=== bitwise_seq ===
Fig. 1: bitwise_seq, routed clock nets over the placement
The bar under the picture is 20 microns long.
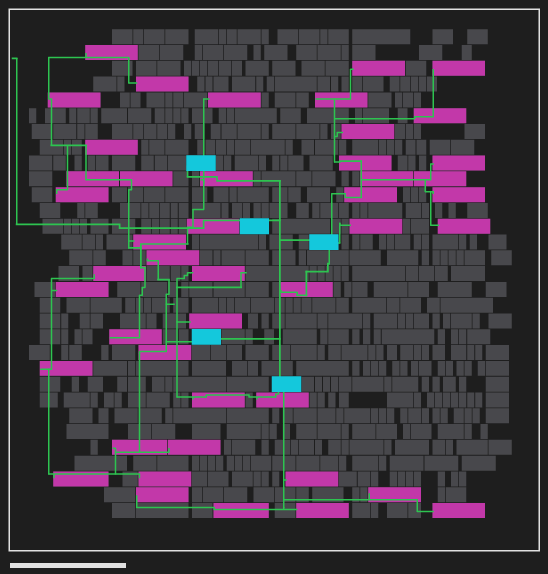
Fig. 2: bitwise_seq, track usage over the die
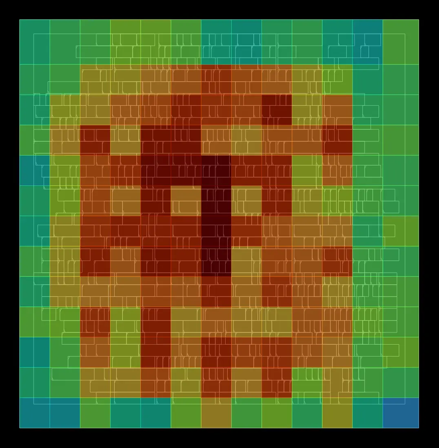
<file path="config.mk">
export PLATFORM = sky130hd
export DESIGN_NAME = bitwise_seq
export DESIGN_NICKNAME = d
export VERILOG_FILES = /design/src/rtl/ez8_pkg.sv /design/src/rtl/bitwise.sv /design/src/rtl/bitwise_seq.sv
export SDC_FILE = /design/constraint.sdc
export NUM_CORES = 1
export LEC_CHECK = 0
export ABC_AREA = 1
export CAP_MARGIN = 25
export CORE_AREA = 3 3 88 90
export CTS_BUF_LIST = sky130_fd_sc_hd__clkbuf_8
export CTS_CLUSTER_SIZE = 25
export DETAILED_ROUTE_END_ITERATION = 10
export DIE_AREA = 0 0 91 93
export GPL_TIMING_DRIVEN = 0
export PLACE_DENSITY_LB_ADDON = 0.25
export SKIP_LAST_GASP = 1
export SLEW_MARGIN = 20
export SYNTH_ARGS = -nofsm -noshare
export SYNTH_HDL_FRONTEND = slang
export SYNTH_HIERARCHICAL = 1
export SYNTH_SLANG_ARGS = --single-unit
</file>
<file path="constraint.sdc">
create_clock -name clk -period 1.5 [get_ports clk]
set_input_delay 0.3 -clock clk [delete_from_list [all_inputs] [get_ports clk]]
set_output_delay 0.3 -clock clk [all_outputs]
set_load 0.03 [all_outputs]
</file>
<file path="src/rtl/ez8_pkg.sv">
// Shared ez8 definitions: sequencer state encoding and bitwise-unit select codes.
package ez8_pkg;
    localparam int unsigned DATA_W = 8;

    typedef enum logic [1:0] {
        IDLE = 2'd0,
        RD_A = 2'd1,
        RD_B = 2'd2,
        WR   = 2'd3
    } state_e;

    // op_sel: bit 1 set selects XOR regardless of bit 0
    localparam logic [1:0] OP_AND    = 2'b00;
    localparam logic [1:0] OP_OR     = 2'b01;
    localparam logic [1:0] OP_XOR    = 2'b10;

    // b_sel: bit 1 set forces zero regardless of bit 0
    localparam logic [1:0] BSEL_PASS = 2'b00;
    localparam logic [1:0] BSEL_ONES = 2'b01;
    localparam logic [1:0] BSEL_ZERO = 2'b10;
endpackage

</file>
<file path="src/rtl/bitwise.sv">
// ez8 bitwise unit: operand swap/force muxing followed by AND/OR/XOR.
module bitwise
    import ez8_pkg::*;
(
    input  logic [DATA_W-1:0] i_a,
    input  logic [DATA_W-1:0] i_b,
    input  logic              i_a_sel,
    input  logic [1:0]        i_b_sel,
    input  logic [1:0]        i_op_sel,
    output logic [DATA_W-1:0] o_res_c
);
    logic [DATA_W-1:0] w_a;
    logic [DATA_W-1:0] w_b;

    always_comb begin
        w_a = i_a_sel ? i_b : i_a;

        if (i_b_sel[1]) begin
            w_b = '0;
        end else if (i_b_sel == BSEL_ONES) begin
            w_b = '1;
        end else begin
            w_b = i_b;
        end

        if (i_op_sel[1]) begin
            o_res_c = w_a ^ w_b;
        end else if (i_op_sel == OP_OR) begin
            o_res_c = w_a | w_b;
        end else begin
            o_res_c = w_a & w_b;
        end
    end
endmodule

</file>
<file path="src/rtl/bitwise_seq.sv">
// Multi-byte bitwise sequencer: per byte reads A, reads B, writes the bitwise result.
module bitwise_seq
    import ez8_pkg::*;
#(
    parameter int unsigned ADDR_W = 8,
    parameter int unsigned LEN_W  = 4
) (
    input  logic              clk,
    input  logic              reset_n,
    input  logic              start,
    input  logic [1:0]        cfg_op_sel,
    input  logic              cfg_a_sel,
    input  logic [1:0]        cfg_b_sel,
    input  logic [ADDR_W-1:0] src_a,
    input  logic [ADDR_W-1:0] src_b,
    input  logic [ADDR_W-1:0] dst,
    input  logic [LEN_W-1:0]  len,
    output logic              busy,
    output logic              done,
    output logic              zero,
    output logic [ADDR_W-1:0] mem_addr,
    output logic              mem_rd,
    output logic              mem_wr,
    output logic [DATA_W-1:0] mem_wdata,
    input  logic [DATA_W-1:0] mem_rdata
);
    state_e              r_state;
    state_e              w_state_nxt;
    logic                w_accept;
    logic [1:0]          r_op_sel;
    logic                r_a_sel;
    logic [1:0]          r_b_sel;
    logic [ADDR_W-1:0]   r_a_ptr;
    logic [ADDR_W-1:0]   r_b_ptr;
    logic [ADDR_W-1:0]   r_d_ptr;
    logic [LEN_W-1:0]    r_rem;
    logic [DATA_W-1:0]   r_a_reg;
    logic                r_zero;
    logic                r_done;
    logic [DATA_W-1:0]   w_res;

    bitwise u_bitwise (
        .i_a      (r_a_reg),
        .i_b      (mem_rdata),
        .i_a_sel  (r_a_sel),
        .i_b_sel  (r_b_sel),
        .i_op_sel (r_op_sel),
        .o_res_c  (w_res)
    );

    always_ff @(posedge clk or negedge reset_n) begin
        if (!reset_n) begin
            r_state <= IDLE;
        end else begin
            r_state <= w_state_nxt;
        end
    end

    // Next state; len=0 is accepted but never leaves IDLE.
    always_comb begin
        w_state_nxt = r_state;
        w_accept    = 1'b0;
        case (r_state)
            IDLE: begin
                if (start) begin
                    w_accept = 1'b1;
                    if (len != '0) begin
                        w_state_nxt = RD_A;
                    end
                end
            end
            RD_A:    w_state_nxt = RD_B;
            RD_B:    w_state_nxt = WR;
            WR:      w_state_nxt = (r_rem == LEN_W'(1)) ? IDLE : RD_A;
            default: w_state_nxt = IDLE;
        endcase
    end

    // Memory port decoded from state so reset silences it immediately.
    always_comb begin
        mem_rd    = 1'b0;
        mem_wr    = 1'b0;
        mem_addr  = '0;
        mem_wdata = '0;
        case (r_state)
            RD_A: begin
                mem_rd   = 1'b1;
                mem_addr = r_a_ptr;
            end
            RD_B: begin
                mem_rd   = 1'b1;
                mem_addr = r_b_ptr;
            end
            WR: begin
                mem_wr    = 1'b1;
                mem_addr  = r_d_ptr;
                mem_wdata = w_res;
            end
            default: ;
        endcase
    end

    assign busy = (r_state != IDLE);
    assign done = r_done;
    assign zero = r_zero;

    always_ff @(posedge clk or negedge reset_n) begin
        if (!reset_n) begin
            r_op_sel <= '0;
            r_a_sel  <= 1'b0;
            r_b_sel  <= '0;
            r_a_ptr  <= '0;
            r_b_ptr  <= '0;
            r_d_ptr  <= '0;
            r_rem    <= '0;
            r_a_reg  <= '0;
            r_zero   <= 1'b0;
            r_done   <= 1'b0;
        end else begin
            r_done <= (w_accept && (len == '0)) ||
                      ((r_state == WR) && (r_rem == LEN_W'(1)));
            if (w_accept) begin
                r_op_sel <= cfg_op_sel;
                r_a_sel  <= cfg_a_sel;
                r_b_sel  <= cfg_b_sel;
                r_a_ptr  <= src_a;
                r_b_ptr  <= src_b;
                r_d_ptr  <= dst;
                r_rem    <= len;
                r_zero   <= 1'b1;
            end
            if (r_state == RD_B) begin
                r_a_reg <= mem_rdata;
            end
            if (r_state == WR) begin
                r_zero  <= r_zero & (w_res == '0);
                r_a_ptr <= r_a_ptr + ADDR_W'(1);
                r_b_ptr <= r_b_ptr + ADDR_W'(1);
                r_d_ptr <= r_d_ptr + ADDR_W'(1);
                r_rem   <= r_rem - LEN_W'(1);
            end
        end
    end
endmodule
</file>
==> impl_metrics.env <==
# yosys + openroad results
export IMPL_violations="setup timing"
export IMPL_drt_pre_antenna_iters=7
export IMPL_gr_usage_all_layers_pct=26.1
export IMPL_fp_util_pct=47.7
export IMPL_final_util_pct=79.9
export IMPL_dp_cells=669
export IMPL_status="complete, but fails checks"
export IMPL_lay_top_count="nand2_1"
export IMPL_p_leak_nw=2.91
export IMPL_via_per_inst=5.68
export IMPL_seq_area_sq_mm=0.00113
export IMPL_fp_coreArea_sq_mm=0.00714
export IMPL_sh_seq_area_pct=19.8
export IMPL_required_ns=1.20
export IMPL_yosys_register_bits=45
export IMPL_yosysWarnings=6
export IMPL_finalWorstSetupSlack_ns=-0.765
export IMPL_clkbuf_count=6
export IMPL_yosys_top_cells_area="dfrtp_1 33%, nand2_1 21%, ha_1 9.6%, inv_1 8.9%, nand3_1 5.6%"
export IMPL_startpoint_type="register"
export IMPL_crit_family="buffers and inverters"
export IMPL_largestClassByArea="combinational gates"
export IMPL_sh_comb_area_pct=43.4
export IMPL_totalPowerFinal_mw=14.0
export IMPL_slew_headroom_pct=73.4
export IMPL_clk_pin_slew_worst_paths_ns=0.10
export IMPL_syn_to_final_growth_pct=67.7
export IMPL_htree_levels=2
export IMPL_finalSetupTns_ns=-19.67
export IMPL_postSynthAreaPerCell_sq_um=6.74
export IMPL_antennaDiodeCount=0
export IMPL_setup_violations=54
export IMPL_wl_met2_mm=6.55
export IMPL_netlist_instances=505
export IMPL_dieHeight_microns=93
export IMPL_grt_pass1_vias=3586
## Picture notes: Fig. 1
- cells driving clock nets: cyan (count 5)
- clock wires: green (length 702 microns)
- flip-flops: magenta (count 45)
- flops lie: spread over the die
- routed clock nets: 6
clk pwr: 1.04 mW
Late-Pin Clk Latency: 0.31 ns
clk_skew: 0.00662 ns
Clk pwr share: 7.4%

## Picture notes: Fig. 2
DR WL/cell: 18.6 microns
met1 Resource Use GR: 34.4%
GR peak layer: met2

==> routing by layer <==
layer	vias to the layer above	global-route usage, %
li1	1825	-
met1	1949	34.4
met2	308	45.4
met3	73	2.65
met4	0	8.29
met5	-	0
==> repair_timing <==
action                                  in CTS  in global routing
setup buffers                               33                 18
resized                                    240                128
endpoints found under the setup margin      50                 49
hold endpoints to repair                    15                  0
cloned                                       5                  1
pin swaps                                   40                 52
hold buffers                                 1                  0
==> worst paths after layout <==
path,end,depth (start not counted)
max in group asynchronous,r_state[0]$_DFFE_PN0P_,3
max,mem_wdata[1],11
max reg2reg,zero$_DFFE_PN0P_,16
min,r_a_ptr[2]$_DFFE_PN0P_,2
min reg2reg,r_op_sel[0]$_DFFE_PN0P_,2
min in group clk,r_op_sel[0]$_DFFE_PN0P_,2
==> report_power, final <==
group / switching, mW / leakage, nW / total (mW) / internal (mW)
registers: 0.753 / 0.553 / 2.56 / 1.81
logic: 5.86 / 2.30 / 10.4 / 4.56
clock network: 0.494 / 0.0574 / 1.04 / 0.543
total: 7.11 / 2.91 / 14.0 / 6.91

=== axil_req_master_flat ===
Fig. 3: axil_req_master_flat, track usage over the die
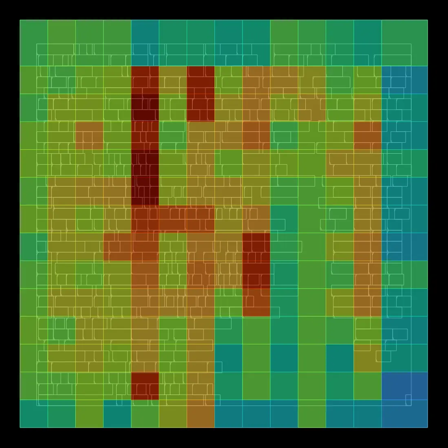
$ cat config.mk
export PLATFORM = sky130hd
export DESIGN_NAME = axil_req_master_flat
export DESIGN_NICKNAME = d
export VERILOG_FILES = /design/src/rtl/axil_req_master_if.sv /design/src/rtl/axil_req_master.sv /design/src/flat_wrapper.sv
export SDC_FILE = /design/constraint.sdc
export NUM_CORES = 1
export LEC_CHECK = 0
export CORE_MARGIN = 4
export CORE_UTILIZATION = 45
export CTS_BUF_LIST = sky130_fd_sc_hd__clkbuf_16
export DETAILED_ROUTE_END_ITERATION = 6
export PLACE_DENSITY = 0.92
export SYNTH_ARGS = -nofsm -noshare
export SYNTH_HDL_FRONTEND = slang
export SYNTH_SLANG_ARGS = --single-unit
$ cat constraint.sdc
create_clock -name aclk -period 5.25 [get_ports aclk]
set_input_delay 1.05 -clock aclk [delete_from_list [all_inputs] [get_ports aclk]]
set_output_delay 1.05 -clock aclk [all_outputs]
set_load 0.005 [all_outputs]
$ cat src/rtl/axil_req_master_if.sv
// AXI4-Lite bus bundle between a single master and a single slave.
// Modports give the master and slave views of the five channels.
interface axil_req_master_if #(
    parameter int ADDR_WIDTH = 3
);
    logic                  awvalid;
    logic                  awready;
    logic [ADDR_WIDTH-1:0] awaddr;
    logic [2:0]            awprot;
    logic                  wvalid;
    logic                  wready;
    logic [31:0]           wdata;
    logic [3:0]            wstrb;
    logic                  bvalid;
    logic                  bready;
    logic [1:0]            bresp;
    logic                  arvalid;
    logic                  arready;
    logic [ADDR_WIDTH-1:0] araddr;
    logic [2:0]            arprot;
    logic                  rvalid;
    logic                  rready;
    logic [31:0]           rdata;
    logic [1:0]            rresp;

    modport master (
        output awvalid, awaddr, awprot, input awready,
        output wvalid, wdata, wstrb, input wready,
        input bvalid, bresp, output bready,
        output arvalid, araddr, arprot, input arready,
        input rvalid, rdata, rresp, output rready
    );

    modport slave (
        input awvalid, awaddr, awprot, output awready,
        input wvalid, wdata, wstrb, output wready,
        output bvalid, bresp, input bready,
        input arvalid, araddr, arprot, output arready,
        output rvalid, rdata, rresp, input rready
    );
endinterface

$ cat src/rtl/axil_req_master.sv
// Turns a simple valid/ready request port into single AXI4-Lite read or write
// transactions, returning a one-cycle response pulse; a watchdog aborts hung slaves.
module axil_req_master #(
    parameter int ADDR_WIDTH = 3,
    parameter int TIMEOUT    = 255
) (
    input  logic                  aclk,
    input  logic                  areset_n,
    input  logic                  req_valid,
    output logic                  req_ready,
    input  logic                  req_we,
    input  logic [ADDR_WIDTH-1:0] req_addr,
    input  logic [31:0]           req_wdata,
    input  logic [3:0]            req_wstrb,
    output logic                  rsp_valid,
    output logic [31:0]           rsp_rdata,
    output logic                  rsp_err,
    axil_req_master_if.master     axil
);

    typedef enum logic [2:0] {IDLE, WRITE, WRESP, READ, RRESP} state_t;

    localparam logic [15:0]           TIMEOUT_LAST = 16'(TIMEOUT - 1);
    localparam logic [ADDR_WIDTH-1:0] ALIGN_MASK   = ~(ADDR_WIDTH'(3));

    state_t                state_q, state_d;
    logic [15:0]           count_q, count_d;
    logic                  aw_done_q, aw_done_d;
    logic                  w_done_q, w_done_d;
    logic [ADDR_WIDTH-1:0] addr_q, addr_d;
    logic [31:0]           wdata_q, wdata_d;
    logic [3:0]            wstrb_q, wstrb_d;
    logic                  rsp_valid_q, rsp_valid_d;
    logic                  rsp_err_q, rsp_err_d;
    logic [31:0]           rsp_rdata_q, rsp_rdata_d;
    logic                  timeout_hit;

    always_ff @(posedge aclk or negedge areset_n) begin
        if (!areset_n) begin
            state_q     <= IDLE;
            count_q     <= '0;
            aw_done_q   <= 1'b0;
            w_done_q    <= 1'b0;
            addr_q      <= '0;
            wdata_q     <= '0;
            wstrb_q     <= '0;
            rsp_valid_q <= 1'b0;
            rsp_err_q   <= 1'b0;
            rsp_rdata_q <= '0;
        end else begin
            state_q     <= state_d;
            count_q     <= count_d;
            aw_done_q   <= aw_done_d;
            w_done_q    <= w_done_d;
            addr_q      <= addr_d;
            wdata_q     <= wdata_d;
            wstrb_q     <= wstrb_d;
            rsp_valid_q <= rsp_valid_d;
            rsp_err_q   <= rsp_err_d;
            rsp_rdata_q <= rsp_rdata_d;
        end
    end

    always_comb begin
        state_d     = state_q;
        aw_done_d   = aw_done_q;
        w_done_d    = w_done_q;
        addr_d      = addr_q;
        wdata_d     = wdata_q;
        wstrb_d     = wstrb_q;
        rsp_valid_d = 1'b0;
        rsp_err_d   = 1'b0;
        rsp_rdata_d = '0;

        // Holding off for the response cycle keeps a held req_valid from re-issuing early.
        req_ready    = (state_q == IDLE) && !rsp_valid_q;
        axil.awvalid = (state_q == WRITE) && !aw_done_q;
        axil.wvalid  = (state_q == WRITE) && !w_done_q;
        axil.bready  = (state_q == WRESP);
        axil.arvalid = (state_q == READ);
        axil.rready  = (state_q == RRESP);
        timeout_hit  = (count_q == TIMEOUT_LAST);

        case (state_q)
            IDLE: begin
                if (req_valid && req_ready) begin
                    addr_d    = req_addr & ALIGN_MASK;
                    wdata_d   = req_wdata;
                    wstrb_d   = req_wstrb;
                    aw_done_d = 1'b0;
                    w_done_d  = 1'b0;
                    state_d   = req_we ? WRITE : READ;
                end
            end
            WRITE: begin
                if (axil.awvalid && axil.awready) aw_done_d = 1'b1;
                if (axil.wvalid && axil.wready)   w_done_d  = 1'b1;
                if (aw_done_d && w_done_d) begin
                    state_d = WRESP;
                end else if (timeout_hit) begin
                    state_d     = IDLE;
                    rsp_valid_d = 1'b1;
                    rsp_err_d   = 1'b1;
                end
            end
            WRESP: begin
                if (axil.bvalid) begin
                    state_d     = IDLE;
                    rsp_valid_d = 1'b1;
                    rsp_err_d   = (axil.bresp != 2'b00);
                end else if (timeout_hit) begin
                    state_d     = IDLE;
                    rsp_valid_d = 1'b1;
                    rsp_err_d   = 1'b1;
                end
            end
            READ: begin
                if (axil.arready) begin
                    state_d = RRESP;
                end else if (timeout_hit) begin
                    state_d     = IDLE;
                    rsp_valid_d = 1'b1;
                    rsp_err_d   = 1'b1;
                end
            end
            RRESP: begin
                if (axil.rvalid) begin
                    state_d     = IDLE;
                    rsp_valid_d = 1'b1;
                    rsp_rdata_d = axil.rdata;
                    rsp_err_d   = (axil.rresp != 2'b00);
                end else if (timeout_hit) begin
                    state_d     = IDLE;
                    rsp_valid_d = 1'b1;
                    rsp_err_d   = 1'b1;
                end
            end
            default: state_d = IDLE;
        endcase

        if (state_d != state_q) begin
            count_d = '0;
        end else if (state_q != IDLE) begin
            count_d = count_q + 16'd1;
        end else begin
            count_d = count_q;
        end
    end

    assign axil.awaddr = addr_q;
    assign axil.araddr = addr_q;
    assign axil.awprot = 3'b000;
    assign axil.arprot = 3'b000;
    assign axil.wdata  = wdata_q;
    assign axil.wstrb  = wstrb_q;
    assign rsp_valid   = rsp_valid_q;
    assign rsp_err     = rsp_err_q;
    assign rsp_rdata   = rsp_rdata_q;

endmodule

$ cat src/flat_wrapper.sv
// flat-port wrapper written by rule: the top's interface ports become plain ports
module axil_req_master_flat 
#(
    parameter int ADDR_WIDTH = 3,
    parameter int TIMEOUT    = 255
)
  (aclk, areset_n, req_valid, req_ready, req_we, req_addr, req_wdata, req_wstrb, rsp_valid, rsp_rdata, rsp_err, axil_awvalid, axil_awaddr, axil_awprot, axil_awready, axil_wvalid, axil_wdata, axil_wstrb, axil_wready, axil_bvalid, axil_bresp, axil_bready, axil_arvalid, axil_araddr, axil_arprot, axil_arready, axil_rvalid, axil_rdata, axil_rresp, axil_rready);
  axil_req_master_if #(.ADDR_WIDTH(ADDR_WIDTH)) axil_i ();
  input  logic aclk;
  input  logic areset_n;
  input  logic req_valid;
  output logic req_ready;
  input  logic req_we;
  input  logic [ADDR_WIDTH-1:0] req_addr;
  input  logic [31:0] req_wdata;
  input  logic [3:0] req_wstrb;
  output logic rsp_valid;
  output logic [31:0] rsp_rdata;
  output logic rsp_err;
  output wire logic [$bits(axil_i.awvalid)-1:0] axil_awvalid;
  output wire logic [$bits(axil_i.awaddr)-1:0] axil_awaddr;
  output wire logic [$bits(axil_i.awprot)-1:0] axil_awprot;
  input wire logic [$bits(axil_i.awready)-1:0] axil_awready;
  output wire logic [$bits(axil_i.wvalid)-1:0] axil_wvalid;
  output wire logic [$bits(axil_i.wdata)-1:0] axil_wdata;
  output wire logic [$bits(axil_i.wstrb)-1:0] axil_wstrb;
  input wire logic [$bits(axil_i.wready)-1:0] axil_wready;
  input wire logic [$bits(axil_i.bvalid)-1:0] axil_bvalid;
  input wire logic [$bits(axil_i.bresp)-1:0] axil_bresp;
  output wire logic [$bits(axil_i.bready)-1:0] axil_bready;
  output wire logic [$bits(axil_i.arvalid)-1:0] axil_arvalid;
  output wire logic [$bits(axil_i.araddr)-1:0] axil_araddr;
  output wire logic [$bits(axil_i.arprot)-1:0] axil_arprot;
  input wire logic [$bits(axil_i.arready)-1:0] axil_arready;
  input wire logic [$bits(axil_i.rvalid)-1:0] axil_rvalid;
  input wire logic [$bits(axil_i.rdata)-1:0] axil_rdata;
  input wire logic [$bits(axil_i.rresp)-1:0] axil_rresp;
  output wire logic [$bits(axil_i.rready)-1:0] axil_rready;
  assign axil_awvalid = axil_i.awvalid;
  assign axil_awaddr = axil_i.awaddr;
  assign axil_awprot = axil_i.awprot;
  assign axil_i.awready = axil_awready;
  assign axil_wvalid = axil_i.wvalid;
  assign axil_wdata = axil_i.wdata;
  assign axil_wstrb = axil_i.wstrb;
  assign axil_i.wready = axil_wready;
  assign axil_i.bvalid = axil_bvalid;
  assign axil_i.bresp = axil_bresp;
  assign axil_bready = axil_i.bready;
  assign axil_arvalid = axil_i.arvalid;
  assign axil_araddr = axil_i.araddr;
  assign axil_arprot = axil_i.arprot;
  assign axil_i.arready = axil_arready;
  assign axil_i.rvalid = axil_rvalid;
  assign axil_i.rdata = axil_rdata;
  assign axil_i.rresp = axil_rresp;
  assign axil_rready = axil_i.rready;
  axil_req_master #(.ADDR_WIDTH(ADDR_WIDTH), .TIMEOUT(TIMEOUT)) u_core (.aclk(aclk), .areset_n(areset_n), .req_valid(req_valid), .req_ready(req_ready), .req_we(req_we), .req_addr(req_addr), .req_wdata(req_wdata), .req_wstrb(req_wstrb), .rsp_valid(rsp_valid), .rsp_rdata(rsp_rdata), .rsp_err(rsp_err), .axil(axil_i));
endmodule
==> impl_metrics.env <==
# yosys + openroad results
export IMPL_crit_family="simple AND/OR/NAND/NOR gates"
export IMPL_hold_ws_ns=0.507
export IMPL_finalHoldViolations=0
export IMPL_lay_top_count="clkdlybuf4s50_1"
export IMPL_htree_levels=3
export IMPL_grt_pass1_vias=3023
export IMPL_totalPowerFinal_mw=2.58
export IMPL_drt_iter0_drc=65
export IMPL_slew_headroom_pct=26.3
export IMPL_status="complete, no violations"
export IMPL_max_freq_mhz=317
export IMPL_root_buffer="clkbuf_16"
export IMPL_slew_violations=0
export IMPL_seq_cells=92
export IMPL_dieArea_sq_mm=0.0102
export IMPL_power_frac_seq_pct=39.5
export IMPL_final_cell_mix="158 x clkdlybuf4s50_1, 92 x dfrtp_1, 35 x and2_1"
export IMPL_power_switching_mw=0.753
export IMPL_ys_cells=298
export IMPL_numPortBuffers=159
export IMPL_power_group_top="registers"
export IMPL_worstSetupEndpointType="primary output"
export IMPL_taps=105
export IMPL_layout_min_cycle_time_ns=3.15
export IMPL_place_congestion=0.791
export IMPL_yosysWarnings=0
export IMPL_cap_violations=0
export IMPL_dp_cells=547
export IMPL_worst_path_buf_inv=1
export IMPL_seq_area_sq_mm=0.00230
export IMPL_nNetsFinal=539
export IMPL_setup_violations=0
export IMPL_final_nonclk_buf_share_pct=27.8
export IMPL_finalWorstSetupSlack_ns=2.10
export IMPL_finClkSkew_ns=0.00810
export IMPL_met3WireLength_microns=919
export IMPL_yosys_area_sq_mm=0.00390
export IMPL_top_layer="met4"
About Fig. 3:
met1 Resource Use GR: 20.0%
grt met3 use: 6.44%
DR WL/cell: 16.2 microns
GR peak layer: met2

[cells by family (layout without fill, tap and decap cells)]
group	after synthesis	in the layout	share of synthesized area [%]
and+or+nand+nor	96	96	14.7
other	1	10	0.0961
AOI/OAI and AO/OA	27	27	5.29
muxes	39	39	12.0
DFF	92	92	59.0
buffers and inverters	29	180	5.61
xor gates and xnor gates	12	12	2.69
adders and majority gates	2	2	0.641
[final timing paths]
path,startpoint,endpoint,depth (start not counted),slack (ns)
min reg2reg,u_core.axil.wdata[28]$_DFFE_PN0P_,u_core.axil.wdata[28]$_DFFE_PN0P_,1,0.51
max in group asynchronous,areset_n,u_core.w_done_q$_DFFE_PN0P_,1,3.63
min,u_core.axil.wdata[28]$_DFFE_PN0P_,u_core.axil.wdata[28]$_DFFE_PN0P_,1,0.51
min in group asynchronous,areset_n,u_core.axil.wstrb[2]$_DFFE_PN0P_,1,0.93
max,u_core.state_q[1]$_DFF_PN0_,req_ready,3,2.10
max reg2reg,u_core.state_q[1]$_DFF_PN0_,u_core.axil.wdata[29]$_DFFE_PN0P_,4,2.96

=== uart_rx_mp ===
Fig. 4: uart_rx_mp, routed clock nets over the placement
The bar under the picture is 20 microns long.
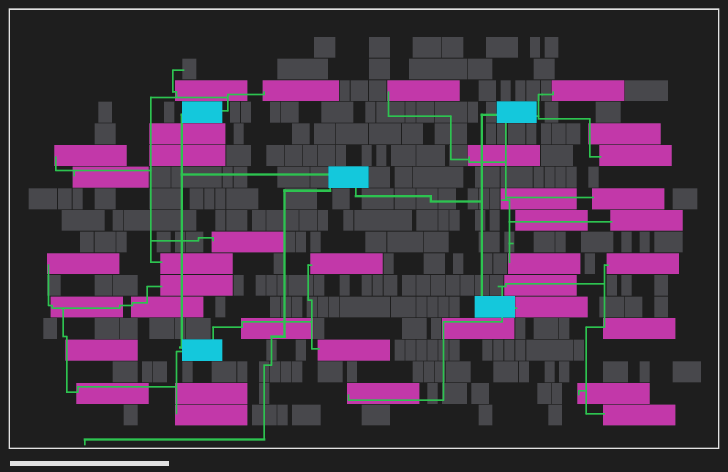
Fig. 5: uart_rx_mp, track usage over the die
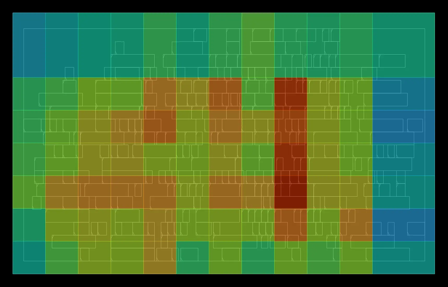
$ cat src/rtl/uart_pkg.sv
// uart_pkg: shared state encoding, parity-mode codes and parity check for uart_rx_mp
package uart_pkg;
  typedef enum logic [2:0] {IDLE, START, DATA, PARITY, STOP} state_t;
  localparam logic [1:0] PAR_NONE = 2'b00;
  localparam logic [1:0] PAR_EVEN = 2'b01;
  localparam logic [1:0] PAR_ODD  = 2'b10;
  localparam int MAX_DATA = 9;
  function automatic logic parity_err(input logic [MAX_DATA-1:0] d, input logic p, input logic [1:0] mode);
    return (^d ^ p) ^ (mode == PAR_ODD);
  endfunction
endpackage

$ cat src/rtl/uart_rx_sync.sv
// uart_rx_sync: 2-flop line synchronizer, per-tick sample history and start-edge detect (UART_RX_MAJORITY_VOTE_EN adds 2-of-3 voting)
module uart_rx_sync (
  input  logic clk,
  input  logic rst_n,
  input  logic rx,
  input  logic tick,
  output logic smp,
  output logic start_edge
);
  logic [1:0] sync_q;
  logic prev;
  always_ff @(posedge clk or negedge rst_n)
    if (!rst_n) begin
      sync_q <= 2'b11;
      prev   <= 1'b1;
    end else begin
      sync_q <= {sync_q[0], rx};
      if (tick) prev <= sync_q[1];
    end
  assign start_edge = tick & prev & ~sync_q[1];
`ifdef UART_RX_MAJORITY_VOTE_EN
  // vote over the ticks at nominal-1, nominal and nominal+1 (the current one)
  logic prev2;
  always_ff @(posedge clk or negedge rst_n)
    if (!rst_n) prev2 <= 1'b1;
    else if (tick) prev2 <= prev;
  assign smp = (sync_q[1] & prev) | (sync_q[1] & prev2) | (prev & prev2);
`else
  assign smp = sync_q[1];
`endif
endmodule

$ cat src/rtl/uart_rx_mp.sv
// uart_rx_mp: parametrised oversampling UART receiver; UART_RX_MAJORITY_VOTE_EN moves each decision one tick later for 2-of-3 voting
module uart_rx_mp
  import uart_pkg::*;
#(
  parameter int OVS    = 16,
  parameter int N_DATA = 8,
  parameter int M_STOP = 1
) (
  input  logic              i_clock,
  input  logic              i_reset_n,
  input  logic              i_rx,
  input  logic              i_valid,
  input  logic [1:0]        i_parity_mode,
  output logic [N_DATA-1:0] o_data,
  output logic              o_rx_done,
  output logic              o_parity_err,
  output logic              o_frame_err,
  output logic              o_busy
);
  localparam int TW = $clog2(OVS);
  localparam int BW = $clog2(N_DATA + 1);
`ifdef UART_RX_MAJORITY_VOTE_EN
  localparam logic [TW-1:0] START_PT = TW'(OVS / 2);
`else
  localparam logic [TW-1:0] START_PT = TW'(OVS / 2 - 1);
`endif
  state_t state, state_n;
  logic [TW-1:0] tcnt, tcnt_n;
  logic [BW-1:0] bcnt, bcnt_n;
  logic [N_DATA-1:0] sr, sr_n;
  logic [1:0] mode, mode_n;
  logic perr, perr_n, ferr, ferr_n, fin, at_pt, last_data, last_stop, smp, start_edge;
  uart_rx_sync u_sync (
    .clk       (i_clock),
    .rst_n     (i_reset_n),
    .rx        (i_rx),
    .tick      (i_valid),
    .smp       (smp),
    .start_edge(start_edge)
  );
  // first sample is half a bit after the edge, every later one a full bit after the previous
  assign at_pt     = tcnt == (state == START ? START_PT : TW'(OVS - 1));
  assign last_data = bcnt == BW'(N_DATA - 1);
  assign last_stop = bcnt == BW'(M_STOP - 1);
  assign o_busy    = state != IDLE;
  always_comb begin
    state_n = state;
    tcnt_n  = tcnt;
    bcnt_n  = bcnt;
    sr_n    = sr;
    mode_n  = mode;
    perr_n  = perr;
    ferr_n  = ferr;
    fin     = 1'b0;
    if (i_valid) begin
      tcnt_n = at_pt ? '0 : tcnt + 1'b1;
      case (state)
        IDLE: begin
          tcnt_n = '0;
          if (start_edge) begin
            state_n = START;
            mode_n  = i_parity_mode;
            perr_n  = 1'b0;
            ferr_n  = 1'b0;
          end
        end
        START:
          if (at_pt) state_n = smp ? IDLE : DATA;
        DATA:
          if (at_pt) begin
            sr_n   = {smp, sr[N_DATA-1:1]};
            bcnt_n = last_data ? '0 : bcnt + 1'b1;
            if (last_data) state_n = (mode == PAR_EVEN || mode == PAR_ODD) ? PARITY : STOP;
          end
        PARITY:
          if (at_pt) begin
            perr_n  = parity_err(MAX_DATA'(sr), smp, mode);
            state_n = STOP;
          end
        STOP:
          if (at_pt) begin
            ferr_n = ferr | ~smp;
            bcnt_n = last_stop ? '0 : bcnt + 1'b1;
            if (last_stop) begin
              state_n = IDLE;
              fin     = 1'b1;
            end
          end
        default: state_n = IDLE;
      endcase
    end
  end
  always_ff @(posedge i_clock or negedge i_reset_n)
    if (!i_reset_n) begin
      state        <= IDLE;
      tcnt         <= '0;
      bcnt         <= '0;
      sr           <= '0;
      mode         <= PAR_NONE;
      perr         <= 1'b0;
      ferr         <= 1'b0;
      o_data       <= '0;
      o_rx_done    <= 1'b0;
      o_parity_err <= 1'b0;
      o_frame_err  <= 1'b0;
    end else begin
      state     <= state_n;
      tcnt      <= tcnt_n;
      bcnt      <= bcnt_n;
      sr        <= sr_n;
      mode      <= mode_n;
      perr      <= perr_n;
      ferr      <= ferr_n;
      o_rx_done <= fin;
      if (fin) begin
        o_data       <= sr;
        o_parity_err <= perr;
        o_frame_err  <= ferr_n;
      end
    end
endmodule

$ cat config.mk
export PLATFORM = sky130hd
export DESIGN_NAME = uart_rx_mp
export DESIGN_NICKNAME = d
export VERILOG_FILES = /design/src/rtl/uart_pkg.sv /design/src/rtl/uart_rx_sync.sv /design/src/rtl/uart_rx_mp.sv
export SDC_FILE = /design/constraint.sdc
export NUM_CORES = 1
export LEC_CHECK = 0
export ABC_AREA = 1
export ABC_CLOCK_PERIOD_IN_PS = 1700
export CAP_MARGIN = 20
export CORE_ASPECT_RATIO = 0.6
export CORE_MARGIN = 2
export CORE_UTILIZATION = 45
export CTS_CLUSTER_SIZE = 20
export DETAILED_ROUTE_END_ITERATION = 8
export GPL_TIMING_DRIVEN = 0
export PLACE_DENSITY = 0.68
export REMOVE_ABC_BUFFERS = 1
export SLEW_MARGIN = 5
export SYNTH_ARGS = -nofsm -noshare
export SYNTH_HDL_FRONTEND = slang
export SYNTH_HIERARCHICAL = 1
export SYNTH_SLANG_ARGS = --single-unit
$ cat constraint.sdc
create_clock -name i_clock -period 1.7 [get_ports i_clock]
set_clock_uncertainty 0.2 [all_clocks]
set_input_delay 0.51 -clock i_clock [delete_from_list [all_inputs] [get_ports i_clock]]
set_output_delay 0.51 -clock i_clock [all_outputs]
set_load 0.02 [all_outputs]
==> impl_metrics.env <==
# yosys + openroad results
export IMPL_status="complete, but fails checks"
export IMPL_violations="setup timing"
export IMPL_finalWorstSetupSlack_ns=-0.109
export IMPL_met3WireLength_microns=182
export IMPL_setup_violations=7
export IMPL_largest_registers="o_data: 8 flops, sr: 8 flops"
export IMPL_sh_comb_area_pct=40.7
export IMPL_yosys_area_sq_mm=0.00195
export IMPL_layout_min_cycle_time_ns=1.81
export IMPL_num_rows=18
export IMPL_vias=1665
export IMPL_ctsHoldBuffers=0
export IMPL_endpoint="o_busy"
export IMPL_htree_levels=2
export IMPL_required_ns=0.99
export IMPL_critPathArrivalTime_ns=1.10
## Picture notes: Fig. 4
- clock wires: green (length 486 microns)
- cells driving clock nets: cyan (count 5)
- flip-flops: magenta (count 37)
- routed clock nets: 6

## Picture notes: Fig. 5
grt met3 use: 4.01%
DR WL/cell: 12.5 microns
met2 GRT Util: 23.6%
met1 Resource Use GR: 27.9%

cell usage after synthesis:
master / instances
a21oi_1: 3
a22o_1: 1
a22oi_1: 1
and3_1: 1
buf_6: 2
dfrtp_1: 34
dfstp_2: 3
ha_1: 4
inv_1: 27
inv_2: 4
inv_4: 1
nand2_1: 91
nand2_2: 2
nand2_4: 1
nand3_1: 12
nand3_2: 1
nand3_4: 1
nand4_1: 4
nor2_1: 11
nor2_2: 3
nor2_4: 1
nor2_8: 1
nor3_1: 1
o21ai_0: 5
o21ai_1: 4
o21ai_2: 15
o22ai_1: 2
xor2_1: 3
power by group through the flow:
stage	clock [mW]	combinational (mW)	sequential, mW
2_1_floorplan	0	0.474	1.06
3_3_place_gp	0	0.624	1.08
3_5_place_dp	0	0.629	1.08
4_1_cts	0.604	0.656	1.08
5_1_grt	0.650	1.19	1.09
6_report	0.595	1.08	1.07
cell families (layout without fill, tap and decap cells):
group,after synthesis,in the layout
simple gates,130,131
xor+xnor,3,3
fa+ha+maj,4,4
flops,37,37
compound gates,31,31
buf+inv,34,80

=== cpu_timing_gen ===
Fig. 6: cpu_timing_gen, the metal 2 layer
Cells faint in the background.
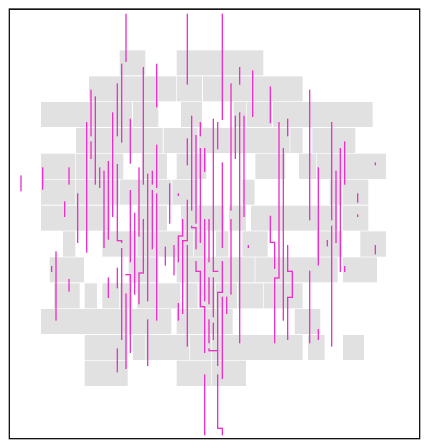
File: config.mk
export PLATFORM = sky130hd
export DESIGN_NAME = cpu_timing_gen
export DESIGN_NICKNAME = d
export VERILOG_FILES = /design/src/rtl/cpu_timing_pkg.sv /design/src/rtl/cpu_timing_gen_phase_counter.sv /design/src/rtl/cpu_timing_gen.sv
export SDC_FILE = /design/constraint.sdc
export NUM_CORES = 1
export LEC_CHECK = 0
export CAP_MARGIN = 20
export CORE_AREA = 3 3 40 42
export DETAILED_ROUTE_END_ITERATION = 16
export DIE_AREA = 0 0 43 45
export PLACE_DENSITY = 0.76
export SETUP_SLACK_MARGIN = 0.4
export SLEW_MARGIN = 30
export SYNTH_ARGS = -nofsm -noshare
export SYNTH_HDL_FRONTEND = slang
export SYNTH_SLANG_ARGS = --single-unit
File: constraint.sdc
create_clock -name clk -period 2.9 [get_ports clk]
set_clock_uncertainty 0.1 [all_clocks]
set_input_delay 0.435 -clock clk [delete_from_list [all_inputs] [get_ports clk]]
set_output_delay 0.435 -clock clk [all_outputs]
set_load 0.1 [all_outputs]
File: src/rtl/cpu_timing_pkg.sv
// Shared types and defaults for the CPU beat/phase timing generator.
// Beat encoding and the beat-to-strobe mapping live here.
package cpu_timing_pkg;

    typedef enum logic [1:0] {
        IDLE = 2'd0,
        W1   = 2'd1,
        W2   = 2'd2,
        W3   = 2'd3
    } beat_e;

    localparam int unsigned DEF_PHASES   = 4;
    localparam int unsigned DEF_T3_PHASE = 2;

    // Map a beat to its {w3,w2,w1} strobe pattern; IDLE is all zero.
    function automatic logic [2:0] beat_onehot(input beat_e b);
        logic [2:0] oh;
        oh = 3'b000;
        unique case (b)
            IDLE: oh = 3'b000;
            W1:   oh = 3'b001;
            W2:   oh = 3'b010;
            W3:   oh = 3'b100;
        endcase
        return oh;
    endfunction

endpackage

File: src/rtl/cpu_timing_gen_phase_counter.sv
// Modulo-PHASES phase counter with enable and synchronous clear.
// Flags the last phase of a beat so the FSM can take its decision.
module phase_counter #(
    parameter int unsigned PHASES = 4
) (
    input  logic       clk,
    input  logic       rst_n,
    input  logic       en,
    input  logic       sclr,
    output logic [3:0] phase,
    output logic       last
);

    localparam logic [3:0] LAST_PH = 4'(PHASES - 1);

    logic [3:0] phase_d;
    logic [3:0] phase_q;

    assign phase = phase_q;
    assign last  = (phase_q == LAST_PH);

    // Next phase: clear wins, otherwise wrap after the last phase.
    always_comb begin
        phase_d = phase_q;
        if (sclr) begin
            phase_d = 4'd0;
        end else if (en) begin
            phase_d = last ? 4'd0 : phase_q + 4'd1;
        end
    end

    // Phase register.
    always_ff @(posedge clk or negedge rst_n) begin
        if (!rst_n) begin
            phase_q <= 4'd0;
        end else begin
            phase_q <= phase_d;
        end
    end

endmodule

File: src/rtl/cpu_timing_gen.sv
// Beat FSM for the hardwired controller: sizes each machine cycle
// from short/long feedback and halts on stop/step at cycle end.
module cpu_timing_gen
    import cpu_timing_pkg::*;
#(
    parameter int unsigned PHASES   = DEF_PHASES,
    parameter int unsigned T3_PHASE = DEF_T3_PHASE
) (
    input  logic       clk,
    input  logic       clr,
    input  logic       qd,
    input  logic       step,
    input  logic       short,
    input  logic       long,
    input  logic       stop,
    output logic       w1,
    output logic       w2,
    output logic       w3,
    output logic       t3,
    output logic [3:0] phase,
    output logic       running,
    output logic       cyc_end
);

    localparam logic [3:0] T3_PH = 4'(T3_PHASE);

    beat_e      state_d;
    beat_e      state_q;
    logic [2:0] w_q;
    logic       last;
    logic       end_mc;

    phase_counter #(
        .PHASES (PHASES)
    ) u_phase (
        .clk   (clk),
        .rst_n (clr),
        .en    (running),
        .sclr  (!running),
        .phase (phase),
        .last  (last)
    );

    assign running = (state_q != IDLE);
    assign t3      = running && (phase == T3_PH);
    assign cyc_end = end_mc;
    assign w1      = w_q[0];
    assign w2      = w_q[1];
    assign w3      = w_q[2];

    // Beat sequencing; feedback is only looked at on the last phase.
    always_comb begin
        state_d = state_q;
        end_mc  = 1'b0;
        unique case (state_q)
            IDLE: begin
                if (qd) state_d = W1;
            end
            W1: begin
                if (last) begin
                    if (short) end_mc = 1'b1;
                    else       state_d = W2;
                end
            end
            W2: begin
                if (last) begin
                    if (long) state_d = W3;
                    else      end_mc = 1'b1;
                end
            end
            W3: begin
                if (last) end_mc = 1'b1;
            end
        endcase
        if (end_mc) begin
            state_d = (stop || step) ? IDLE : W1;
        end
    end

    // State and beat strobes, registered together so they always agree.
    always_ff @(posedge clk or negedge clr) begin
        if (!clr) begin
            state_q <= IDLE;
            w_q     <= 3'b000;
        end else begin
            state_q <= state_d;
            w_q     <= beat_onehot(state_d);
        end
    end

endmodule

==> impl_metrics.env <==
# yosys + openroad results
export IMPL_status="complete, no violations"
export IMPL_antenna_found_initial=0
export IMPL_num_fill_cells=101
export IMPL_htree_levels=1
export IMPL_startpoint="state_q[0]$_DFF_PN0_"
export IMPL_seq_area_sq_um=236
export IMPL_max_clock_path_buffers=2
export IMPL_startpoint_type="register"
export IMPL_mi_logic_area_sq_um=379
export IMPL_ys_seq_share_pct=37.9
export IMPL_yosys_register_bits=9
export IMPL_drt_pre_antenna_iters=4
export IMPL_pre_cts_ws_ns=0.529
export IMPL_synth_edff_count=0
export IMPL_synth_top_cell_by_count="dfrtp_1"
export IMPL_finalWorstSetupSlack_ns=0.515
export IMPL_antennaDiodeCount=0
export IMPL_rr_endpoint="w_q[2]$_DFF_PN0_"
export IMPL_synth_top_area_share_pct=37.9
export IMPL_max_freq_mhz=419
export IMPL_gr_usage_all_layers_pct=16.2
export IMPL_cap_violations=0
export IMPL_worst_path_buf_inv=2
export IMPL_die_w_microns=43
export IMPL_top_area_cell="dfrtp_1"
export IMPL_crit_path_top_delay_cell="dfrtp_2"
export IMPL_slew_violations=0
export IMPL_ys_types=28
export IMPL_finalHoldViolations=0
export IMPL_async_reset_ff_share_pct=100
export IMPL_dieArea_sq_mm=0.00194
export IMPL_numPortBuffers=16
export IMPL_dp_cells=86
Notes on Fig. 6 above:
- main direction: vertical
- share of all routed wire: 50%
- nets with wire on the layer: 75

-- state kept, by name, summed over array words and instances, names as in the netlist --
name           cells
w_q                3
state_q            2
u_phase.phase      4
-- cell type report --
type	instances	area share, %
Timing Repair Buffer	17	19.7
Multi-Input combinational cell	40	44.6
Sequential cell	9	27.8
Clock buffer	4	3.09
Inverter	6	2.65
Tap cell	15	2.21
-- per-layer routing --
layer / track usage, % / vias to the layer above / share of wire, % / wire, microns
met5: 0 / - / 0 / 0
met4: 6.02 / 0 / 0.54 / 7
met3: 6.37 / 2 / 7.1 / 92
met2: 26.3 / 18 / 50 / 642
met1: 19.6 / 238 / 43 / 553
li1: - / 242 / - / -
-- cell families after synthesis --
kind of cell	share of synthesized area, %
AND-OR/OR-AND	24.0
XOR/XNOR	1.47
adder cells (fa/ha/maj)	14.7
buffers and inverters	5.05
flip-flops	37.9
AND/OR/NAND/NOR	16.8
-- cells in the final DEF (no fill, tap or decap), types with 2 or more instances in the layout --
cell	instances
ha_1	6
nor2_1	6
dfrtp_1	4
dfrtp_4	2
clkdlybuf4s50_1	6
clkbuf_4	3
inv_1	6
a32o_1	2
buf_12	2
o21ai_0	2
buf_4	9
a21oi_1	2
dfrtp_2	3

=== uart_loader ===
Fig. 7: uart_loader, metal 3
The bar under the picture is 20 microns long. Cells faint in the background.
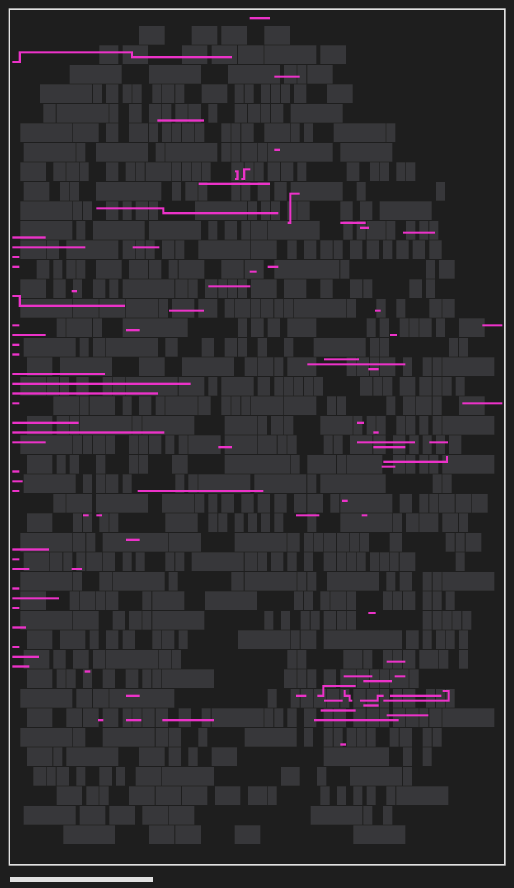
Fig. 8: uart_loader, wiring by layer
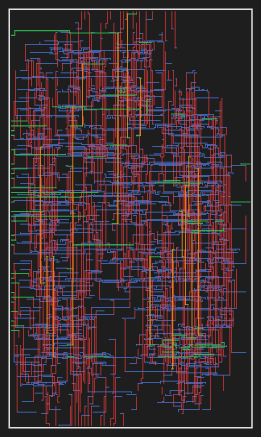
### src/rtl/uart_loader.sv
// uart_loader: packs the UART receiver byte stream into little-endian
// ISA-width words and writes them to instruction memory (addr MSB = 0) or
// data memory (addr MSB = 1) during a program upload.
//
// Ports:
//   clk               system clock, all logic on posedge
//   rst               synchronous active-high reset
//   uart_start        pulse from hazard unit requesting a new upload
//   rx_valid/rx_data  one received byte per cycle at most
//   uart_write_enable one-cycle memory write strobe
//   uart_addr         word address of the current write (ROM_DEPTH+1 bits)
//   uart_data         assembled word
//   uart_busy         high from leaving IDLE until DONE is left
//   uart_done         one-cycle completion pulse
//   uart_error        sticky: upload ended on a partial word
module uart_loader #(
  parameter int ISA_WIDTH      = 32,
  parameter int ROM_DEPTH      = 14,
  parameter int TIMEOUT_CYCLES = 1000000
) (
  input  logic                 clk,
  input  logic                 rst,
  input  logic                 uart_start,
  input  logic                 rx_valid,
  input  logic [7:0]           rx_data,
  output logic                 uart_write_enable,
  output logic [ROM_DEPTH:0]   uart_addr,
  output logic [ISA_WIDTH-1:0] uart_data,
  output logic                 uart_busy,
  output logic                 uart_done,
  output logic                 uart_error
);

  localparam int TMO_W = (TIMEOUT_CYCLES > 1) ? $clog2(TIMEOUT_CYCLES) : 1;
  localparam logic [TMO_W-1:0]   TMO_LAST  = TMO_W'(TIMEOUT_CYCLES - 1);
  localparam logic [ROM_DEPTH:0] ADDR_LAST = '1;

  localparam logic [1:0] S_IDLE  = 2'd0;
  localparam logic [1:0] S_RECV  = 2'd1;
  localparam logic [1:0] S_WRITE = 2'd2;
  localparam logic [1:0] S_DONE  = 2'd3;

  logic [1:0]           state;
  logic [1:0]           idx;
  logic [ROM_DEPTH:0]   addr;
  logic [TMO_W-1:0]     tmo;
  logic [ISA_WIDTH-1:0] word;
  logic                 err;

  // Idle counter never wraps; it holds at its maximum.
  function automatic logic [TMO_W-1:0] sat_inc(input logic [TMO_W-1:0] v);
    logic [TMO_W-1:0] r;
    r = (v == {TMO_W{1'b1}}) ? v : v + 1'b1;
    return r;
  endfunction

  always_ff @(posedge clk) begin
    if (rst) begin
      state <= S_IDLE;
      idx   <= 2'd0;
      addr  <= '0;
      tmo   <= '0;
      word  <= '0;
      err   <= 1'b0;
    end else begin
      case (state)
        S_IDLE: begin
          if (uart_start) begin
            state <= S_RECV;
            idx   <= 2'd0;
            addr  <= '0;
            tmo   <= '0;
            err   <= 1'b0;
          end
        end
        S_RECV: begin
          if (rx_valid) begin
            word[{idx, 3'b000} +: 8] <= rx_data;
            idx <= idx + 2'd1;
            tmo <= '0;
            if (idx == 2'd3) state <= S_WRITE;
          end else if (tmo == TMO_LAST) begin
            // A partial word is dropped, never written.
            state <= S_DONE;
            if (idx != 2'd0) err <= 1'b1;
          end else begin
            tmo <= sat_inc(tmo);
          end
        end
        S_WRITE: begin
          // Address and data are held through the strobe cycle; a byte
          // arriving now becomes lane 0 of the next word.
          if (addr == ADDR_LAST) begin
            state <= S_DONE;
          end else begin
            addr  <= addr + 1'b1;
            state <= S_RECV;
            if (rx_valid) begin
              word[7:0] <= rx_data;
              idx       <= 2'd1;
              tmo       <= '0;
            end
          end
        end
        S_DONE:  state <= S_IDLE;
        default: state <= S_IDLE;
      endcase
    end
  end

  assign uart_write_enable = (state == S_WRITE);
  assign uart_done         = (state == S_DONE);
  assign uart_busy         = (state != S_IDLE);
  assign uart_addr         = addr;
  assign uart_data         = word;
  assign uart_error        = err;

endmodule
### config.mk
export PLATFORM = sky130hd
export DESIGN_NAME = uart_loader
export DESIGN_NICKNAME = d
export VERILOG_FILES = /design/src/rtl/uart_loader.sv
export SDC_FILE = /design/constraint.sdc
export NUM_CORES = 1
export LEC_CHECK = 0
export ABC_AREA = 1
export CORE_ASPECT_RATIO = 1.75
export CORE_UTILIZATION = 50
export CTS_CLUSTER_SIZE = 24
export DETAILED_ROUTE_END_ITERATION = 12
export GPL_TIMING_DRIVEN = 1
export PLACE_DENSITY = 0.8
export RECOVER_POWER = 50
export SYNTH_ARGS = -nofsm -noshare
export SYNTH_HDL_FRONTEND = slang
export SYNTH_SLANG_ARGS = --single-unit
### constraint.sdc
create_clock -name clk -period 2.9 [get_ports clk]
set_input_delay 0.435 -clock clk [delete_from_list [all_inputs] [get_ports clk]]
set_output_delay 0.435 -clock clk [all_outputs]
set_load 0.02 [all_outputs]
==> impl_metrics.env <==
# yosys + openroad results
export IMPL_status="complete, no violations"
export IMPL_p_seq_mw=1.18
export IMPL_max_freq_mhz=432
export IMPL_htree_levels=3
export IMPL_xor_share_pct=0.670
export IMPL_swShare_pct=38.0
export IMPL_synth_top_area_share_pct=36.8
export IMPL_setup_violations=0
export IMPL_root_buffer="clkbuf_16"
export IMPL_yosysWarnings=0
export IMPL_top_area_cell="dfxtp_1"
export IMPL_power_internal_mw=2.10
export IMPL_pwr_share_comb_pct=32.1
export IMPL_rr_endpoint="tmo[12]$_SDFFE_PP0P_"
export IMPL_slew_violations=0
export IMPL_pre_cts_ws_ns=0.534
export IMPL_netlist_instances=610
export IMPL_dp_cells=748
export IMPL_numPortBuffers=62
export IMPL_ant_nets=0
export IMPL_startpoint_type="register"
export IMPL_finalWorstSetupSlack_ns=0.584
export IMPL_cp_max_fo=5
export IMPL_cp_depth=4
export IMPL_worst_path_most_repeated_cell="inv_1"
export IMPL_place_congestion=0.895
export IMPL_ys_sh_simple_pct=40.9
export IMPL_ir_drop_mv=0.450
export IMPL_die_w_microns=68.9
export IMPL_holdPathStages=2
export IMPL_place_hpwl_mm=8.02
export IMPL_ctsHoldBuffers=0
export IMPL_hold_end="uart_data[20]$_SDFFE_PP0P_"
export IMPL_openroad_warnings=35
export IMPL_p_clk_share_pct=33.2
export IMPL_finalHoldViolations=0
export IMPL_synth_edff_count=0
About Fig. 7:
- nets with wire on the layer: 72
- main direction: horizontal
- longest straight run: 24.6 microns
- share of all routed wire: 4.0%
- wire length on this layer: 431 microns

About Fig. 8:
- met4: orange (wire length 484 microns)
- met3: green (wire length 431 microns)
- met1: blue (wire length 4120 microns)
- met2: red (wire length 5790 microns)

==> placed cells by master, fill, tap and decap left out, types with 9 or more instances in the layout <==
master	Yosys	routed
clkbuf_16	0	9
inv_1	54	54
clkdlybuf4s50_1	0	12
dlygate4sd3_1	0	50
o21ai_0	18	18
nand2_1	174	174
nand3_1	63	63
dfxtp_1	72	72
a21oi_1	51	51
nor2_1	96	96
ha_1	13	13
==> flip-flops by register name, indices dropped and copies added (netlist names) <==
signal	cells
idx	2
state	2
tmo	20
uart_addr	15
uart_data	32
uart_error	1
==> per-layer routing <==
metal,wire [microns],vias to the layer above,part of all wire (%)
met4,483,0,4.5
li1,-,2077,-
met5,0,-,0
met2,5790,128,53
met1,4120,1861,38
met3,430,34,4.0
==> area by class of cell <==
cell class | count | area (sq um)
Sequential cell | 72 | 1440
Timing Repair Buffer | 66 | 651
Clock inverter | 6 | 58.8
Multi-Input combinational cell | 465 | 2170
Tap cell | 88 | 110
Inverter | 57 | 214
Clock buffer | 10 | 239
Fill cell | 704 | 2680
==> logic make-up after synthesis <==
| kind of cell | after synthesis |
|---|---|
| simple gates | 375 |
| compound gates | 74 |
| xor+xnor | 3 |
| flops | 72 |
| buf+inv | 73 |
| fa+ha+maj | 13 |

=== mult_dot_accumulator ===
Fig. 9: mult_dot_accumulator, wiring by layer
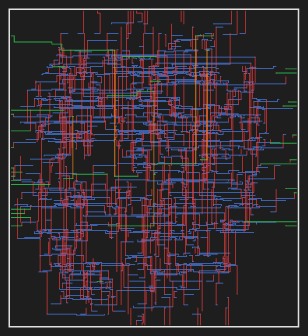
==> src/rtl/mult_dot_accumulator.sv <==
// Dot-product accumulator behind the 8x8 multiplier: sums LEN products and then holds the result on a valid/ready port.
// Optional feature macro MULT_DOT_ACC_SATURATE_EN: when defined, overflow clamps the accumulator at all-ones instead of letting it wrap.
module mult_dot_accumulator #(
   parameter int ACC_W = 24,
   parameter int LEN   = 8
) (
   input  logic             clk,
   input  logic             rst,
   input  logic             in_valid,
   output logic             in_ready,
   input  logic [15:0]      prod,
   input  logic             prod_cout,
   output logic             out_valid,
   input  logic             out_ready,
   output logic [ACC_W-1:0] acc_out,
   output logic             out_err,
   output logic             busy
);

   typedef enum logic [1:0] {
      S_IDLE  = 2'd0,
      S_ACCUM = 2'd1,
      S_HOLD  = 2'd2
   } state_t;

   localparam logic [7:0] LEN_C = 8'(LEN);

   state_t           r_state;
   logic [ACC_W-1:0] r_acc;
   logic [7:0]       r_cnt;
   logic             r_err;

   logic             w_accept;
   logic [ACC_W:0]   w_sum;
   logic             w_ovf;
   logic [ACC_W-1:0] w_acc_next;
   logic [7:0]       w_cnt_inc;
   logic             w_last;

   assign w_accept  = in_valid && in_ready;
   assign w_sum     = {1'b0, r_acc} + {{(ACC_W-15){1'b0}}, prod};
   assign w_ovf     = w_sum[ACC_W];
   assign w_cnt_inc = r_cnt + 8'd1;
   assign w_last    = (w_cnt_inc == LEN_C);

`ifdef MULT_DOT_ACC_SATURATE_EN
   // Once clamped, adding a non-zero term overflows again, so the accumulator stays at all-ones.
   assign w_acc_next = w_ovf ? {ACC_W{1'b1}} : w_sum[ACC_W-1:0];
`else
   assign w_acc_next = w_sum[ACC_W-1:0];
`endif

   // NOTE: acc/cnt/err are deliberately left untouched when a result is handed off; only the first term of the next run reloads them.
   always_ff @(posedge clk) begin
      if (rst) begin
         r_state <= S_IDLE;
         r_acc   <= '0;
         r_cnt   <= '0;
         r_err   <= 1'b0;
      end else begin
         case (r_state)
            S_IDLE: begin
               if (w_accept) begin
                  r_acc   <= {{(ACC_W-16){1'b0}}, prod};
                  r_cnt   <= 8'd1;
                  r_err   <= prod_cout;
                  r_state <= (LEN_C == 8'd1) ? S_HOLD : S_ACCUM;
               end
            end
            S_ACCUM: begin
               if (w_accept) begin
                  r_acc <= w_acc_next;
                  r_cnt <= w_cnt_inc;
                  r_err <= r_err | prod_cout | w_ovf;
                  if (w_last) begin
                     r_state <= S_HOLD;
                  end
               end
            end
            S_HOLD: begin
               if (out_ready) begin
                  r_state <= S_IDLE;
               end
            end
            default: r_state <= S_IDLE;
         endcase
      end
   end

   assign in_ready  = (r_state != S_HOLD);
   assign out_valid = (r_state == S_HOLD);
   assign busy      = (r_state == S_ACCUM);
   assign acc_out   = r_acc;
   assign out_err   = r_err;

endmodule

==> config.mk <==
export PLATFORM = sky130hd
export DESIGN_NAME = mult_dot_accumulator
export DESIGN_NICKNAME = d
export VERILOG_FILES = /design/src/rtl/mult_dot_accumulator.sv
export SDC_FILE = /design/constraint.sdc
export NUM_CORES = 1
export LEC_CHECK = 0
export ABC_AREA = 1
export CAP_MARGIN = 20
export CORE_ASPECT_RATIO = 1.1
export CORE_UTILIZATION = 30
export CTS_CLUSTER_DIAMETER = 60
export DETAILED_ROUTE_END_ITERATION = 10
export PLACE_DENSITY = 0.5
export SYNTH_ARGS = -nofsm -noshare
export SYNTH_HDL_FRONTEND = slang
export SYNTH_SLANG_ARGS = --single-unit
==> constraint.sdc <==
create_clock -name clk -period 2.1 [get_ports clk]
set_input_delay 0.42 -clock clk [delete_from_list [all_inputs] [get_ports clk]]
set_output_delay 0.42 -clock clk [all_outputs]
set_load 0.01 [all_outputs]
==> impl_metrics.env <==
# yosys + openroad results
export IMPL_yosysWarnings=0
export IMPL_fp_coreArea_sq_mm=0.00901
export IMPL_slew_violations=0
export IMPL_synth_top_flop_cell="dfxtp_1"
export IMPL_finalCritPeriodShare_pct=94.9
export IMPL_place_hpwl_mm=6.36
export IMPL_htree_levels=2
export IMPL_path_cells="clkdlybuf4s50_1 -> inv_1 -> fa_2 -> inv_2 -> nand3_1 -> nand3_2 -> buf_4 -> a21oi_1 -> and2_1 -> o21ai_0 -> a21oi_1"
export IMPL_num_rows=36
export IMPL_numPortBuffers=48
export IMPL_tightest_slew_ns=0.441
export IMPL_mi_logic_area_sq_mm=0.00184
export IMPL_totalPowerFinal_mw=2.40
export IMPL_drive_gt1_share_pct=14.7
export IMPL_slew_headroom_pct=70.5
export IMPL_syn_to_final_growth_pct=32.6
export IMPL_ys_sh_simple_pct=40.6
export IMPL_startpoint_type="input port"
export IMPL_rr_endpoint="acc_out[8]$_SDFFE_PP0P_"
export IMPL_postSynthAreaPerCell_sq_um=5.97
export IMPL_cellPowerDensity_mw_per_mm2=637
export IMPL_ctsHoldBuffers=0
export IMPL_fp_util_pct=31.5
export IMPL_drt_pre_antenna_iters=4
export IMPL_xor_share_pct=3.08
export IMPL_crit_path_top_delay_cell="clkdlybuf4s50_1"
export IMPL_nNetsFinal=589
export IMPL_ant_nets=0
export IMPL_layout_min_cycle_time_ns=1.99
export IMPL_status="complete, no violations"
export IMPL_final_util_pct=41.8
export IMPL_grt_overflow_total=0
export IMPL_worst_path_buf_inv=4
export IMPL_numCtsBuffers=5
export IMPL_ys_cells=476
export IMPL_critPathArrivalTime_ns=2.19
export IMPL_p_leak_nw=1.76
export IMPL_via_per_inst=4.63
export IMPL_numClockSinks=35
export IMPL_final_area_sq_mm=0.00377
export IMPL_root_buffer="clkbuf_8"
export IMPL_synthMuxAreaShare_pct=0
Notes on Fig. 9 above:
- met1: blue (wire length 3770 microns)
- met2: red (wire length 3840 microns)
- met3: green (wire length 267 microns)
- met4: orange (wire length 184 microns)
Routed WL: 8.06 mm
gr usage total: 17.3%
DR WL/cell: 12.1 microns
DR vias: 3081

## final cells by class
class | count | area share, %
clock buffers | 5 | 1.83
clock inverters | 3 | 0.532
inverters | 75 | 7.48
multi-input cells | 354 | 48.7
flip-flops and latches | 35 | 18.6
well taps | 114 | 3.79
repair buffers | 79 | 19.0
## where the power goes
| part | internal (mW) | switching, mW |
|---|---|---|
| Clock | 0.232 | 0.308 |
| Combinational | 0.483 | 0.605 |
| Sequential | 0.721 | 0.0502 |
| Total | 1.44 | 0.963 |
## flip-flops by register name, indices dropped and copies added, names as in the netlist
name and count:
acc_out 24, out_err 1, r_state 2, r_cnt 8
## stage by stage
step,TNS [ns],hold slack (ns),setup WS (ns)
global route,-0.00414,0.502,-0.00414
global placement,-4.02,0.466,-0.346
floorplan,0,0.447,0.298
detailed placement,-4.52,0.469,-0.392
finish,0,0.488,0.106
CTS,0,0.490,0.0251
## per-layer routing
layer	wire (microns)	vias up	GRT usage [%]
met5	0	-	0
met1	3770	1385	21.6
li1	-	1638	-
met4	184	0	5.95
met3	266	12	3.22
met2	3840	46	29.1

=== alu_ctrl_unit ===
Fig. 10: alu_ctrl_unit, routed clock nets over the placement
The bar under the picture is 50 microns long.
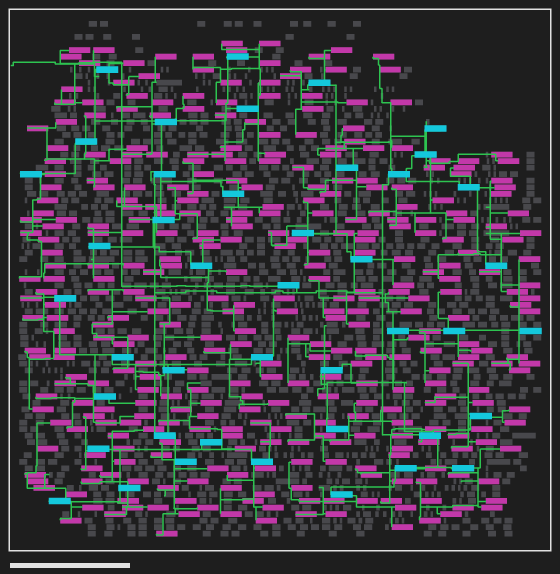
--- config.mk ---
export PLATFORM = sky130hd
export DESIGN_NAME = alu_ctrl_unit
export DESIGN_NICKNAME = d
export VERILOG_FILES = /design/src/rtl/alu_cu_defs.sv /design/src/rtl/cu_regfile.sv /design/src/rtl/alu_ctrl_unit.sv
export SDC_FILE = /design/constraint.sdc
export NUM_CORES = 1
export LEC_CHECK = 0
export CELL_PAD_IN_SITES_DETAIL_PLACEMENT = 1
export CELL_PAD_IN_SITES_GLOBAL_PLACEMENT = 2
export CORE_MARGIN = 3
export CORE_UTILIZATION = 42
export CTS_CLUSTER_SIZE = 24
export DETAILED_ROUTE_END_ITERATION = 6
export GPL_ROUTABILITY_DRIVEN = 0
export GPL_TIMING_DRIVEN = 0
export PLACE_DENSITY = 0.9
export SLEW_MARGIN = 5
export SYNTH_ARGS = -nofsm -noshare
export SYNTH_HDL_FRONTEND = slang
export SYNTH_HIERARCHICAL = 1
export SYNTH_SLANG_ARGS = --single-unit
--- constraint.sdc ---
create_clock -name clk -period 19.9 [get_ports clk]
set_clock_uncertainty 0.15 [all_clocks]
set_input_delay 3.98 -clock clk [delete_from_list [all_inputs] [get_ports clk]]
set_output_delay 3.98 -clock clk [all_outputs]
set_load 0.03 [all_outputs]
--- src/rtl/alu_cu_defs.sv ---
// Shared definitions for the ALU control unit: opcodes, FSM encoding,
// instruction field positions and opcode classification helpers.
package alu_cu_defs;

    localparam int CU_DATA_W = 32;
    localparam int CU_NREGS  = 8;
    localparam int CU_REG_AW = 3;
    localparam int OP_W      = 6;

    localparam int OP_LO  = 26;
    localparam int RD_LO  = 23;
    localparam int RS1_LO = 20;
    localparam int RS2_LO = 17;
    localparam int IMM_W  = 16;

    localparam logic [OP_W-1:0] OP_NOP = 6'b000000;
    localparam logic [OP_W-1:0] OP_LDI = 6'b000001;
    localparam logic [OP_W-1:0] OP_ADD = 6'b010000;
    localparam logic [OP_W-1:0] OP_SUB = 6'b010001;
    localparam logic [OP_W-1:0] OP_EQ  = 6'b100000;
    localparam logic [OP_W-1:0] OP_NE  = 6'b100001;
    localparam logic [OP_W-1:0] OP_LE  = 6'b100010;
    localparam logic [OP_W-1:0] OP_GT  = 6'b100011;
    localparam logic [OP_W-1:0] OP_SLL = 6'b110000;
    localparam logic [OP_W-1:0] OP_SRL = 6'b110001;
    localparam logic [OP_W-1:0] OP_SRA = 6'b110010;

    localparam logic [1:0] ST_IDLE   = 2'd0;
    localparam logic [1:0] ST_DECODE = 2'd1;
    localparam logic [1:0] ST_EXEC   = 2'd2;

    function automatic logic is_alu_op(input logic [OP_W-1:0] op);
        case (op)
            OP_ADD, OP_SUB, OP_EQ, OP_NE, OP_LE, OP_GT,
            OP_SLL, OP_SRL, OP_SRA: return 1'b1;
            default:                return 1'b0;
        endcase
    endfunction

    // Only arithmetic ops define a carry/borrow; compares and shifts keep C.
    function automatic logic sets_carry(input logic [OP_W-1:0] op);
        return (op == OP_ADD) || (op == OP_SUB);
    endfunction

endpackage

--- src/rtl/cu_regfile.sv ---
// Register file for the control unit: one write port, two read ports sampled
// by the caller at DECODE, one combinational debug port; r0 is hard zero.
module cu_regfile
    import alu_cu_defs::*;
#(
    parameter int DATA_W = CU_DATA_W,
    parameter int NREGS  = CU_NREGS,
    parameter int REG_AW = CU_REG_AW
) (
    input  logic              clk,
    input  logic              rst,
    input  logic              we,
    input  logic [REG_AW-1:0] waddr,
    input  logic [DATA_W-1:0] wdata,
    input  logic [REG_AW-1:0] raddr_a,
    output logic [DATA_W-1:0] rdata_a,
    input  logic [REG_AW-1:0] raddr_b,
    output logic [DATA_W-1:0] rdata_b,
    input  logic [REG_AW-1:0] dbg_addr,
    output logic [DATA_W-1:0] dbg_data
);

    logic [DATA_W-1:0] regs [NREGS];

    // NOTE: the array is built from flops and must read zero after reset, so it
    // is reset explicitly; a RAM macro could not be used here.
    always_ff @(posedge clk or posedge rst) begin
        if (rst) begin
            for (int i = 0; i < NREGS; i++) begin
                regs[i] <= '0;
            end
        end else if (we && (waddr != '0)) begin
            regs[waddr] <= wdata;
        end
    end

    assign rdata_a  = (raddr_a  == '0) ? '0 : regs[raddr_a];
    assign rdata_b  = (raddr_b  == '0) ? '0 : regs[raddr_b];
    assign dbg_data = (dbg_addr == '0) ? '0 : regs[dbg_addr];

endmodule

--- src/rtl/alu_ctrl_unit.sv ---
// ALU control unit: accepts one instruction per handshake, reads operands,
// drives an external ALU and writes its result and flags back.
module alu_ctrl_unit
    import alu_cu_defs::*;
#(
    parameter int DATA_W = CU_DATA_W,
    parameter int NREGS  = CU_NREGS,
    parameter int REG_AW = CU_REG_AW
) (
    input  logic              clk,
    input  logic              rst,
    input  logic              instr_valid,
    output logic              instr_ready,
    input  logic [31:0]       instr,
    output logic              done,
    output logic              err,
    output logic [DATA_W-1:0] result,
    output logic              flag_c,
    output logic              flag_z,
    output logic              flag_n,
    output logic [OP_W-1:0]   alu_op,
    output logic [DATA_W-1:0] alu_a,
    output logic [DATA_W-1:0] alu_b,
    input  logic [DATA_W-1:0] alu_res,
    input  logic              alu_cout,
    input  logic              alu_z,
    input  logic              alu_n,
    input  logic [REG_AW-1:0] dbg_addr,
    output logic [DATA_W-1:0] dbg_data
);

    logic [1:0]        state;
    logic [31:0]       instr_q;
    logic [OP_W-1:0]   op_q;
    logic [REG_AW-1:0] rd_q;
    logic [REG_AW-1:0] rs1_q;
    logic [REG_AW-1:0] rs2_q;
    logic [DATA_W-1:0] imm_ext;
    logic [DATA_W-1:0] rdata_a;
    logic [DATA_W-1:0] rdata_b;
    logic              we;
    logic [DATA_W-1:0] wdata;
    logic              unused_instr_bit;

    assign op_q    = instr_q[OP_LO +: OP_W];
    assign rd_q    = instr_q[RD_LO +: REG_AW];
    assign rs1_q   = instr_q[RS1_LO +: REG_AW];
    assign rs2_q   = instr_q[RS2_LO +: REG_AW];
    assign imm_ext = {{(DATA_W-IMM_W){instr_q[IMM_W-1]}}, instr_q[IMM_W-1:0]};
    assign unused_instr_bit = instr_q[16];

    assign instr_ready = (state == ST_IDLE);

    // NOTE: every output of an always_comb gets a default first, so no path
    // leaves it unassigned and no latch is inferred.
    always_comb begin
        we    = 1'b0;
        wdata = alu_res;
        if (state == ST_EXEC) begin
            if (is_alu_op(op_q)) begin
                we = 1'b1;
            end else if (op_q == OP_LDI) begin
                we    = 1'b1;
                wdata = imm_ext;
            end
        end
    end

    cu_regfile #(
        .DATA_W (DATA_W),
        .NREGS  (NREGS),
        .REG_AW (REG_AW)
    ) u_regfile (
        .clk      (clk),
        .rst      (rst),
        .we       (we),
        .waddr    (rd_q),
        .wdata    (wdata),
        .raddr_a  (rs1_q),
        .rdata_a  (rdata_a),
        .raddr_b  (rs2_q),
        .rdata_b  (rdata_b),
        .dbg_addr (dbg_addr),
        .dbg_data (dbg_data)
    );

    // NOTE: all state here uses non-blocking assignments so every register
    // samples pre-edge values regardless of statement order.
    always_ff @(posedge clk or posedge rst) begin
        if (rst) begin
            state   <= ST_IDLE;
            instr_q <= '0;
            alu_op  <= OP_NOP;
            alu_a   <= '0;
            alu_b   <= '0;
            result  <= '0;
            flag_c  <= 1'b0;
            flag_z  <= 1'b0;
            flag_n  <= 1'b0;
            done    <= 1'b0;
            err     <= 1'b0;
        end else begin
            done <= 1'b0;
            err  <= 1'b0;
            case (state)
                ST_IDLE: begin
                    if (instr_valid) begin
                        instr_q <= instr;
                        state   <= ST_DECODE;
                    end
                end
                ST_DECODE: begin
                    alu_a  <= rdata_a;
                    alu_b  <= rdata_b;
                    alu_op <= is_alu_op(op_q) ? op_q : OP_NOP;
                    state  <= ST_EXEC;
                end
                ST_EXEC: begin
                    if (is_alu_op(op_q)) begin
                        result <= alu_res;
                        flag_z <= alu_z;
                        flag_n <= alu_n;
                        if (sets_carry(op_q)) begin
                            flag_c <= alu_cout;
                        end
                    end else if (op_q == OP_LDI) begin
                        result <= imm_ext;
                    end else if (op_q != OP_NOP) begin
                        err <= 1'b1;
                    end
                    done  <= 1'b1;
                    state <= ST_IDLE;
                end
                default: state <= ST_IDLE;
            endcase
        end
    end

endmodule

==> impl_metrics.env <==
# yosys + openroad results
export IMPL_status="complete, no violations"
export IMPL_path_class="input port to primary output"
export IMPL_startpoint_type="input port"
export IMPL_pre_cts_ws_ns=9.28
export IMPL_grt_use_met1_pct=37.1
export IMPL_ir_drop_mv=0.0906
export IMPL_met3WireLength_mm=3.82
export IMPL_power_group_top="combinational logic"
export IMPL_xor_share_pct=0
export IMPL_dp_cells=2458
export IMPL_cap_violations=0
export IMPL_drt_iter0_drc=1334
export IMPL_grt_pass1_wl_mm=109
export IMPL_dieArea_sq_mm=0.0505
export IMPL_syn_to_final_growth_pct=22.0
export IMPL_drc=0
export IMPL_place_hpwl_mm=50.3
export IMPL_final_util_pct=52.2
export IMPL_cp_depth=6
export IMPL_rr_endpoint="u_regfile/regs[214]$_DFFE_PP0P_"
export IMPL_reg2reg_depth=9
export IMPL_aoi_share_pct=11.3
export IMPL_finalHoldViolations=0
## Picture notes: Fig. 10
- clock wires: green (length 5360 microns)
- cells driving clock nets: cyan (count 43)
- flip-flops: magenta (count 364)
- flops lie: spread over the die
Late-Pin Clk Latency: 0.58 ns
clk pwr: 0.839 mW
Clk pwr share: 24.8%

cell usage after synthesis, types with 7 or more instances:
cell type | count | share of area [%]
a21o_1 | 17 | 0.64
a21oi_1 | 37 | 0.92
a21oi_2 | 17 | 0.74
a221oi_1 | 178 | 7.8
a221oi_2 | 8 | 0.60
buf_2 | 41 | 1.0
buf_4 | 9 | 0.34
buf_6 | 48 | 2.7
clkbuf_1 | 46 | 0.86
dfrtp_1 | 364 | 45
inv_1 | 7 | 0.13
mux2_1 | 21 | 1.2
mux2_2 | 287 | 16
mux2_4 | 60 | 4.5
mux2i_1 | 207 | 10
nand2_1 | 204 | 3.8
nor2_1 | 35 | 0.65
flip-flops by register name, summed over array words and instances, names as in the netlist, 2 cells and up:
| register | flops |
|---|---|
| state | 2 |
| alu_a | 32 |
| instr_q | 31 |
| u_regfile/regs | 224 |
| alu_op | 6 |
| result | 32 |
| alu_b | 32 |
area by class of cell:
type	instances	area, sq um	area share (%)
well taps	607	759	3.10
inverters	8	42.5	0.173
clock inverters	13	209	0.852
multi-input cells	1115	9900	40.4
repair buffers	211	2160	8.83
clock buffers	62	1280	5.22
plain buffers	153	1050	4.30
flip-flops and latches	364	9110	37.1

=== exc_ctrl ===
<file path="config.mk">
export PLATFORM = sky130hd
export DESIGN_NAME = exc_ctrl
export DESIGN_NICKNAME = d
export VERILOG_FILES = /design/src/rtl/exc_pkg.sv /design/src/rtl/exc_ctrl_prio_enc.sv /design/src/rtl/exc_ctrl.sv
export SDC_FILE = /design/constraint.sdc
export NUM_CORES = 1
export LEC_CHECK = 0
export ABC_AREA = 1
export CORE_MARGIN = 1.5
export CORE_UTILIZATION = 40
export CTS_CLUSTER_SIZE = 10
export DETAILED_ROUTE_END_ITERATION = 6
export PLACE_DENSITY_LB_ADDON = 0.3
export SLEW_MARGIN = 20
export SYNTH_ARGS = -nofsm -noshare
export SYNTH_HDL_FRONTEND = slang
export SYNTH_SLANG_ARGS = --single-unit
</file>
<file path="constraint.sdc">
create_clock -name clk -period 1.6 [get_ports clk]
set_input_delay 0.24 -clock clk [delete_from_list [all_inputs] [get_ports clk]]
set_output_delay 0.24 -clock clk [all_outputs]
set_load 0.1 [all_outputs]
</file>
<file path="src/rtl/exc_pkg.sv">
// Shared types and constants for the exception controller.
// Holds the controller state enum, cause-code constants, default
// parameter values and the index-to-cause helper.
package exc_pkg;

  localparam int unsigned NSRC_DEF        = 4;
  localparam int unsigned ACK_TIMEOUT_DEF = 15;
  localparam int unsigned ESTAT_W         = 4;
  localparam int unsigned CNT_W           = 4;
  localparam int unsigned IDX_W           = 4;

  localparam logic [ESTAT_W-1:0] ESTAT_NONE = ESTAT_W'(0);

  typedef enum logic [1:0] {
    ST_IDLE    = 2'd0,
    ST_PENDING = 2'd1,
    ST_HANDLER = 2'd2,
    ST_RETURN  = 2'd3
  } exc_state_e;

  // Cause code for a source index: index+1, leaving 0 to mean "none".
  function automatic logic [ESTAT_W-1:0] estat_code(input logic [IDX_W-1:0] idx);
    return ESTAT_W'(idx) + ESTAT_W'(1);
  endfunction

endpackage

</file>
<file path="src/rtl/exc_ctrl_prio_enc.sv">
// Lowest-index-first priority encoder.
// Ports:
//   i_req   : N-bit request vector (any number of bits may be set)
//   o_idx   : index of the lowest set bit (0 when none set)
//   o_valid : 1 when any request bit is set
module prio_enc
  import exc_pkg::*;
#(
  parameter int unsigned N = NSRC_DEF
) (
  input  logic [N-1:0]     i_req,
  output logic [IDX_W-1:0] o_idx,
  output logic             o_valid
);

  // Scan from the top down so the lowest set bit is the last one written.
  always_comb begin
    o_idx   = '0;
    o_valid = 1'b0;
    for (int i = int'(N) - 1; i >= 0; i--) begin
      if (i_req[i]) begin
        o_idx   = IDX_W'(i);
        o_valid = 1'b1;
      end
    end
  end

endmodule

</file>
<file path="src/rtl/exc_ctrl.sv">
// Exception controller: collects exception request pulses, raises Exc
// for the highest-priority one, waits for the fetch to reach the vector
// (ExcAck), tracks handler execution until ERET and flushes the pipeline
// on entry and on return.
// Ports:
//   clk, reset   : rising-edge clock, synchronous active-high reset
//   exc_req      : NSRC one-cycle request pulses, bit 0 highest priority
//   ExcAck       : fetch address equals exception vector
//   ERet         : ERET in Execute
//   Exc          : exception request to the exception unit
//   EStatus      : captured cause code (index+1, 0 = none)
//   Flush        : one-cycle F/D/E flush
//   InHandler    : handler executing
//   exc_pending  : sticky pending request bits
//   exc_timeout  : sticky ExcAck timeout flag
module exc_ctrl
  import exc_pkg::*;
#(
  parameter int unsigned NSRC        = NSRC_DEF,
  parameter int unsigned ACK_TIMEOUT = ACK_TIMEOUT_DEF
) (
  input  logic               clk,
  input  logic               reset,
  input  logic [NSRC-1:0]    exc_req,
  input  logic               ExcAck,
  input  logic               ERet,
  output logic               Exc,
  output logic [ESTAT_W-1:0] EStatus,
  output logic               Flush,
  output logic               InHandler,
  output logic [NSRC-1:0]    exc_pending,
  output logic               exc_timeout
);

  exc_state_e         r_state;
  exc_state_e         w_next;
  logic [NSRC-1:0]    r_pending;
  logic [CNT_W-1:0]   r_cnt;
  logic               r_timeout;
  logic [ESTAT_W-1:0] r_estatus;

  logic [NSRC-1:0]    w_cand;
  logic [IDX_W-1:0]   w_idx;
  logic               w_valid;
  logic               w_capture;
  logic               w_ack;
  logic [NSRC-1:0]    w_clr;
  logic [NSRC-1:0]    w_pend_next;

  assign w_cand = r_pending | exc_req;

  prio_enc #(.N(NSRC)) u_prio_enc (
    .i_req   (w_cand),
    .o_idx   (w_idx),
    .o_valid (w_valid)
  );

  assign w_capture = (r_state == ST_IDLE) && w_valid;
  assign w_ack     = (r_state == ST_PENDING) && ExcAck;
  assign w_clr     = w_capture ? (NSRC'(1) << w_idx) : '0;

  // The captured bit is consumed, unless it was already pending and a
  // fresh pulse arrives on it in the same cycle: that new request stays.
  assign w_pend_next = ((r_pending | exc_req) & ~w_clr)
                     | (w_clr & r_pending & exc_req);

  // State register.
  always_ff @(posedge clk) begin
    if (reset) r_state <= ST_IDLE;
    else       r_state <= w_next;
  end

  // Next-state logic.
  always_comb begin
    w_next = r_state;
    case (r_state)
      ST_IDLE:    if (w_valid) w_next = ST_PENDING;
      ST_PENDING: if (ExcAck)  w_next = ST_HANDLER;
      ST_HANDLER: if (ERet)    w_next = ST_RETURN;
      ST_RETURN:               w_next = ST_IDLE;
      default:                 w_next = ST_IDLE;
    endcase
  end

  // Output decode; Flush is the only output that also looks at inputs.
  always_comb begin
    Exc       = 1'b0;
    InHandler = 1'b0;
    Flush     = 1'b0;
    case (r_state)
      ST_PENDING: begin
        Exc   = 1'b1;
        Flush = ExcAck && !reset;
      end
      ST_HANDLER: InHandler = 1'b1;
      ST_RETURN: begin
        InHandler = 1'b1;
        Flush     = !reset;
      end
      default: ;
    endcase
  end

  // Pending bits and cause capture.
  always_ff @(posedge clk) begin
    if (reset) begin
      r_pending <= '0;
      r_estatus <= ESTAT_NONE;
    end else begin
      r_pending <= w_pend_next;
      if (w_capture) r_estatus <= estat_code(w_idx);
    end
  end

  // ExcAck wait counter, saturating at ACK_TIMEOUT, with sticky timeout.
  always_ff @(posedge clk) begin
    if (reset) begin
      r_cnt     <= '0;
      r_timeout <= 1'b0;
    end else if (w_ack) begin
      r_cnt <= '0;
    end else if (r_state == ST_PENDING) begin
      if (r_cnt < CNT_W'(ACK_TIMEOUT)) begin
        r_cnt <= r_cnt + CNT_W'(1);
        if (r_cnt + CNT_W'(1) == CNT_W'(ACK_TIMEOUT)) r_timeout <= 1'b1;
      end
    end
  end

  assign EStatus     = r_estatus;
  assign exc_pending = r_pending;
  assign exc_timeout = r_timeout;

endmodule

</file>
Fig. 11: exc_ctrl, metal 3
The bar under the picture is 10 microns long. Cells faint in the background.
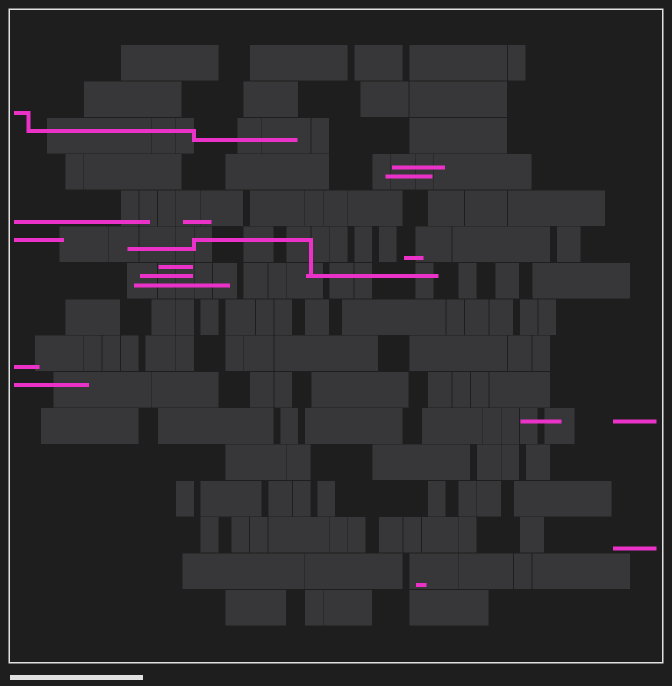
- main direction: horizontal
- share of all routed wire: 5.6%
- wire length on this layer: 102 microns
DR vias: 839
Routed WL: 1.81 mm
grt met3 use: 5.83%

==> impl_metrics.env <==
# yosys + openroad results
export IMPL_power_group_top="combinational logic"
export IMPL_synthTopCellsByCount="25 x nand2_1, 21 x inv_1, 14 x dfxtp_1"
export IMPL_die_w_microns=48.8
export IMPL_async_reset_ff_share_pct=0
export IMPL_yosys_top_cells_area="dfxtp_1 33%, nand2_1 11%, ha_1 10%, inv_1 9.4%, a21oi_1 6.5%"
export IMPL_cellPowerDensity_mw_per_mm2=1720
export IMPL_drive_gt1_share_pct=25.2
export IMPL_yosys_register_bits=14
export IMPL_status="complete, no violations"
export IMPL_power_internal_mw=1.05
export IMPL_wl_met2_microns=969
export IMPL_synth_nets=136
export IMPL_via_per_inst=4.94
export IMPL_pwr_share_comb_pct=61.8
export IMPL_antennaDiodeCount=0
export IMPL_grt_pass1_wl_mm=3.08
export IMPL_met3WireLength_microns=101
export IMPL_openroad_warnings=32
export IMPL_ys_types=20
export IMPL_post_cts_buffers=1
export IMPL_reg2reg_depth=9
export IMPL_finalHoldViolations=0
export IMPL_wl_met1_microns=713
export IMPL_drt_iter0_drc=20
export IMPL_numClockSinks=14
export IMPL_crit_path_top_delay_cell="dfxtp_2"
export IMPL_regToRegSetupSlack_ns=0.24
export IMPL_final_cell_mix="24 x nand2_1, 20 x inv_1, 12 x nor2_1"
export IMPL_yosys_area_sq_um=841
export IMPL_power_switching_mw=1.09
export IMPL_cap_violations=0
export IMPL_ctsHoldBuffers=0
export IMPL_dieHeight_microns=48.8
==> cells by family (layout without fill, tap and decap cells) <==
family,count (synthesis),count (layout),synth area share [%]
fa+ha+maj,7,7,10.4
simple gates,57,57,32.3
compound gates,18,18,11.3
flops,14,14,33.3
xor+xnor,1,1,1.04
other cells,1,1,0.446
buf+inv,23,45,11.2
==> final cells by class <==
class	instances	area [sq um]	share of cell area, %
Timing Repair Buffer	20	305	24.6
Tap cell	27	33.8	2.72
Inverter	21	78.8	6.35
Sequential cell	14	289	23.3
Multi-Input combinational cell	84	498	40.1
Clock buffer	4	36.3	2.92
==> layer usage <==
layer	vias to the layer above	track usage, %
met4	0	3.33
met2	26	30.4
met5	-	0
li1	422	-
met3	2	5.83
met1	389	18.3
==> through the flow <==
stage | area, sq um | setup WS [ns] | std cells | TNS, ns | power (mW)
floorplan | 877 | -0.0768 | 121 | -0.0768 | 1.45
detailed placement | 1190 | 0.0866 | 165 | 0 | 1.87
finish | 1240 | 0.0661 | 170 | 0 | 2.14
global placement | 1190 | 0.176 | 165 | 0 | 1.83
global route | 1240 | 0.00448 | 170 | 0 | 2.26
CTS | 1240 | 0.0454 | 170 | 0 | 2.14

=== alu_cmd_sequencer_flat ===
==> src/rtl/alu_cmd_sequencer_if.sv <==
// ============================================================================
// Module : alu_cmd_sequencer_if
// Brief  : Command and result handshake channels of the ALU command sequencer
// Rev    : 1.0
// ============================================================================
`default_nettype none

interface alu_cmd_sequencer_if #(
    parameter int DATA_W = 16,
    parameter int OP_W   = 3
);
    logic              cmd_valid;
    logic              cmd_ready;
    logic [DATA_W-1:0] cmd_a;
    logic [DATA_W-1:0] cmd_b;
    logic [OP_W-1:0]   cmd_op;

    logic              res_valid;
    logic              res_ready;
    logic [DATA_W:0]   res_data;
    logic [OP_W-1:0]   res_op;
    logic              res_illegal;

    // master: command producer / result consumer
    modport master (
        output cmd_valid, cmd_a, cmd_b, cmd_op, res_ready,
        input  cmd_ready, res_valid, res_data, res_op, res_illegal
    );

    modport slave (
        input  cmd_valid, cmd_a, cmd_b, cmd_op, res_ready,
        output cmd_ready, res_valid, res_data, res_op, res_illegal
    );
endinterface

`default_nettype wire

==> src/rtl/alu_cmd_sequencer.sv <==
// ============================================================================
// Module : alu_cmd_sequencer
// Brief  : Command FIFO feeding a combinational ALU, result in a valid/ready slot
// Rev    : 1.0
// ============================================================================
`default_nettype none

module alu_cmd_sequencer #(
    parameter int DATA_W     = 16,
    parameter int OP_W       = 3,
    parameter int FIFO_DEPTH = 4
) (
    input  wire                          clk,
    input  wire                          rst_n,
    alu_cmd_sequencer_if.slave           bus,
    output logic [DATA_W-1:0]            alu_num1,
    output logic [DATA_W-1:0]            alu_num2,
    output logic [OP_W-1:0]              alu_sel,
    input  wire  [DATA_W:0]              alu_result,
    output logic [$clog2(FIFO_DEPTH):0]  fifo_count
);

    localparam int PTR_W = $clog2(FIFO_DEPTH);
    localparam int CNT_W = PTR_W + 1;

    localparam logic [CNT_W-1:0] c_depth        = CNT_W'(FIFO_DEPTH);
    localparam logic [OP_W-1:0]  c_max_legal_op = OP_W'(4);

    typedef enum logic [1:0] {
        S_IDLE  = 2'd0,
        S_ISSUE = 2'd1,
        S_HOLD  = 2'd2,
        S_DRAIN = 2'd3
    } state_t;

    logic [DATA_W-1:0] r_mem_a  [FIFO_DEPTH];
    logic [DATA_W-1:0] r_mem_b  [FIFO_DEPTH];
    logic [OP_W-1:0]   r_mem_op [FIFO_DEPTH];

    logic [PTR_W-1:0]  r_wr_ptr;
    logic [PTR_W-1:0]  r_rd_ptr;
    logic [CNT_W-1:0]  r_count;

    logic              r_res_valid;
    logic [DATA_W:0]   r_res_data;
    logic [OP_W-1:0]   r_res_op;
    logic              r_res_illegal;

    logic              w_empty;
    logic              w_cmd_ready;
    logic              w_slot_free;
    logic              w_push;
    logic              w_pop;
    logic [OP_W-1:0]   w_head_op;
    state_t            w_state;

    assign w_empty     = (r_count == '0);
    assign w_cmd_ready = (r_count < c_depth);
    assign w_slot_free = !r_res_valid || bus.res_ready;
    assign w_push      = bus.cmd_valid && w_cmd_ready;
    assign w_head_op   = r_mem_op[r_rd_ptr];

    // State is a pure function of occupancy and the result slot, so it needs no register of its own
    always_comb begin
        w_state = S_IDLE;
        if (!w_empty) begin
            w_state = w_slot_free ? S_ISSUE : S_HOLD;
        end else if (r_res_valid) begin
            w_state = S_DRAIN;
        end
    end

    assign w_pop = (w_state == S_ISSUE);

    always_comb begin
        alu_num1 = '0;
        alu_num2 = '0;
        alu_sel  = '0;
        if (!w_empty) begin
            alu_num1 = r_mem_a[r_rd_ptr];
            alu_num2 = r_mem_b[r_rd_ptr];
            alu_sel  = w_head_op;
        end
    end

    // Storage needs no reset: occupancy alone decides which entries are meaningful
    always_ff @(posedge clk) begin
        if (w_push) begin
            r_mem_a[r_wr_ptr]  <= bus.cmd_a;
            r_mem_b[r_wr_ptr]  <= bus.cmd_b;
            r_mem_op[r_wr_ptr] <= bus.cmd_op;
        end
    end

    always_ff @(posedge clk or negedge rst_n) begin
        if (!rst_n) begin
            r_wr_ptr      <= '0;
            r_rd_ptr      <= '0;
            r_count       <= '0;
            r_res_valid   <= 1'b0;
            r_res_data    <= '0;
            r_res_op      <= '0;
            r_res_illegal <= 1'b0;
        end else begin
            if (w_push) begin
                r_wr_ptr <= r_wr_ptr + PTR_W'(1);
            end
            if (w_pop) begin
                r_rd_ptr <= r_rd_ptr + PTR_W'(1);
            end

            case ({w_push, w_pop})
                2'b10:   r_count <= r_count + CNT_W'(1);
                2'b01:   r_count <= r_count - CNT_W'(1);
                default: r_count <= r_count;
            endcase

            case (w_state)
                S_ISSUE: begin
                    r_res_valid   <= 1'b1;
                    r_res_data    <= alu_result;
                    r_res_op      <= w_head_op;
                    r_res_illegal <= (w_head_op > c_max_legal_op);
                end
                S_DRAIN: begin
                    if (bus.res_ready) begin
                        r_res_valid <= 1'b0;
                    end
                end
                default: begin
                end
            endcase
        end
    end

    assign bus.cmd_ready   = w_cmd_ready;
    assign bus.res_valid   = r_res_valid;
    assign bus.res_data    = r_res_data;
    assign bus.res_op      = r_res_op;
    assign bus.res_illegal = r_res_illegal;
    assign fifo_count      = r_count;

endmodule

`default_nettype wire

==> src/flat_wrapper.sv <==
// flat-port wrapper written by rule: the top's interface ports become plain ports
module alu_cmd_sequencer_flat 
#(
    parameter int DATA_W     = 16,
    parameter int OP_W       = 3,
    parameter int FIFO_DEPTH = 4
)
  (clk, rst_n, alu_num1, alu_num2, alu_sel, alu_result, fifo_count, bus_cmd_valid, bus_cmd_a, bus_cmd_b, bus_cmd_op, bus_res_ready, bus_cmd_ready, bus_res_valid, bus_res_data, bus_res_op, bus_res_illegal);
  alu_cmd_sequencer_if #(.DATA_W(DATA_W), .OP_W(OP_W)) bus_i ();
  input  wire clk;
  input  wire rst_n;
  output logic [DATA_W-1:0] alu_num1;
  output logic [DATA_W-1:0] alu_num2;
  output logic [OP_W-1:0] alu_sel;
  input  wire  [DATA_W:0] alu_result;
  output logic [$clog2(FIFO_DEPTH):0] fifo_count;
  input wire logic [$bits(bus_i.cmd_valid)-1:0] bus_cmd_valid;
  input wire logic [$bits(bus_i.cmd_a)-1:0] bus_cmd_a;
  input wire logic [$bits(bus_i.cmd_b)-1:0] bus_cmd_b;
  input wire logic [$bits(bus_i.cmd_op)-1:0] bus_cmd_op;
  input wire logic [$bits(bus_i.res_ready)-1:0] bus_res_ready;
  output wire logic [$bits(bus_i.cmd_ready)-1:0] bus_cmd_ready;
  output wire logic [$bits(bus_i.res_valid)-1:0] bus_res_valid;
  output wire logic [$bits(bus_i.res_data)-1:0] bus_res_data;
  output wire logic [$bits(bus_i.res_op)-1:0] bus_res_op;
  output wire logic [$bits(bus_i.res_illegal)-1:0] bus_res_illegal;
  assign bus_i.cmd_valid = bus_cmd_valid;
  assign bus_i.cmd_a = bus_cmd_a;
  assign bus_i.cmd_b = bus_cmd_b;
  assign bus_i.cmd_op = bus_cmd_op;
  assign bus_i.res_ready = bus_res_ready;
  assign bus_cmd_ready = bus_i.cmd_ready;
  assign bus_res_valid = bus_i.res_valid;
  assign bus_res_data = bus_i.res_data;
  assign bus_res_op = bus_i.res_op;
  assign bus_res_illegal = bus_i.res_illegal;
  alu_cmd_sequencer #(.DATA_W(DATA_W), .OP_W(OP_W), .FIFO_DEPTH(FIFO_DEPTH)) u_core (.clk(clk), .rst_n(rst_n), .bus(bus_i), .alu_num1(alu_num1), .alu_num2(alu_num2), .alu_sel(alu_sel), .alu_result(alu_result), .fifo_count(fifo_count));
endmodule
==> config.mk <==
export PLATFORM = sky130hd
export DESIGN_NAME = alu_cmd_sequencer_flat
export DESIGN_NICKNAME = d
export VERILOG_FILES = /design/src/rtl/alu_cmd_sequencer_if.sv /design/src/rtl/alu_cmd_sequencer.sv /design/src/flat_wrapper.sv
export SDC_FILE = /design/constraint.sdc
export NUM_CORES = 1
export LEC_CHECK = 0
export CAP_MARGIN = 20
export CORE_MARGIN = 4
export CORE_UTILIZATION = 56
export CTS_CLUSTER_DIAMETER = 100
export DETAILED_ROUTE_END_ITERATION = 8
export PLACE_DENSITY = 0.86
export SLEW_MARGIN = 20
export SYNTH_ARGS = -nofsm -noshare
export SYNTH_HDL_FRONTEND = slang
export SYNTH_SLANG_ARGS = --single-unit
==> constraint.sdc <==
create_clock -name clk -period 4.2 [get_ports clk]
set_input_delay 0.42 -clock clk [delete_from_list [all_inputs] [get_ports clk]]
set_output_delay 0.42 -clock clk [all_outputs]
set_load 0.01 [all_outputs]
Fig. 12: alu_cmd_sequencer_flat, metal 3
The bar under the picture is 20 microns long. Cells faint in the background.
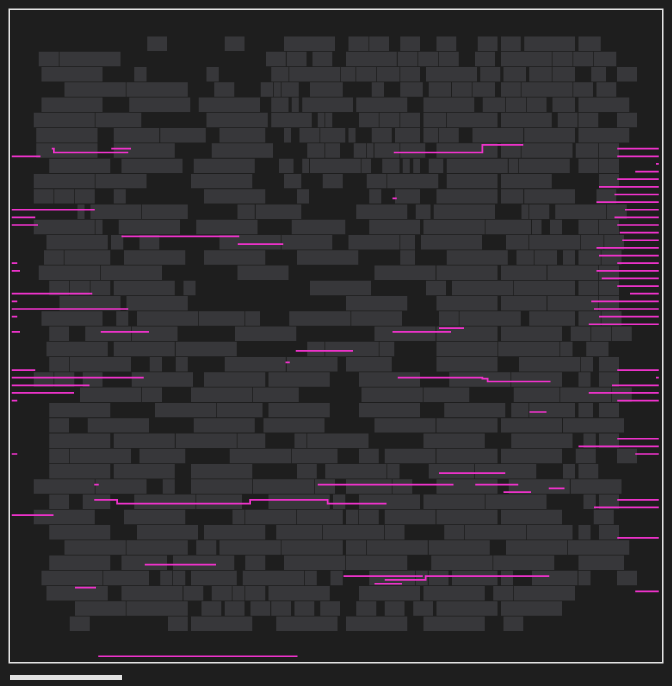
- wire length on this layer: 746 microns
- share of all routed wire: 6.3%
- longest straight run: 35.2 microns
Routed WL: 11.9 mm
grt met3 use: 6.32%

==> impl_metrics.env <==
# yosys + openroad results
export IMPL_numCtsBuffers=17
export IMPL_top_logic_kind="multiplexers"
export IMPL_num_fill_cells=683
export IMPL_cap_violations=0
export IMPL_power_switching_mw=1.67
export IMPL_finalSetupTns_ns=0
export IMPL_numClockSinks=169
export IMPL_dieHeight_microns=116
export IMPL_reg2reg_depth=2
export IMPL_swShare_pct=26.9
export IMPL_syn_to_final_growth_pct=29.8
export IMPL_final_area_sq_mm=0.00850
export IMPL_finClkSkew_ns=0.00756
export IMPL_use_met2_pct=33.0
export IMPL_cp_max_fo=17
export IMPL_drc=0
export IMPL_cts_resized_gates=0
export IMPL_rsz0062_at_grt="no"
export IMPL_status="complete, no violations"
export IMPL_wl_met1_mm=4.70
export IMPL_grt_max_degree=39
export IMPL_synth_edff_count=140
export IMPL_sh_comb_area_pct=17.5
export IMPL_die_w_microns=116
export IMPL_top_layer="met4"
export IMPL_grt_use_met1_pct=24.6
export IMPL_max_clock_path_buffers=2
export IMPL_tightest_slew_ns=0.983
[kinds of logic (layout without fill, tap and decap cells)]
group	after synthesis	after routing
flip-flops	169	169
multiplexers	57	57
AND/OR/NAND/NOR	47	47
buffers and inverters	24	161
adder cells (fa/ha/maj)	6	6
XOR/XNOR	6	6
AND-OR/OR-AND	2	2
[layout by cell type, fill, tap and decap left out, drive strengths merged]
cell / netlist / routed
edfxtp: 140 / 140
clkdlybuf4s50: 0 / 116
nor2b: 36 / 36
mux4: 35 / 35
dfrtp: 29 / 29
clkbuf: 5 / 21
mux2: 20 / 20
inv: 8 / 8
bufinv: 0 / 6
ha: 5 / 5
buf: 11 / 5
and2: 4 / 4
xnor2: 4 / 4
clkinv: 0 / 4
mux2i: 2 / 2
xor2: 2 / 2
o21ai: 2 / 2
nand2: 2 / 2
nor3: 1 / 1
nand2b: 1 / 1
and2b: 1 / 1
nor2: 1 / 1
nand3b: 1 / 1
fa: 1 / 1
clkinvlp: 0 / 1
[worst max-delay path, cell delays in order (launching register included)]
cell and delay, ns:
dfrtp_2 0.70, buf_4 0.37, mux4_2 0.56, nor2b_1 0.15, clkdlybuf4s50_1 0.50

=== regfile_dbg_master ===
Fig. 13: regfile_dbg_master, wiring by layer
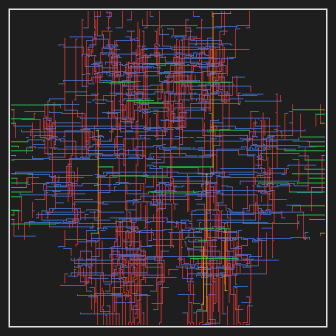
Fig. 14: regfile_dbg_master, track usage over the die
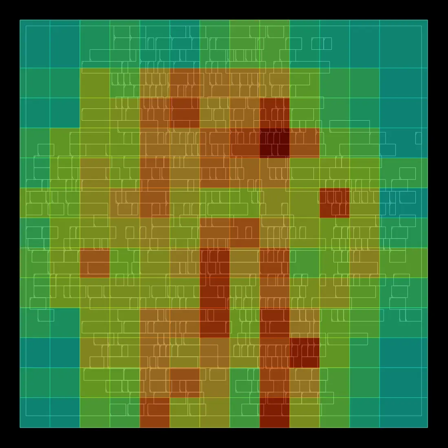
[src/rtl/regfile_dbg_master.sv]
// Debug initiator driving the register file's spare read port and write port.
// Optional build macro REGFILE_DBG_X0_PROTECT_EN makes register 0 write-protected.
module regfile_dbg_master #(
  parameter int DATA_WIDTH    = 16,
  parameter int REGADDR_WIDTH = 3,
  parameter int NUM_REGS      = (1 << REGADDR_WIDTH)
) (
  input  logic                     clk,
  input  logic                     reset_n,
  input  logic                     cmd_valid,
  output logic                     cmd_ready,
  input  logic [1:0]               cmd_op,
  input  logic [REGADDR_WIDTH-1:0] cmd_addr,
  input  logic [DATA_WIDTH-1:0]    cmd_wdata,
  output logic                     rsp_valid,
  input  logic                     rsp_ready,
  output logic [REGADDR_WIDTH-1:0] rsp_addr,
  output logic [DATA_WIDTH-1:0]    rsp_data,
  output logic                     rsp_last,
  output logic                     rsp_err,
  output logic [REGADDR_WIDTH-1:0] rf_read_reg,
  input  logic [DATA_WIDTH-1:0]    rf_read_data,
  output logic [REGADDR_WIDTH-1:0] rf_write_reg,
  output logic [DATA_WIDTH-1:0]    rf_write_data,
  output logic                     rf_reg_write,
  output logic                     busy
);

  typedef enum logic [2:0] {IDLE, READ, WRITE, RESP, DUMP_RD, DUMP_RESP} state_t;

  localparam logic [REGADDR_WIDTH:0]   NUM_REGS_W = (REGADDR_WIDTH+1)'(NUM_REGS);
  localparam logic [REGADDR_WIDTH-1:0] LAST_REG   = REGADDR_WIDTH'(NUM_REGS - 1);

  state_t                     state_q;
  logic [REGADDR_WIDTH-1:0]   addr_q;
  logic [DATA_WIDTH-1:0]      wdata_q;
  logic                       err_q;
  logic [REGADDR_WIDTH-1:0]   cnt_q;
  logic                       rsp_valid_q;
  logic                       rsp_last_q;
  logic                       rsp_err_q;
  logic [REGADDR_WIDTH-1:0]   rsp_addr_q;
  logic [DATA_WIDTH-1:0]      rsp_data_q;
  logic [REGADDR_WIDTH-1:0]   rf_read_reg_q;
  logic [REGADDR_WIDTH-1:0]   rf_write_reg_q;
  logic [DATA_WIDTH-1:0]      rf_write_data_q;
  logic                       rf_reg_write_q;

  logic oor_d;
  logic wr_err_d;

  assign oor_d = ({1'b0, cmd_addr} >= NUM_REGS_W);
`ifdef REGFILE_DBG_X0_PROTECT_EN
  assign wr_err_d = oor_d | (cmd_addr == '0);
`else
  assign wr_err_d = oor_d;
`endif

  assign cmd_ready     = (state_q == IDLE) && reset_n;
  assign busy          = (state_q != IDLE);
  assign rsp_valid     = rsp_valid_q;
  assign rsp_last      = rsp_last_q;
  assign rsp_err       = rsp_err_q;
  assign rsp_addr      = rsp_addr_q;
  assign rsp_data      = rsp_data_q;
  assign rf_read_reg   = rf_read_reg_q;
  assign rf_write_reg  = rf_write_reg_q;
  assign rf_write_data = rf_write_data_q;
  assign rf_reg_write  = rf_reg_write_q;

  always_ff @(posedge clk or negedge reset_n) begin
    if (!reset_n) begin
      state_q         <= IDLE;
      addr_q          <= '0;
      wdata_q         <= '0;
      err_q           <= 1'b0;
      cnt_q           <= '0;
      rsp_valid_q     <= 1'b0;
      rsp_last_q      <= 1'b0;
      rsp_err_q       <= 1'b0;
      rsp_addr_q      <= '0;
      rsp_data_q      <= '0;
      rf_read_reg_q   <= '0;
      rf_write_reg_q  <= '0;
      rf_write_data_q <= '0;
      rf_reg_write_q  <= 1'b0;
    end else begin
      rf_reg_write_q <= 1'b0;
      case (state_q)
        IDLE: begin
          if (cmd_valid) begin
            addr_q  <= cmd_addr;
            wdata_q <= cmd_wdata;
            case (cmd_op)
              2'b00: begin
                state_q       <= READ;
                rf_read_reg_q <= cmd_addr;
                err_q         <= oor_d;
              end
              2'b01: begin
                // The write strobe is launched here so it is live during the WRITE cycle.
                state_q         <= WRITE;
                err_q           <= wr_err_d;
                rf_reg_write_q  <= !wr_err_d;
                rf_write_reg_q  <= cmd_addr;
                rf_write_data_q <= cmd_wdata;
              end
              2'b10: begin
                state_q       <= DUMP_RD;
                cnt_q         <= '0;
                rf_read_reg_q <= '0;
              end
              default: ;
            endcase
          end
        end
        READ: begin
          rsp_data_q  <= err_q ? '0 : rf_read_data;
          rsp_addr_q  <= addr_q;
          rsp_err_q   <= err_q;
          rsp_last_q  <= 1'b1;
          rsp_valid_q <= 1'b1;
          state_q     <= RESP;
        end
        WRITE: begin
          rsp_data_q  <= wdata_q;
          rsp_addr_q  <= addr_q;
          rsp_err_q   <= err_q;
          rsp_last_q  <= 1'b1;
          rsp_valid_q <= 1'b1;
          state_q     <= RESP;
        end
        RESP: begin
          if (rsp_ready) begin
            rsp_valid_q <= 1'b0;
            state_q     <= IDLE;
          end
        end
        DUMP_RD: begin
          rsp_data_q  <= rf_read_data;
          rsp_addr_q  <= cnt_q;
          rsp_err_q   <= 1'b0;
          rsp_last_q  <= (cnt_q == LAST_REG);
          rsp_valid_q <= 1'b1;
          state_q     <= DUMP_RESP;
        end
        DUMP_RESP: begin
          if (rsp_ready) begin
            rsp_valid_q <= 1'b0;
            if (rsp_last_q) begin
              state_q <= IDLE;
            end else begin
              cnt_q         <= cnt_q + 1'b1;
              rf_read_reg_q <= cnt_q + 1'b1;
              state_q       <= DUMP_RD;
            end
          end
        end
        default: state_q <= IDLE;
      endcase
    end
  end

endmodule

[config.mk]
export PLATFORM = sky130hd
export DESIGN_NAME = regfile_dbg_master
export DESIGN_NICKNAME = d
export VERILOG_FILES = /design/src/rtl/regfile_dbg_master.sv
export SDC_FILE = /design/constraint.sdc
export NUM_CORES = 1
export LEC_CHECK = 0
export ABC_AREA = 1
export CAP_MARGIN = 20
export CORE_MARGIN = 1
export CORE_UTILIZATION = 40
export CTS_CLUSTER_SIZE = 24
export DETAILED_ROUTE_END_ITERATION = 6
export PLACE_DENSITY = 0.79
export SLEW_MARGIN = 20
export SYNTH_ARGS = -nofsm -noshare
export SYNTH_HDL_FRONTEND = slang
export SYNTH_SLANG_ARGS = --single-unit
[constraint.sdc]
create_clock -name clk -period 3.5 [get_ports clk]
set_input_delay 0.7 -clock clk [delete_from_list [all_inputs] [get_ports clk]]
set_output_delay 0.7 -clock clk [all_outputs]
set_load 0.01 [all_outputs]
==> impl_metrics.env <==
# yosys + openroad results
export IMPL_p_clk_share_pct=18.4
export IMPL_synth_top_area_share_pct=51.2
export IMPL_xor_share_pct=0
export IMPL_clk_pin_slew_worst_paths_ns=0.07
export IMPL_wl_met2_mm=3.78
export IMPL_post_cts_buffers=0
export IMPL_synth_top_cell_by_count="nand2_1"
export IMPL_dieHeight_microns=93.9
export IMPL_top_layer="met4"
export IMPL_place_hpwl_mm=5.91
export IMPL_pwr_share_comb_pct=46.1
export IMPL_yosysWarnings=0
export IMPL_ir_drop_mv=0.376
export IMPL_htree_levels=3
export IMPL_power_frac_seq_pct=35.5
export IMPL_final_cells=603
export IMPL_wl_met1_mm=3.63
export IMPL_max_freq_mhz=397
export IMPL_hold_end="rf_read_reg[1]$_DFFE_PN0P_"
export IMPL_swShare_pct=38.9
export IMPL_critPathArrivalTime_ns=1.82
export IMPL_largestClassByArea="flip-flops and latches"
export IMPL_status="complete, no violations"
export IMPL_top_area_cell="dfrtp_1"
export IMPL_mi_logic_area_sq_mm=0.00127
export IMPL_grt_max_degree=70
export IMPL_drc=0
export IMPL_ant_nets=0
export IMPL_path_cells="nor2_4 -> nand2_1 -> nor2_1 -> clkdlybuf4s50_1"
export IMPL_aoi_share_pct=7.82
About Fig. 13:
- met1: blue (wire length 3630 microns)
- met4: orange (wire length 147 microns)
- met2: red (wire length 3780 microns)
- met3: green (wire length 369 microns)

About Fig. 14:
met2 GRT Util: 30.8%
gr usage total: 19.6%
DR WL/cell: 13.1 microns
GR peak layer: met2
grt met3 use: 2.91%

[layer usage]
layer | up-vias | GRT usage, %
li1 | 1426 | -
met1 | 1344 | 26.9
met2 | 84 | 30.8
met3 | 14 | 2.91
met4 | 0 | 8.33
met5 | - | 0
[critical path, delay by kind of cell, from the launching register on]
| kind | cells | cell delay (ns) |
|---|---|---|
| DFF | 1 | 0.50 |
| buffers and inverters | 1 | 0.54 |
| and+or+nand+nor | 3 | 0.44 |
[cell usage in the layout (no fill, tap or decap), types with 2 or more instances in the layout]
master           instances
nand3_1                 26
nand2_2                  3
nand3_2                  3
clkinv_2                 2
o21ai_0                 23
inv_2                    2
o21ai_2                 15
dfrtp_1                 69
bufinv_16                2
ha_1                     7
clkbuf_8                11
clkdlybuf4s50_1         85
a21oi_1                  2
inv_4                    2
nand2_4                  2
nand3b_1                 2
nand2_1                153
inv_1                   64
nand4_1                 10
nor2_1                   8
[metrics by stage]
stage	area [sq um]	power [mW]	hold slack, ns	utilization, %
floorplan	3370	2.54	0.404	-
finish	4470	3.95	0.482	54.7
global placement	4250	3.17	0.467	52.0
CTS	4470	3.98	0.483	54.7
global route	4470	4.28	0.500	54.7
detailed placement	4250	3.24	0.464	52.0

=== l2_input_sched ===
Fig. 15: l2_input_sched, wiring by layer
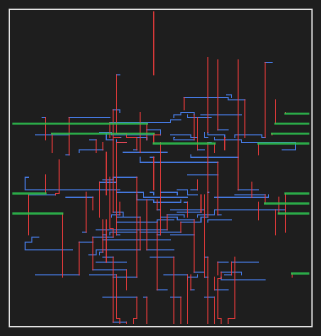
Fig. 16: l2_input_sched, the metal 2 layer
Cells faint in the background.
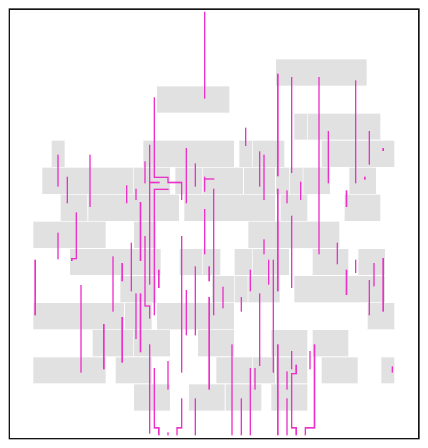
--- config.mk ---
export PLATFORM = sky130hd
export DESIGN_NAME = l2_input_sched
export DESIGN_NICKNAME = d
export VERILOG_FILES = /design/src/rtl/spandex_consts.sv /design/src/rtl/spandex_types.sv /design/src/rtl/l2_sched_prio_enc.sv /design/src/rtl/l2_input_sched.sv
export SDC_FILE = /design/constraint.sdc
export NUM_CORES = 1
export LEC_CHECK = 0
export CAP_MARGIN = 10
export CORE_AREA = 2 2 39 41
export DETAILED_ROUTE_END_ITERATION = 6
export DIE_AREA = 0 0 41 43
export GPL_ROUTABILITY_DRIVEN = 0
export PLACE_DENSITY = 0.66
export SYNTH_ARGS = -nofsm -noshare
export SYNTH_HDL_FRONTEND = slang
export SYNTH_SLANG_ARGS = --single-unit
export TNS_END_PERCENT = 5
--- constraint.sdc ---
create_clock -name clk -period 1.9 [get_ports clk]
set_clock_uncertainty 0.1 [all_clocks]
set_input_delay 0.285 -clock clk [delete_from_list [all_inputs] [get_ports clk]]
set_output_delay 0.285 -clock clk [all_outputs]
set_load 0.1 [all_outputs]
--- src/rtl/spandex_consts.sv ---
// Shared constants for the L2 scheduling logic: grant bit positions and
// starvation counter width.
package spandex_consts;

    localparam int GRANT_W   = 5;
    localparam int GRANT_RSP   = 0;
    localparam int GRANT_FWD   = 1;
    localparam int GRANT_FENCE = 2;
    localparam int GRANT_FLUSH = 3;
    localparam int GRANT_CPU   = 4;

    localparam int L2_STARVE_CNT_BITS = 4;

endpackage

--- src/rtl/spandex_types.sv ---
// Shared type definitions for the L2 scheduling logic.
package spandex_types;

    typedef enum logic [1:0] {
        IDLE  = 2'd0,
        GRANT = 2'd1,
        BUSY  = 2'd2
    } l2_sched_state_t;

endpackage

--- src/rtl/l2_sched_prio_enc.sv ---
// One-hot priority selector for the L2 input scheduler.
// Normal order: rsp > fwd > fence > flush > cpu_req.
// Starved order: rsp > cpu_req > fwd > fence > flush.
module l2_sched_prio_enc
    import spandex_consts::*;
(
    input  logic [GRANT_W-1:0] elig,
    input  logic               starve_active,
    output logic [GRANT_W-1:0] onehot
);

    // Select the single highest-priority eligible source.
    always_comb begin
        onehot = '0;
        if (elig[GRANT_RSP]) begin
            onehot[GRANT_RSP] = 1'b1;
        end else if (starve_active && elig[GRANT_CPU]) begin
            onehot[GRANT_CPU] = 1'b1;
        end else if (elig[GRANT_FWD]) begin
            onehot[GRANT_FWD] = 1'b1;
        end else if (elig[GRANT_FENCE]) begin
            onehot[GRANT_FENCE] = 1'b1;
        end else if (elig[GRANT_FLUSH]) begin
            onehot[GRANT_FLUSH] = 1'b1;
        end else if (elig[GRANT_CPU]) begin
            onehot[GRANT_CPU] = 1'b1;
        end
    end

endmodule

--- src/rtl/l2_input_sched.sv ---
// L2 input scheduler: arbitrates five request sources into a single
// one-hot grant, holds it until the pipeline reports completion.
// Optional feature macro: L2_STARVE_GUARD_EN enables the cpu_req
// starvation counter and priority promotion; without it priority is fixed.
module l2_input_sched
    import spandex_types::*;
    import spandex_consts::*;
#(
    parameter logic [L2_STARVE_CNT_BITS-1:0] STARVE_LIMIT = 4'd15
) (
    input  logic               clk,
    input  logic               rst,
    input  logic               rsp_valid,
    input  logic               fwd_valid,
    input  logic               fence_valid,
    input  logic               flush_valid,
    input  logic               cpu_req_valid,
    input  logic               set_conflict,
    input  logic               fwd_stall,
    input  logic               evict_stall,
    input  logic               ongoing_flush,
    input  logic               mshr_full,
    input  logic               mshr_empty,
    input  logic               pipe_done,
    output logic [GRANT_W-1:0] grant,
    output logic               grant_valid,
    output logic               busy,
    output logic               starve_active,
    output logic               protocol_err
);

    l2_sched_state_t    state_q;
    l2_sched_state_t    state_d;
    logic               arm_q;
    logic [GRANT_W-1:0] grant_q;
    logic [GRANT_W-1:0] elig;
    logic [GRANT_W-1:0] win;
    logic               perr_q;

    // Per-source eligibility; rsp ignores every stall so MSHRs always drain.
    always_comb begin
        elig              = '0;
        elig[GRANT_RSP]   = rsp_valid;
        elig[GRANT_FWD]   = fwd_valid & ~fwd_stall & ~evict_stall;
        elig[GRANT_FENCE] = fence_valid & ~evict_stall & mshr_empty;
        elig[GRANT_FLUSH] = flush_valid & ~evict_stall & mshr_empty;
        elig[GRANT_CPU]   = cpu_req_valid & ~set_conflict & ~evict_stall
                            & ~mshr_full & ~ongoing_flush;
    end

    l2_sched_prio_enc u_prio_enc (
        .elig          (elig),
        .starve_active (starve_active),
        .onehot        (win)
    );

    // State register; arm_q blocks arbitration on the first edge after reset.
    always_ff @(posedge clk or negedge rst) begin
        if (!rst) begin
            state_q <= IDLE;
            arm_q   <= 1'b0;
        end else begin
            state_q <= state_d;
            arm_q   <= 1'b1;
        end
    end

    // Next-state logic: arbitrate only from IDLE, leave on pipe_done.
    always_comb begin
        state_d = state_q;
        unique case (state_q)
            IDLE:    if (arm_q && (|win)) state_d = GRANT;
            GRANT:   state_d = pipe_done ? IDLE : BUSY;
            BUSY:    if (pipe_done) state_d = IDLE;
            default: state_d = IDLE;
        endcase
    end

    // Grant register: capture winner on IDLE->GRANT, clear on return to IDLE.
    always_ff @(posedge clk or negedge rst) begin
        if (!rst) begin
            grant_q <= '0;
        end else if (state_q == IDLE) begin
            grant_q <= arm_q ? win : '0;
        end else if (state_d == IDLE) begin
            grant_q <= '0;
        end
    end

    // Sticky error: completion reported while nothing is granted.
    always_ff @(posedge clk or negedge rst) begin
        if (!rst) begin
            perr_q <= 1'b0;
        end else if (state_q == IDLE && pipe_done) begin
            perr_q <= 1'b1;
        end
    end

    // Output decode from the current state.
    always_comb begin
        grant_valid = 1'b0;
        busy        = 1'b0;
        if (state_q == GRANT) grant_valid = 1'b1;
        if (state_q != IDLE)  busy        = 1'b1;
    end

    assign grant        = grant_q;
    assign protocol_err = perr_q;

`ifdef L2_STARVE_GUARD_EN
    logic [L2_STARVE_CNT_BITS-1:0] starve_cnt_q;
    logic                          take;

    function automatic logic [L2_STARVE_CNT_BITS-1:0] sat_inc(
        input logic [L2_STARVE_CNT_BITS-1:0] v,
        input logic [L2_STARVE_CNT_BITS-1:0] lim
    );
        return (v < lim) ? v + 1'b1 : lim;
    endfunction

    assign take = (state_q == IDLE) && (state_d == GRANT);

    // Count arbitration rounds cpu_req loses while eligible; clear on win or idle drop.
    always_ff @(posedge clk or negedge rst) begin
        if (!rst) begin
            starve_cnt_q <= '0;
        end else if (take && win[GRANT_CPU]) begin
            starve_cnt_q <= '0;
        end else if (state_q == IDLE && !cpu_req_valid) begin
            starve_cnt_q <= '0;
        end else if (take && elig[GRANT_CPU]) begin
            starve_cnt_q <= sat_inc(starve_cnt_q, STARVE_LIMIT);
        end
    end

    assign starve_active = (starve_cnt_q == STARVE_LIMIT);
`else
    logic unused_starve_limit;

    assign unused_starve_limit = ^STARVE_LIMIT;
    assign starve_active       = 1'b0;
`endif

endmodule

==> impl_metrics.env <==
# yosys + openroad results
export IMPL_clkbuf_count=4
export IMPL_root_buffer="clkbuf_4"
export IMPL_rsz0062_at_grt="no"
export IMPL_netlist_instances=34
export IMPL_ios=23
export IMPL_clk_pin_slew_worst_paths_ns=0.06
export IMPL_taps=16
export IMPL_synth_top_area_share_pct=54.7
export IMPL_reg2reg_depth=3
export IMPL_max_stage_delay_ns=0.41
export IMPL_post_cts_buffers=0
export IMPL_p_seq_mw=0.212
export IMPL_rr_endpoint="grant[2]$_DFFE_PN0P_"
export IMPL_max_clock_path_buffers=2
export IMPL_htree_levels=1
export IMPL_hold_ws_ns=0.210
export IMPL_num_fill_cells=122
export IMPL_finalHoldViolations=0
export IMPL_hp_class="input port to async pin"
export IMPL_via_per_inst=4.68
export IMPL_clkCellAreaFrac_pct=3.72
export IMPL_top_area_cell="dfrtp_1"
export IMPL_nNetsFinal=73
export IMPL_numCtsBuffers=3
export IMPL_nMultiInputCombCells=23
export IMPL_syn_to_final_growth_pct=71.4
export IMPL_layout_min_cycle_time_ns=1.54
export IMPL_ys_types=17
export IMPL_pg_comb_mw=0.213
export IMPL_xor_share_pct=2.13
export IMPL_critPathArrivalTime_ns=1.16
export IMPL_power_switching_mw=0.202
export IMPL_status="complete, no violations"
export IMPL_cts_tree="built"
export IMPL_synthTopCellsByCount="9 x dfrtp_1, 4 x nor2b_1, 3 x a32o_1, 3 x nor2_1"
Notes on Fig. 15 above:
- met1: blue (wire length 375 microns)
- met2: red (wire length 412 microns)
- met3: green (wire length 85.8 microns)
DR vias: 346
Routed WL: 872 microns
gr usage total: 12.6%
DR WL/cell: 11.8 microns

Notes on Fig. 16 above:
- wire length on this layer: 412 microns
- longest straight run: 17.7 microns
- main direction: vertical
- share of all routed wire: 47%
- nets with wire on the layer: 61

## per-layer routing
layer | part of all wire, % | wire length, microns | GRT usage (%) | vias to the layer above
li1 | - | - | - | 174
met1 | 43 | 374 | 14.7 | 157
met5 | 0 | 0 | 0 | -
met3 | 9.7 | 85 | 9.95 | 0
met2 | 47 | 412 | 19.1 | 15
met4 | 0 | 0 | 0 | 0
## per-stage QoR
| step | instances | cell area, sq um | total power, mW | util (%) | setup WS [ns] |
|---|---|---|---|---|---|
| after floorplan | 34 | 414 | 0.341 | - | 0.297 |
| after global placement | 70 | 679 | 0.428 | 49.1 | 0.292 |
| after detailed placement | 70 | 679 | 0.429 | 49.1 | 0.283 |
| after CTS | 74 | 706 | 0.577 | 51.0 | 0.333 |
| after global routing | 74 | 706 | 0.602 | 51.0 | 0.250 |
| final | 74 | 706 | 0.568 | 51.0 | 0.356 |
## worst max-delay path: cells and delay by family, from the launching register on
family | cells | cell delay [ns]
AND/OR/NAND/NOR | 1 | 0.21
buffers and inverters | 2 | 0.27
flip-flops | 1 | 0.41

=== dot_product_accumulator ===
Fig. 17: dot_product_accumulator, wiring by layer
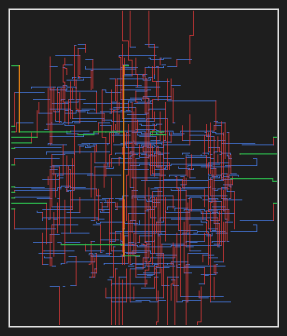
Fig. 18: dot_product_accumulator, metal 3
The bar under the picture is 20 microns long. Cells faint in the background.
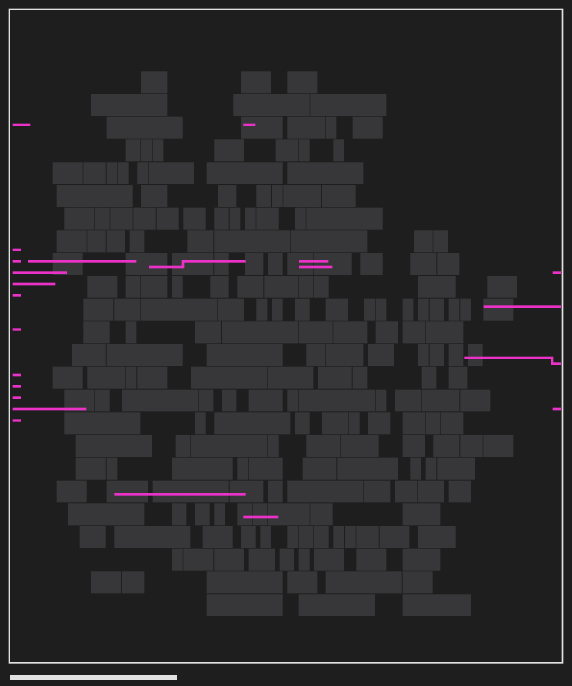
--- config.mk ---
export PLATFORM = sky130hd
export DESIGN_NAME = dot_product_accumulator
export DESIGN_NICKNAME = d
export VERILOG_FILES = /design/src/rtl/dot_product_accumulator.sv
export SDC_FILE = /design/constraint.sdc
export NUM_CORES = 1
export LEC_CHECK = 0
export ABC_CLOCK_PERIOD_IN_PS = 1900
export CAP_MARGIN = 15
export CORE_AREA = 5 5 61 73
export CTS_CLUSTER_SIZE = 14
export DETAILED_ROUTE_END_ITERATION = 16
export DIE_AREA = 0 0 66 78
export MAX_ROUTING_LAYER = met4
export PLACE_DENSITY = 0.73
export SYNTH_ARGS = -nofsm -noshare
export SYNTH_HDL_FRONTEND = slang
export SYNTH_SLANG_ARGS = --single-unit
--- constraint.sdc ---
create_clock -name clk -period 1.9 [get_ports clk]
set_input_delay 0.285 -clock clk [delete_from_list [all_inputs] [get_ports clk]]
set_output_delay 0.285 -clock clk [all_outputs]
set_load 0.005 [all_outputs]
--- src/rtl/dot_product_accumulator.sv ---
// Sums K consecutive unsigned products into one saturating result. The result sits in a
// registered valid/ready output slot, and the next dot product keeps accumulating meanwhile.
module dot_product_accumulator #(
  parameter int K     = 4,
  parameter int PW    = 8,
  parameter int ACC_W = 10
) (
  input  logic             clk,
  input  logic             rst_n,
  input  logic             clear,
  input  logic             in_valid,
  output logic             in_ready,
  input  logic [PW-1:0]    in_product,
  output logic             out_valid,
  input  logic             out_ready,
  output logic [ACC_W-1:0] out_sum,
  output logic             out_sat,
  output logic [3:0]       out_seq
);
  localparam int CW = $clog2(K);
  localparam logic [CW-1:0] LAST = CW'(K - 1);

  typedef enum logic {ACCUM, HOLD} state_t;

  state_t           r_state;
  logic [ACC_W-1:0] r_acc;
  logic [CW-1:0]    r_cnt;
  logic             r_sat;
  logic [ACC_W-1:0] r_out_sum;
  logic             r_out_sat;
  logic [3:0]       r_out_seq;

  logic             w_last;
  logic             w_accept;
  logic             w_fire;
  logic [ACC_W:0]   w_sum;
  logic             w_ovf;
  logic [ACC_W-1:0] w_sat_sum;

  // One spare bit catches the carry out of the add; a set carry clamps the result to all ones.
  assign w_sum     = {1'b0, r_acc} + (ACC_W+1)'(in_product);
  assign w_ovf     = w_sum[ACC_W];
  assign w_sat_sum = w_ovf ? {ACC_W{1'b1}} : w_sum[ACC_W-1:0];

  assign w_last    = (r_cnt == LAST);
  assign out_valid = (r_state == HOLD);
  assign in_ready  = !(out_valid && !out_ready && w_last);
  assign w_accept  = in_valid && in_ready;
  assign w_fire    = out_valid && out_ready;

  assign out_sum   = r_out_sum;
  assign out_sat   = r_out_sat;
  assign out_seq   = r_out_seq;

  always_ff @(posedge clk or negedge rst_n) begin
    if (!rst_n) begin
      r_state   <= ACCUM;
      r_acc     <= '0;
      r_cnt     <= '0;
      r_sat     <= 1'b0;
      r_out_sum <= '0;
      r_out_sat <= 1'b0;
      r_out_seq <= '0;
    end else if (clear) begin
      r_state <= ACCUM;
      r_acc   <= '0;
      r_cnt   <= '0;
      r_sat   <= 1'b0;
    end else begin
      if (w_fire) r_state <= ACCUM;
      // A last-term accept in the same cycle as a fire reloads the slot with no bubble.
      if (w_accept) begin
        if (w_last) begin
          r_out_sum <= w_sat_sum;
          r_out_sat <= r_sat | w_ovf;
          r_out_seq <= r_out_seq + 4'd1;
          r_state   <= HOLD;
          r_acc     <= '0;
          r_cnt     <= '0;
          r_sat     <= 1'b0;
        end else begin
          r_acc <= w_sat_sum;
          r_cnt <= r_cnt + CW'(1);
          r_sat <= r_sat | w_ovf;
        end
      end
    end
  end
endmodule

==> impl_metrics.env <==
# yosys + openroad results
export IMPL_status="complete, but fails checks"
export IMPL_violations="setup timing"
export IMPL_postSynthAreaPerCell_sq_um=9.91
export IMPL_pwr_share_comb_pct=33.4
export IMPL_via_per_inst=5.08
export IMPL_startpoint="r_acc[0]$_DFFE_PN0P_"
export IMPL_ys_seq_share_pct=44.9
export IMPL_setup_violations=19
export IMPL_power_internal_mw=1.28
export IMPL_synthTopCellsByCount="29 x dfrtp_1, 25 x nand2_1, 13 x nor2_1"
export IMPL_htree_levels=2
export IMPL_num_fill_cells=306
export IMPL_grt_max_degree=30
export IMPL_num_rows=24
export IMPL_finalWorstSetupSlack_ns=-0.0878
export IMPL_yosys_top_cells_area="dfrtp_1 45%, ha_1 7.7%, nand2_1 5.8%, xor2_1 4.3%, a21oi_1 3.4%"
export IMPL_cp_max_fo=6
export IMPL_power_switching_mw=0.585
export IMPL_max_freq_mhz=503
export IMPL_drt_wirelength_per_cell_microns=14.2
export IMPL_gr_usage_all_layers_pct=16.9
export IMPL_hold_ws_ns=0.382
export IMPL_crit_path_top_delay_cell="dfrtp_1"
export IMPL_dieArea_sq_mm=0.00515
export IMPL_pg_clk_mw=0.481
export IMPL_aoi_share_pct=19.9
export IMPL_fa_ha_area_share_pct=8.99
export IMPL_cap_violations=0
export IMPL_finalHoldViolations=0
export IMPL_ys_sh_simple_pct=17.6
export IMPL_place_hpwl_mm=2.82
export IMPL_rr_endpoint="r_acc[6]$_DFFE_PN0P_"
export IMPL_layout_min_cycle_time_ns=1.99
export IMPL_ir_drop_mv=0.764
export IMPL_grt_pass1_vias=1471
export IMPL_top_area_cell="dfrtp_1"
## Picture notes: Fig. 17
- met3: green (wire length 101 microns)
- met1: blue (wire length 1670 microns)
- met4: orange (wire length 63.2 microns)
- met2: red (wire length 1930 microns)

## Picture notes: Fig. 18
- main direction: horizontal
- share of all routed wire: 2.7%
Routed WL: 3.77 mm
DR vias: 1345

[per-layer routing]
| metal | global-route usage, % | up-vias | routed length [microns] |
|---|---|---|---|
| met1 | 20.5 | 648 | 1670 |
| li1 | - | 666 | - |
| met2 | 27.7 | 25 | 1930 |
| met3 | 3.32 | 6 | 101 |
| met5 | - | - | 0 |
| met4 | 6.10 | 0 | 63 |
[layout by cell type, fill, tap and decap left out, types with 3 or more instances in the layout]
cell	Yosys	final
dfrtp_1	29	29
clkdlybuf4s50_1	0	28
nand2_1	25	25
buf_4	0	16
o21ai_1	11	12
a21oi_1	11	11
nor2_1	13	11
xor2_1	8	8
ha_1	10	8
nor2_4	1	7
o21ai_0	6	5
clkbuf_8	0	5
o21ai_2	4	4
inv_1	3	3
a21oi_2	3	3
nand3_1	3	3
[cell type report]
class | count | area (sq um) | area share [%]
Inverter | 3 | 11.3 | 0.508
Clock inverter | 2 | 10.0 | 0.452
Clock buffer | 6 | 72.6 | 3.27
Timing Repair Buffer | 46 | 429 | 19.4
Multi-Input combinational cell | 127 | 902 | 40.7
Sequential cell | 29 | 726 | 32.7
Tap cell | 52 | 65.1 | 2.94


==> gallery <==
Wiring by layer.
Plate I
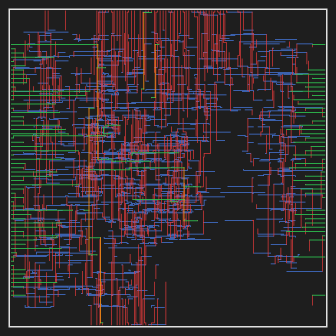
Plate II
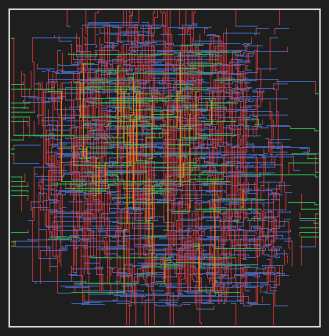
Plate III
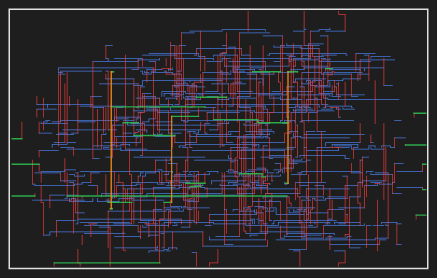
Plate IV
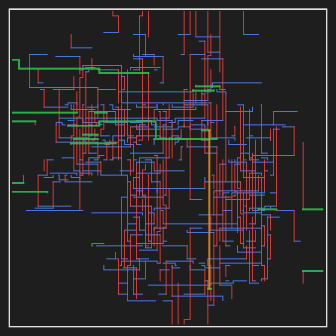
Plate V
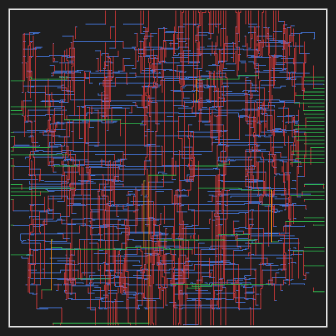
Plate VI
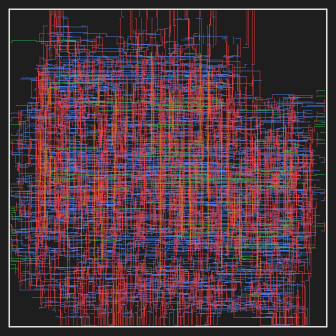
- most wire: Plate VI
| picture | from |
|---|---|
| Plate II | bitwise_seq |
| Plate V | alu_cmd_sequencer_flat |
| Plate III | uart_rx_mp |
| Plate VI | alu_ctrl_unit |
| Plate IV | exc_ctrl |
| Plate I | axil_req_master_flat |


==> layout pictures side by side <==
Routed clock nets over the placement.
image #1
The bar under the picture is 20 microns long.
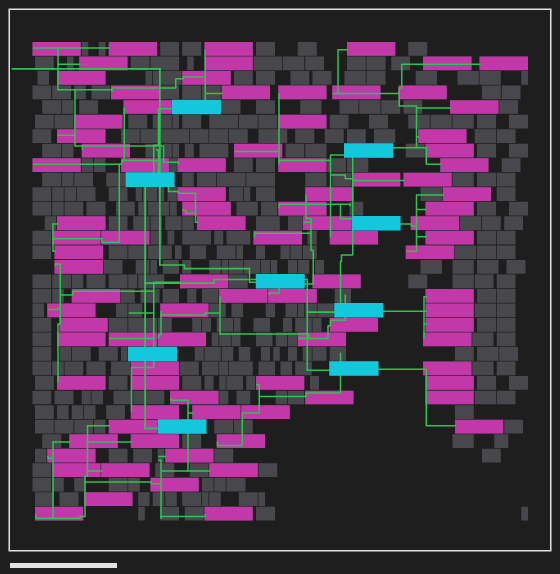
image #2
The bar under the picture is 20 microns long.
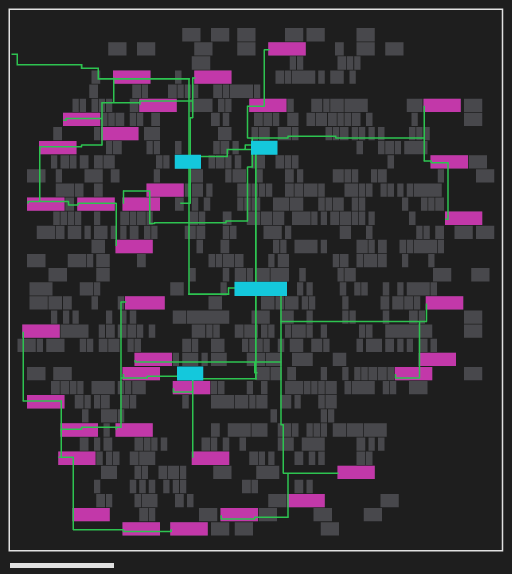
image #3
The bar under the picture is 10 microns long.
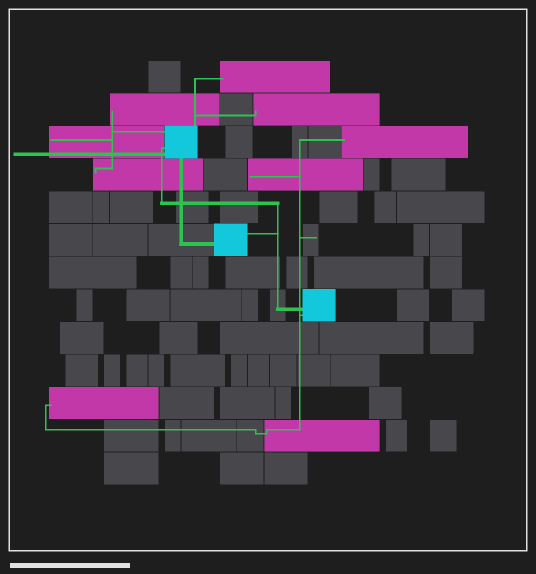
image #4
The bar under the picture is 20 microns long.
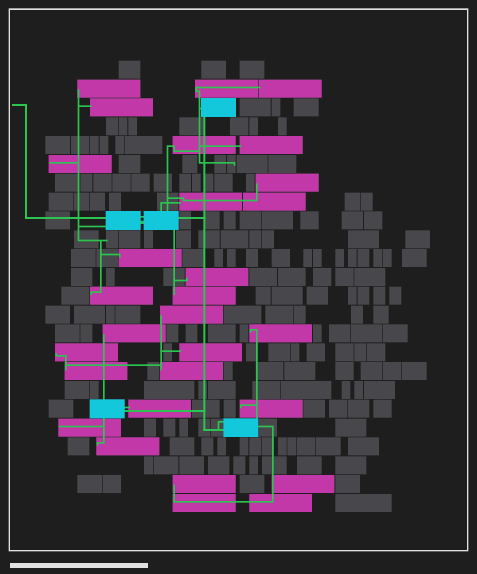
image #5
The bar under the picture is 20 microns long.
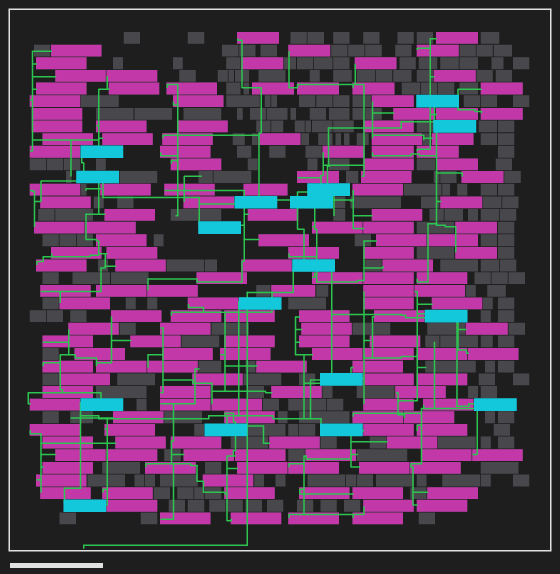
image #6
The bar under the picture is 20 microns long.
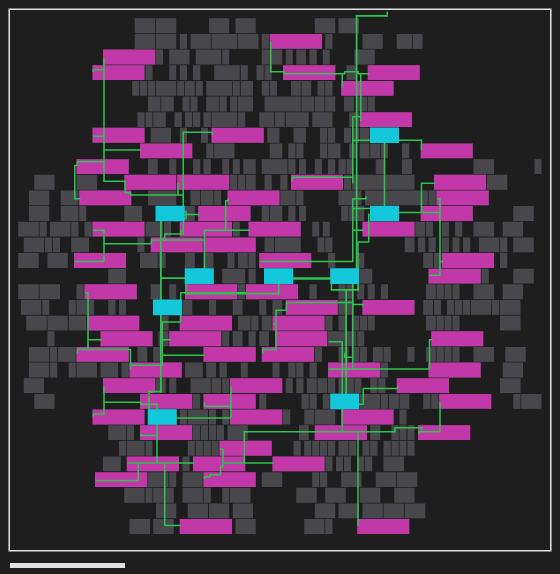
The one with the largest die is image #5.
The one with the smallest die is image #3.
| picture | from |
|---|---|
| image #3 | cpu_timing_gen |
| image #5 | alu_cmd_sequencer_flat |
| image #1 | axil_req_master_flat |
| image #4 | dot_product_accumulator |
| image #2 | mult_dot_accumulator |
| image #6 | regfile_dbg_master |

No activity file was given, so power comes from the tool's default toggle rates.
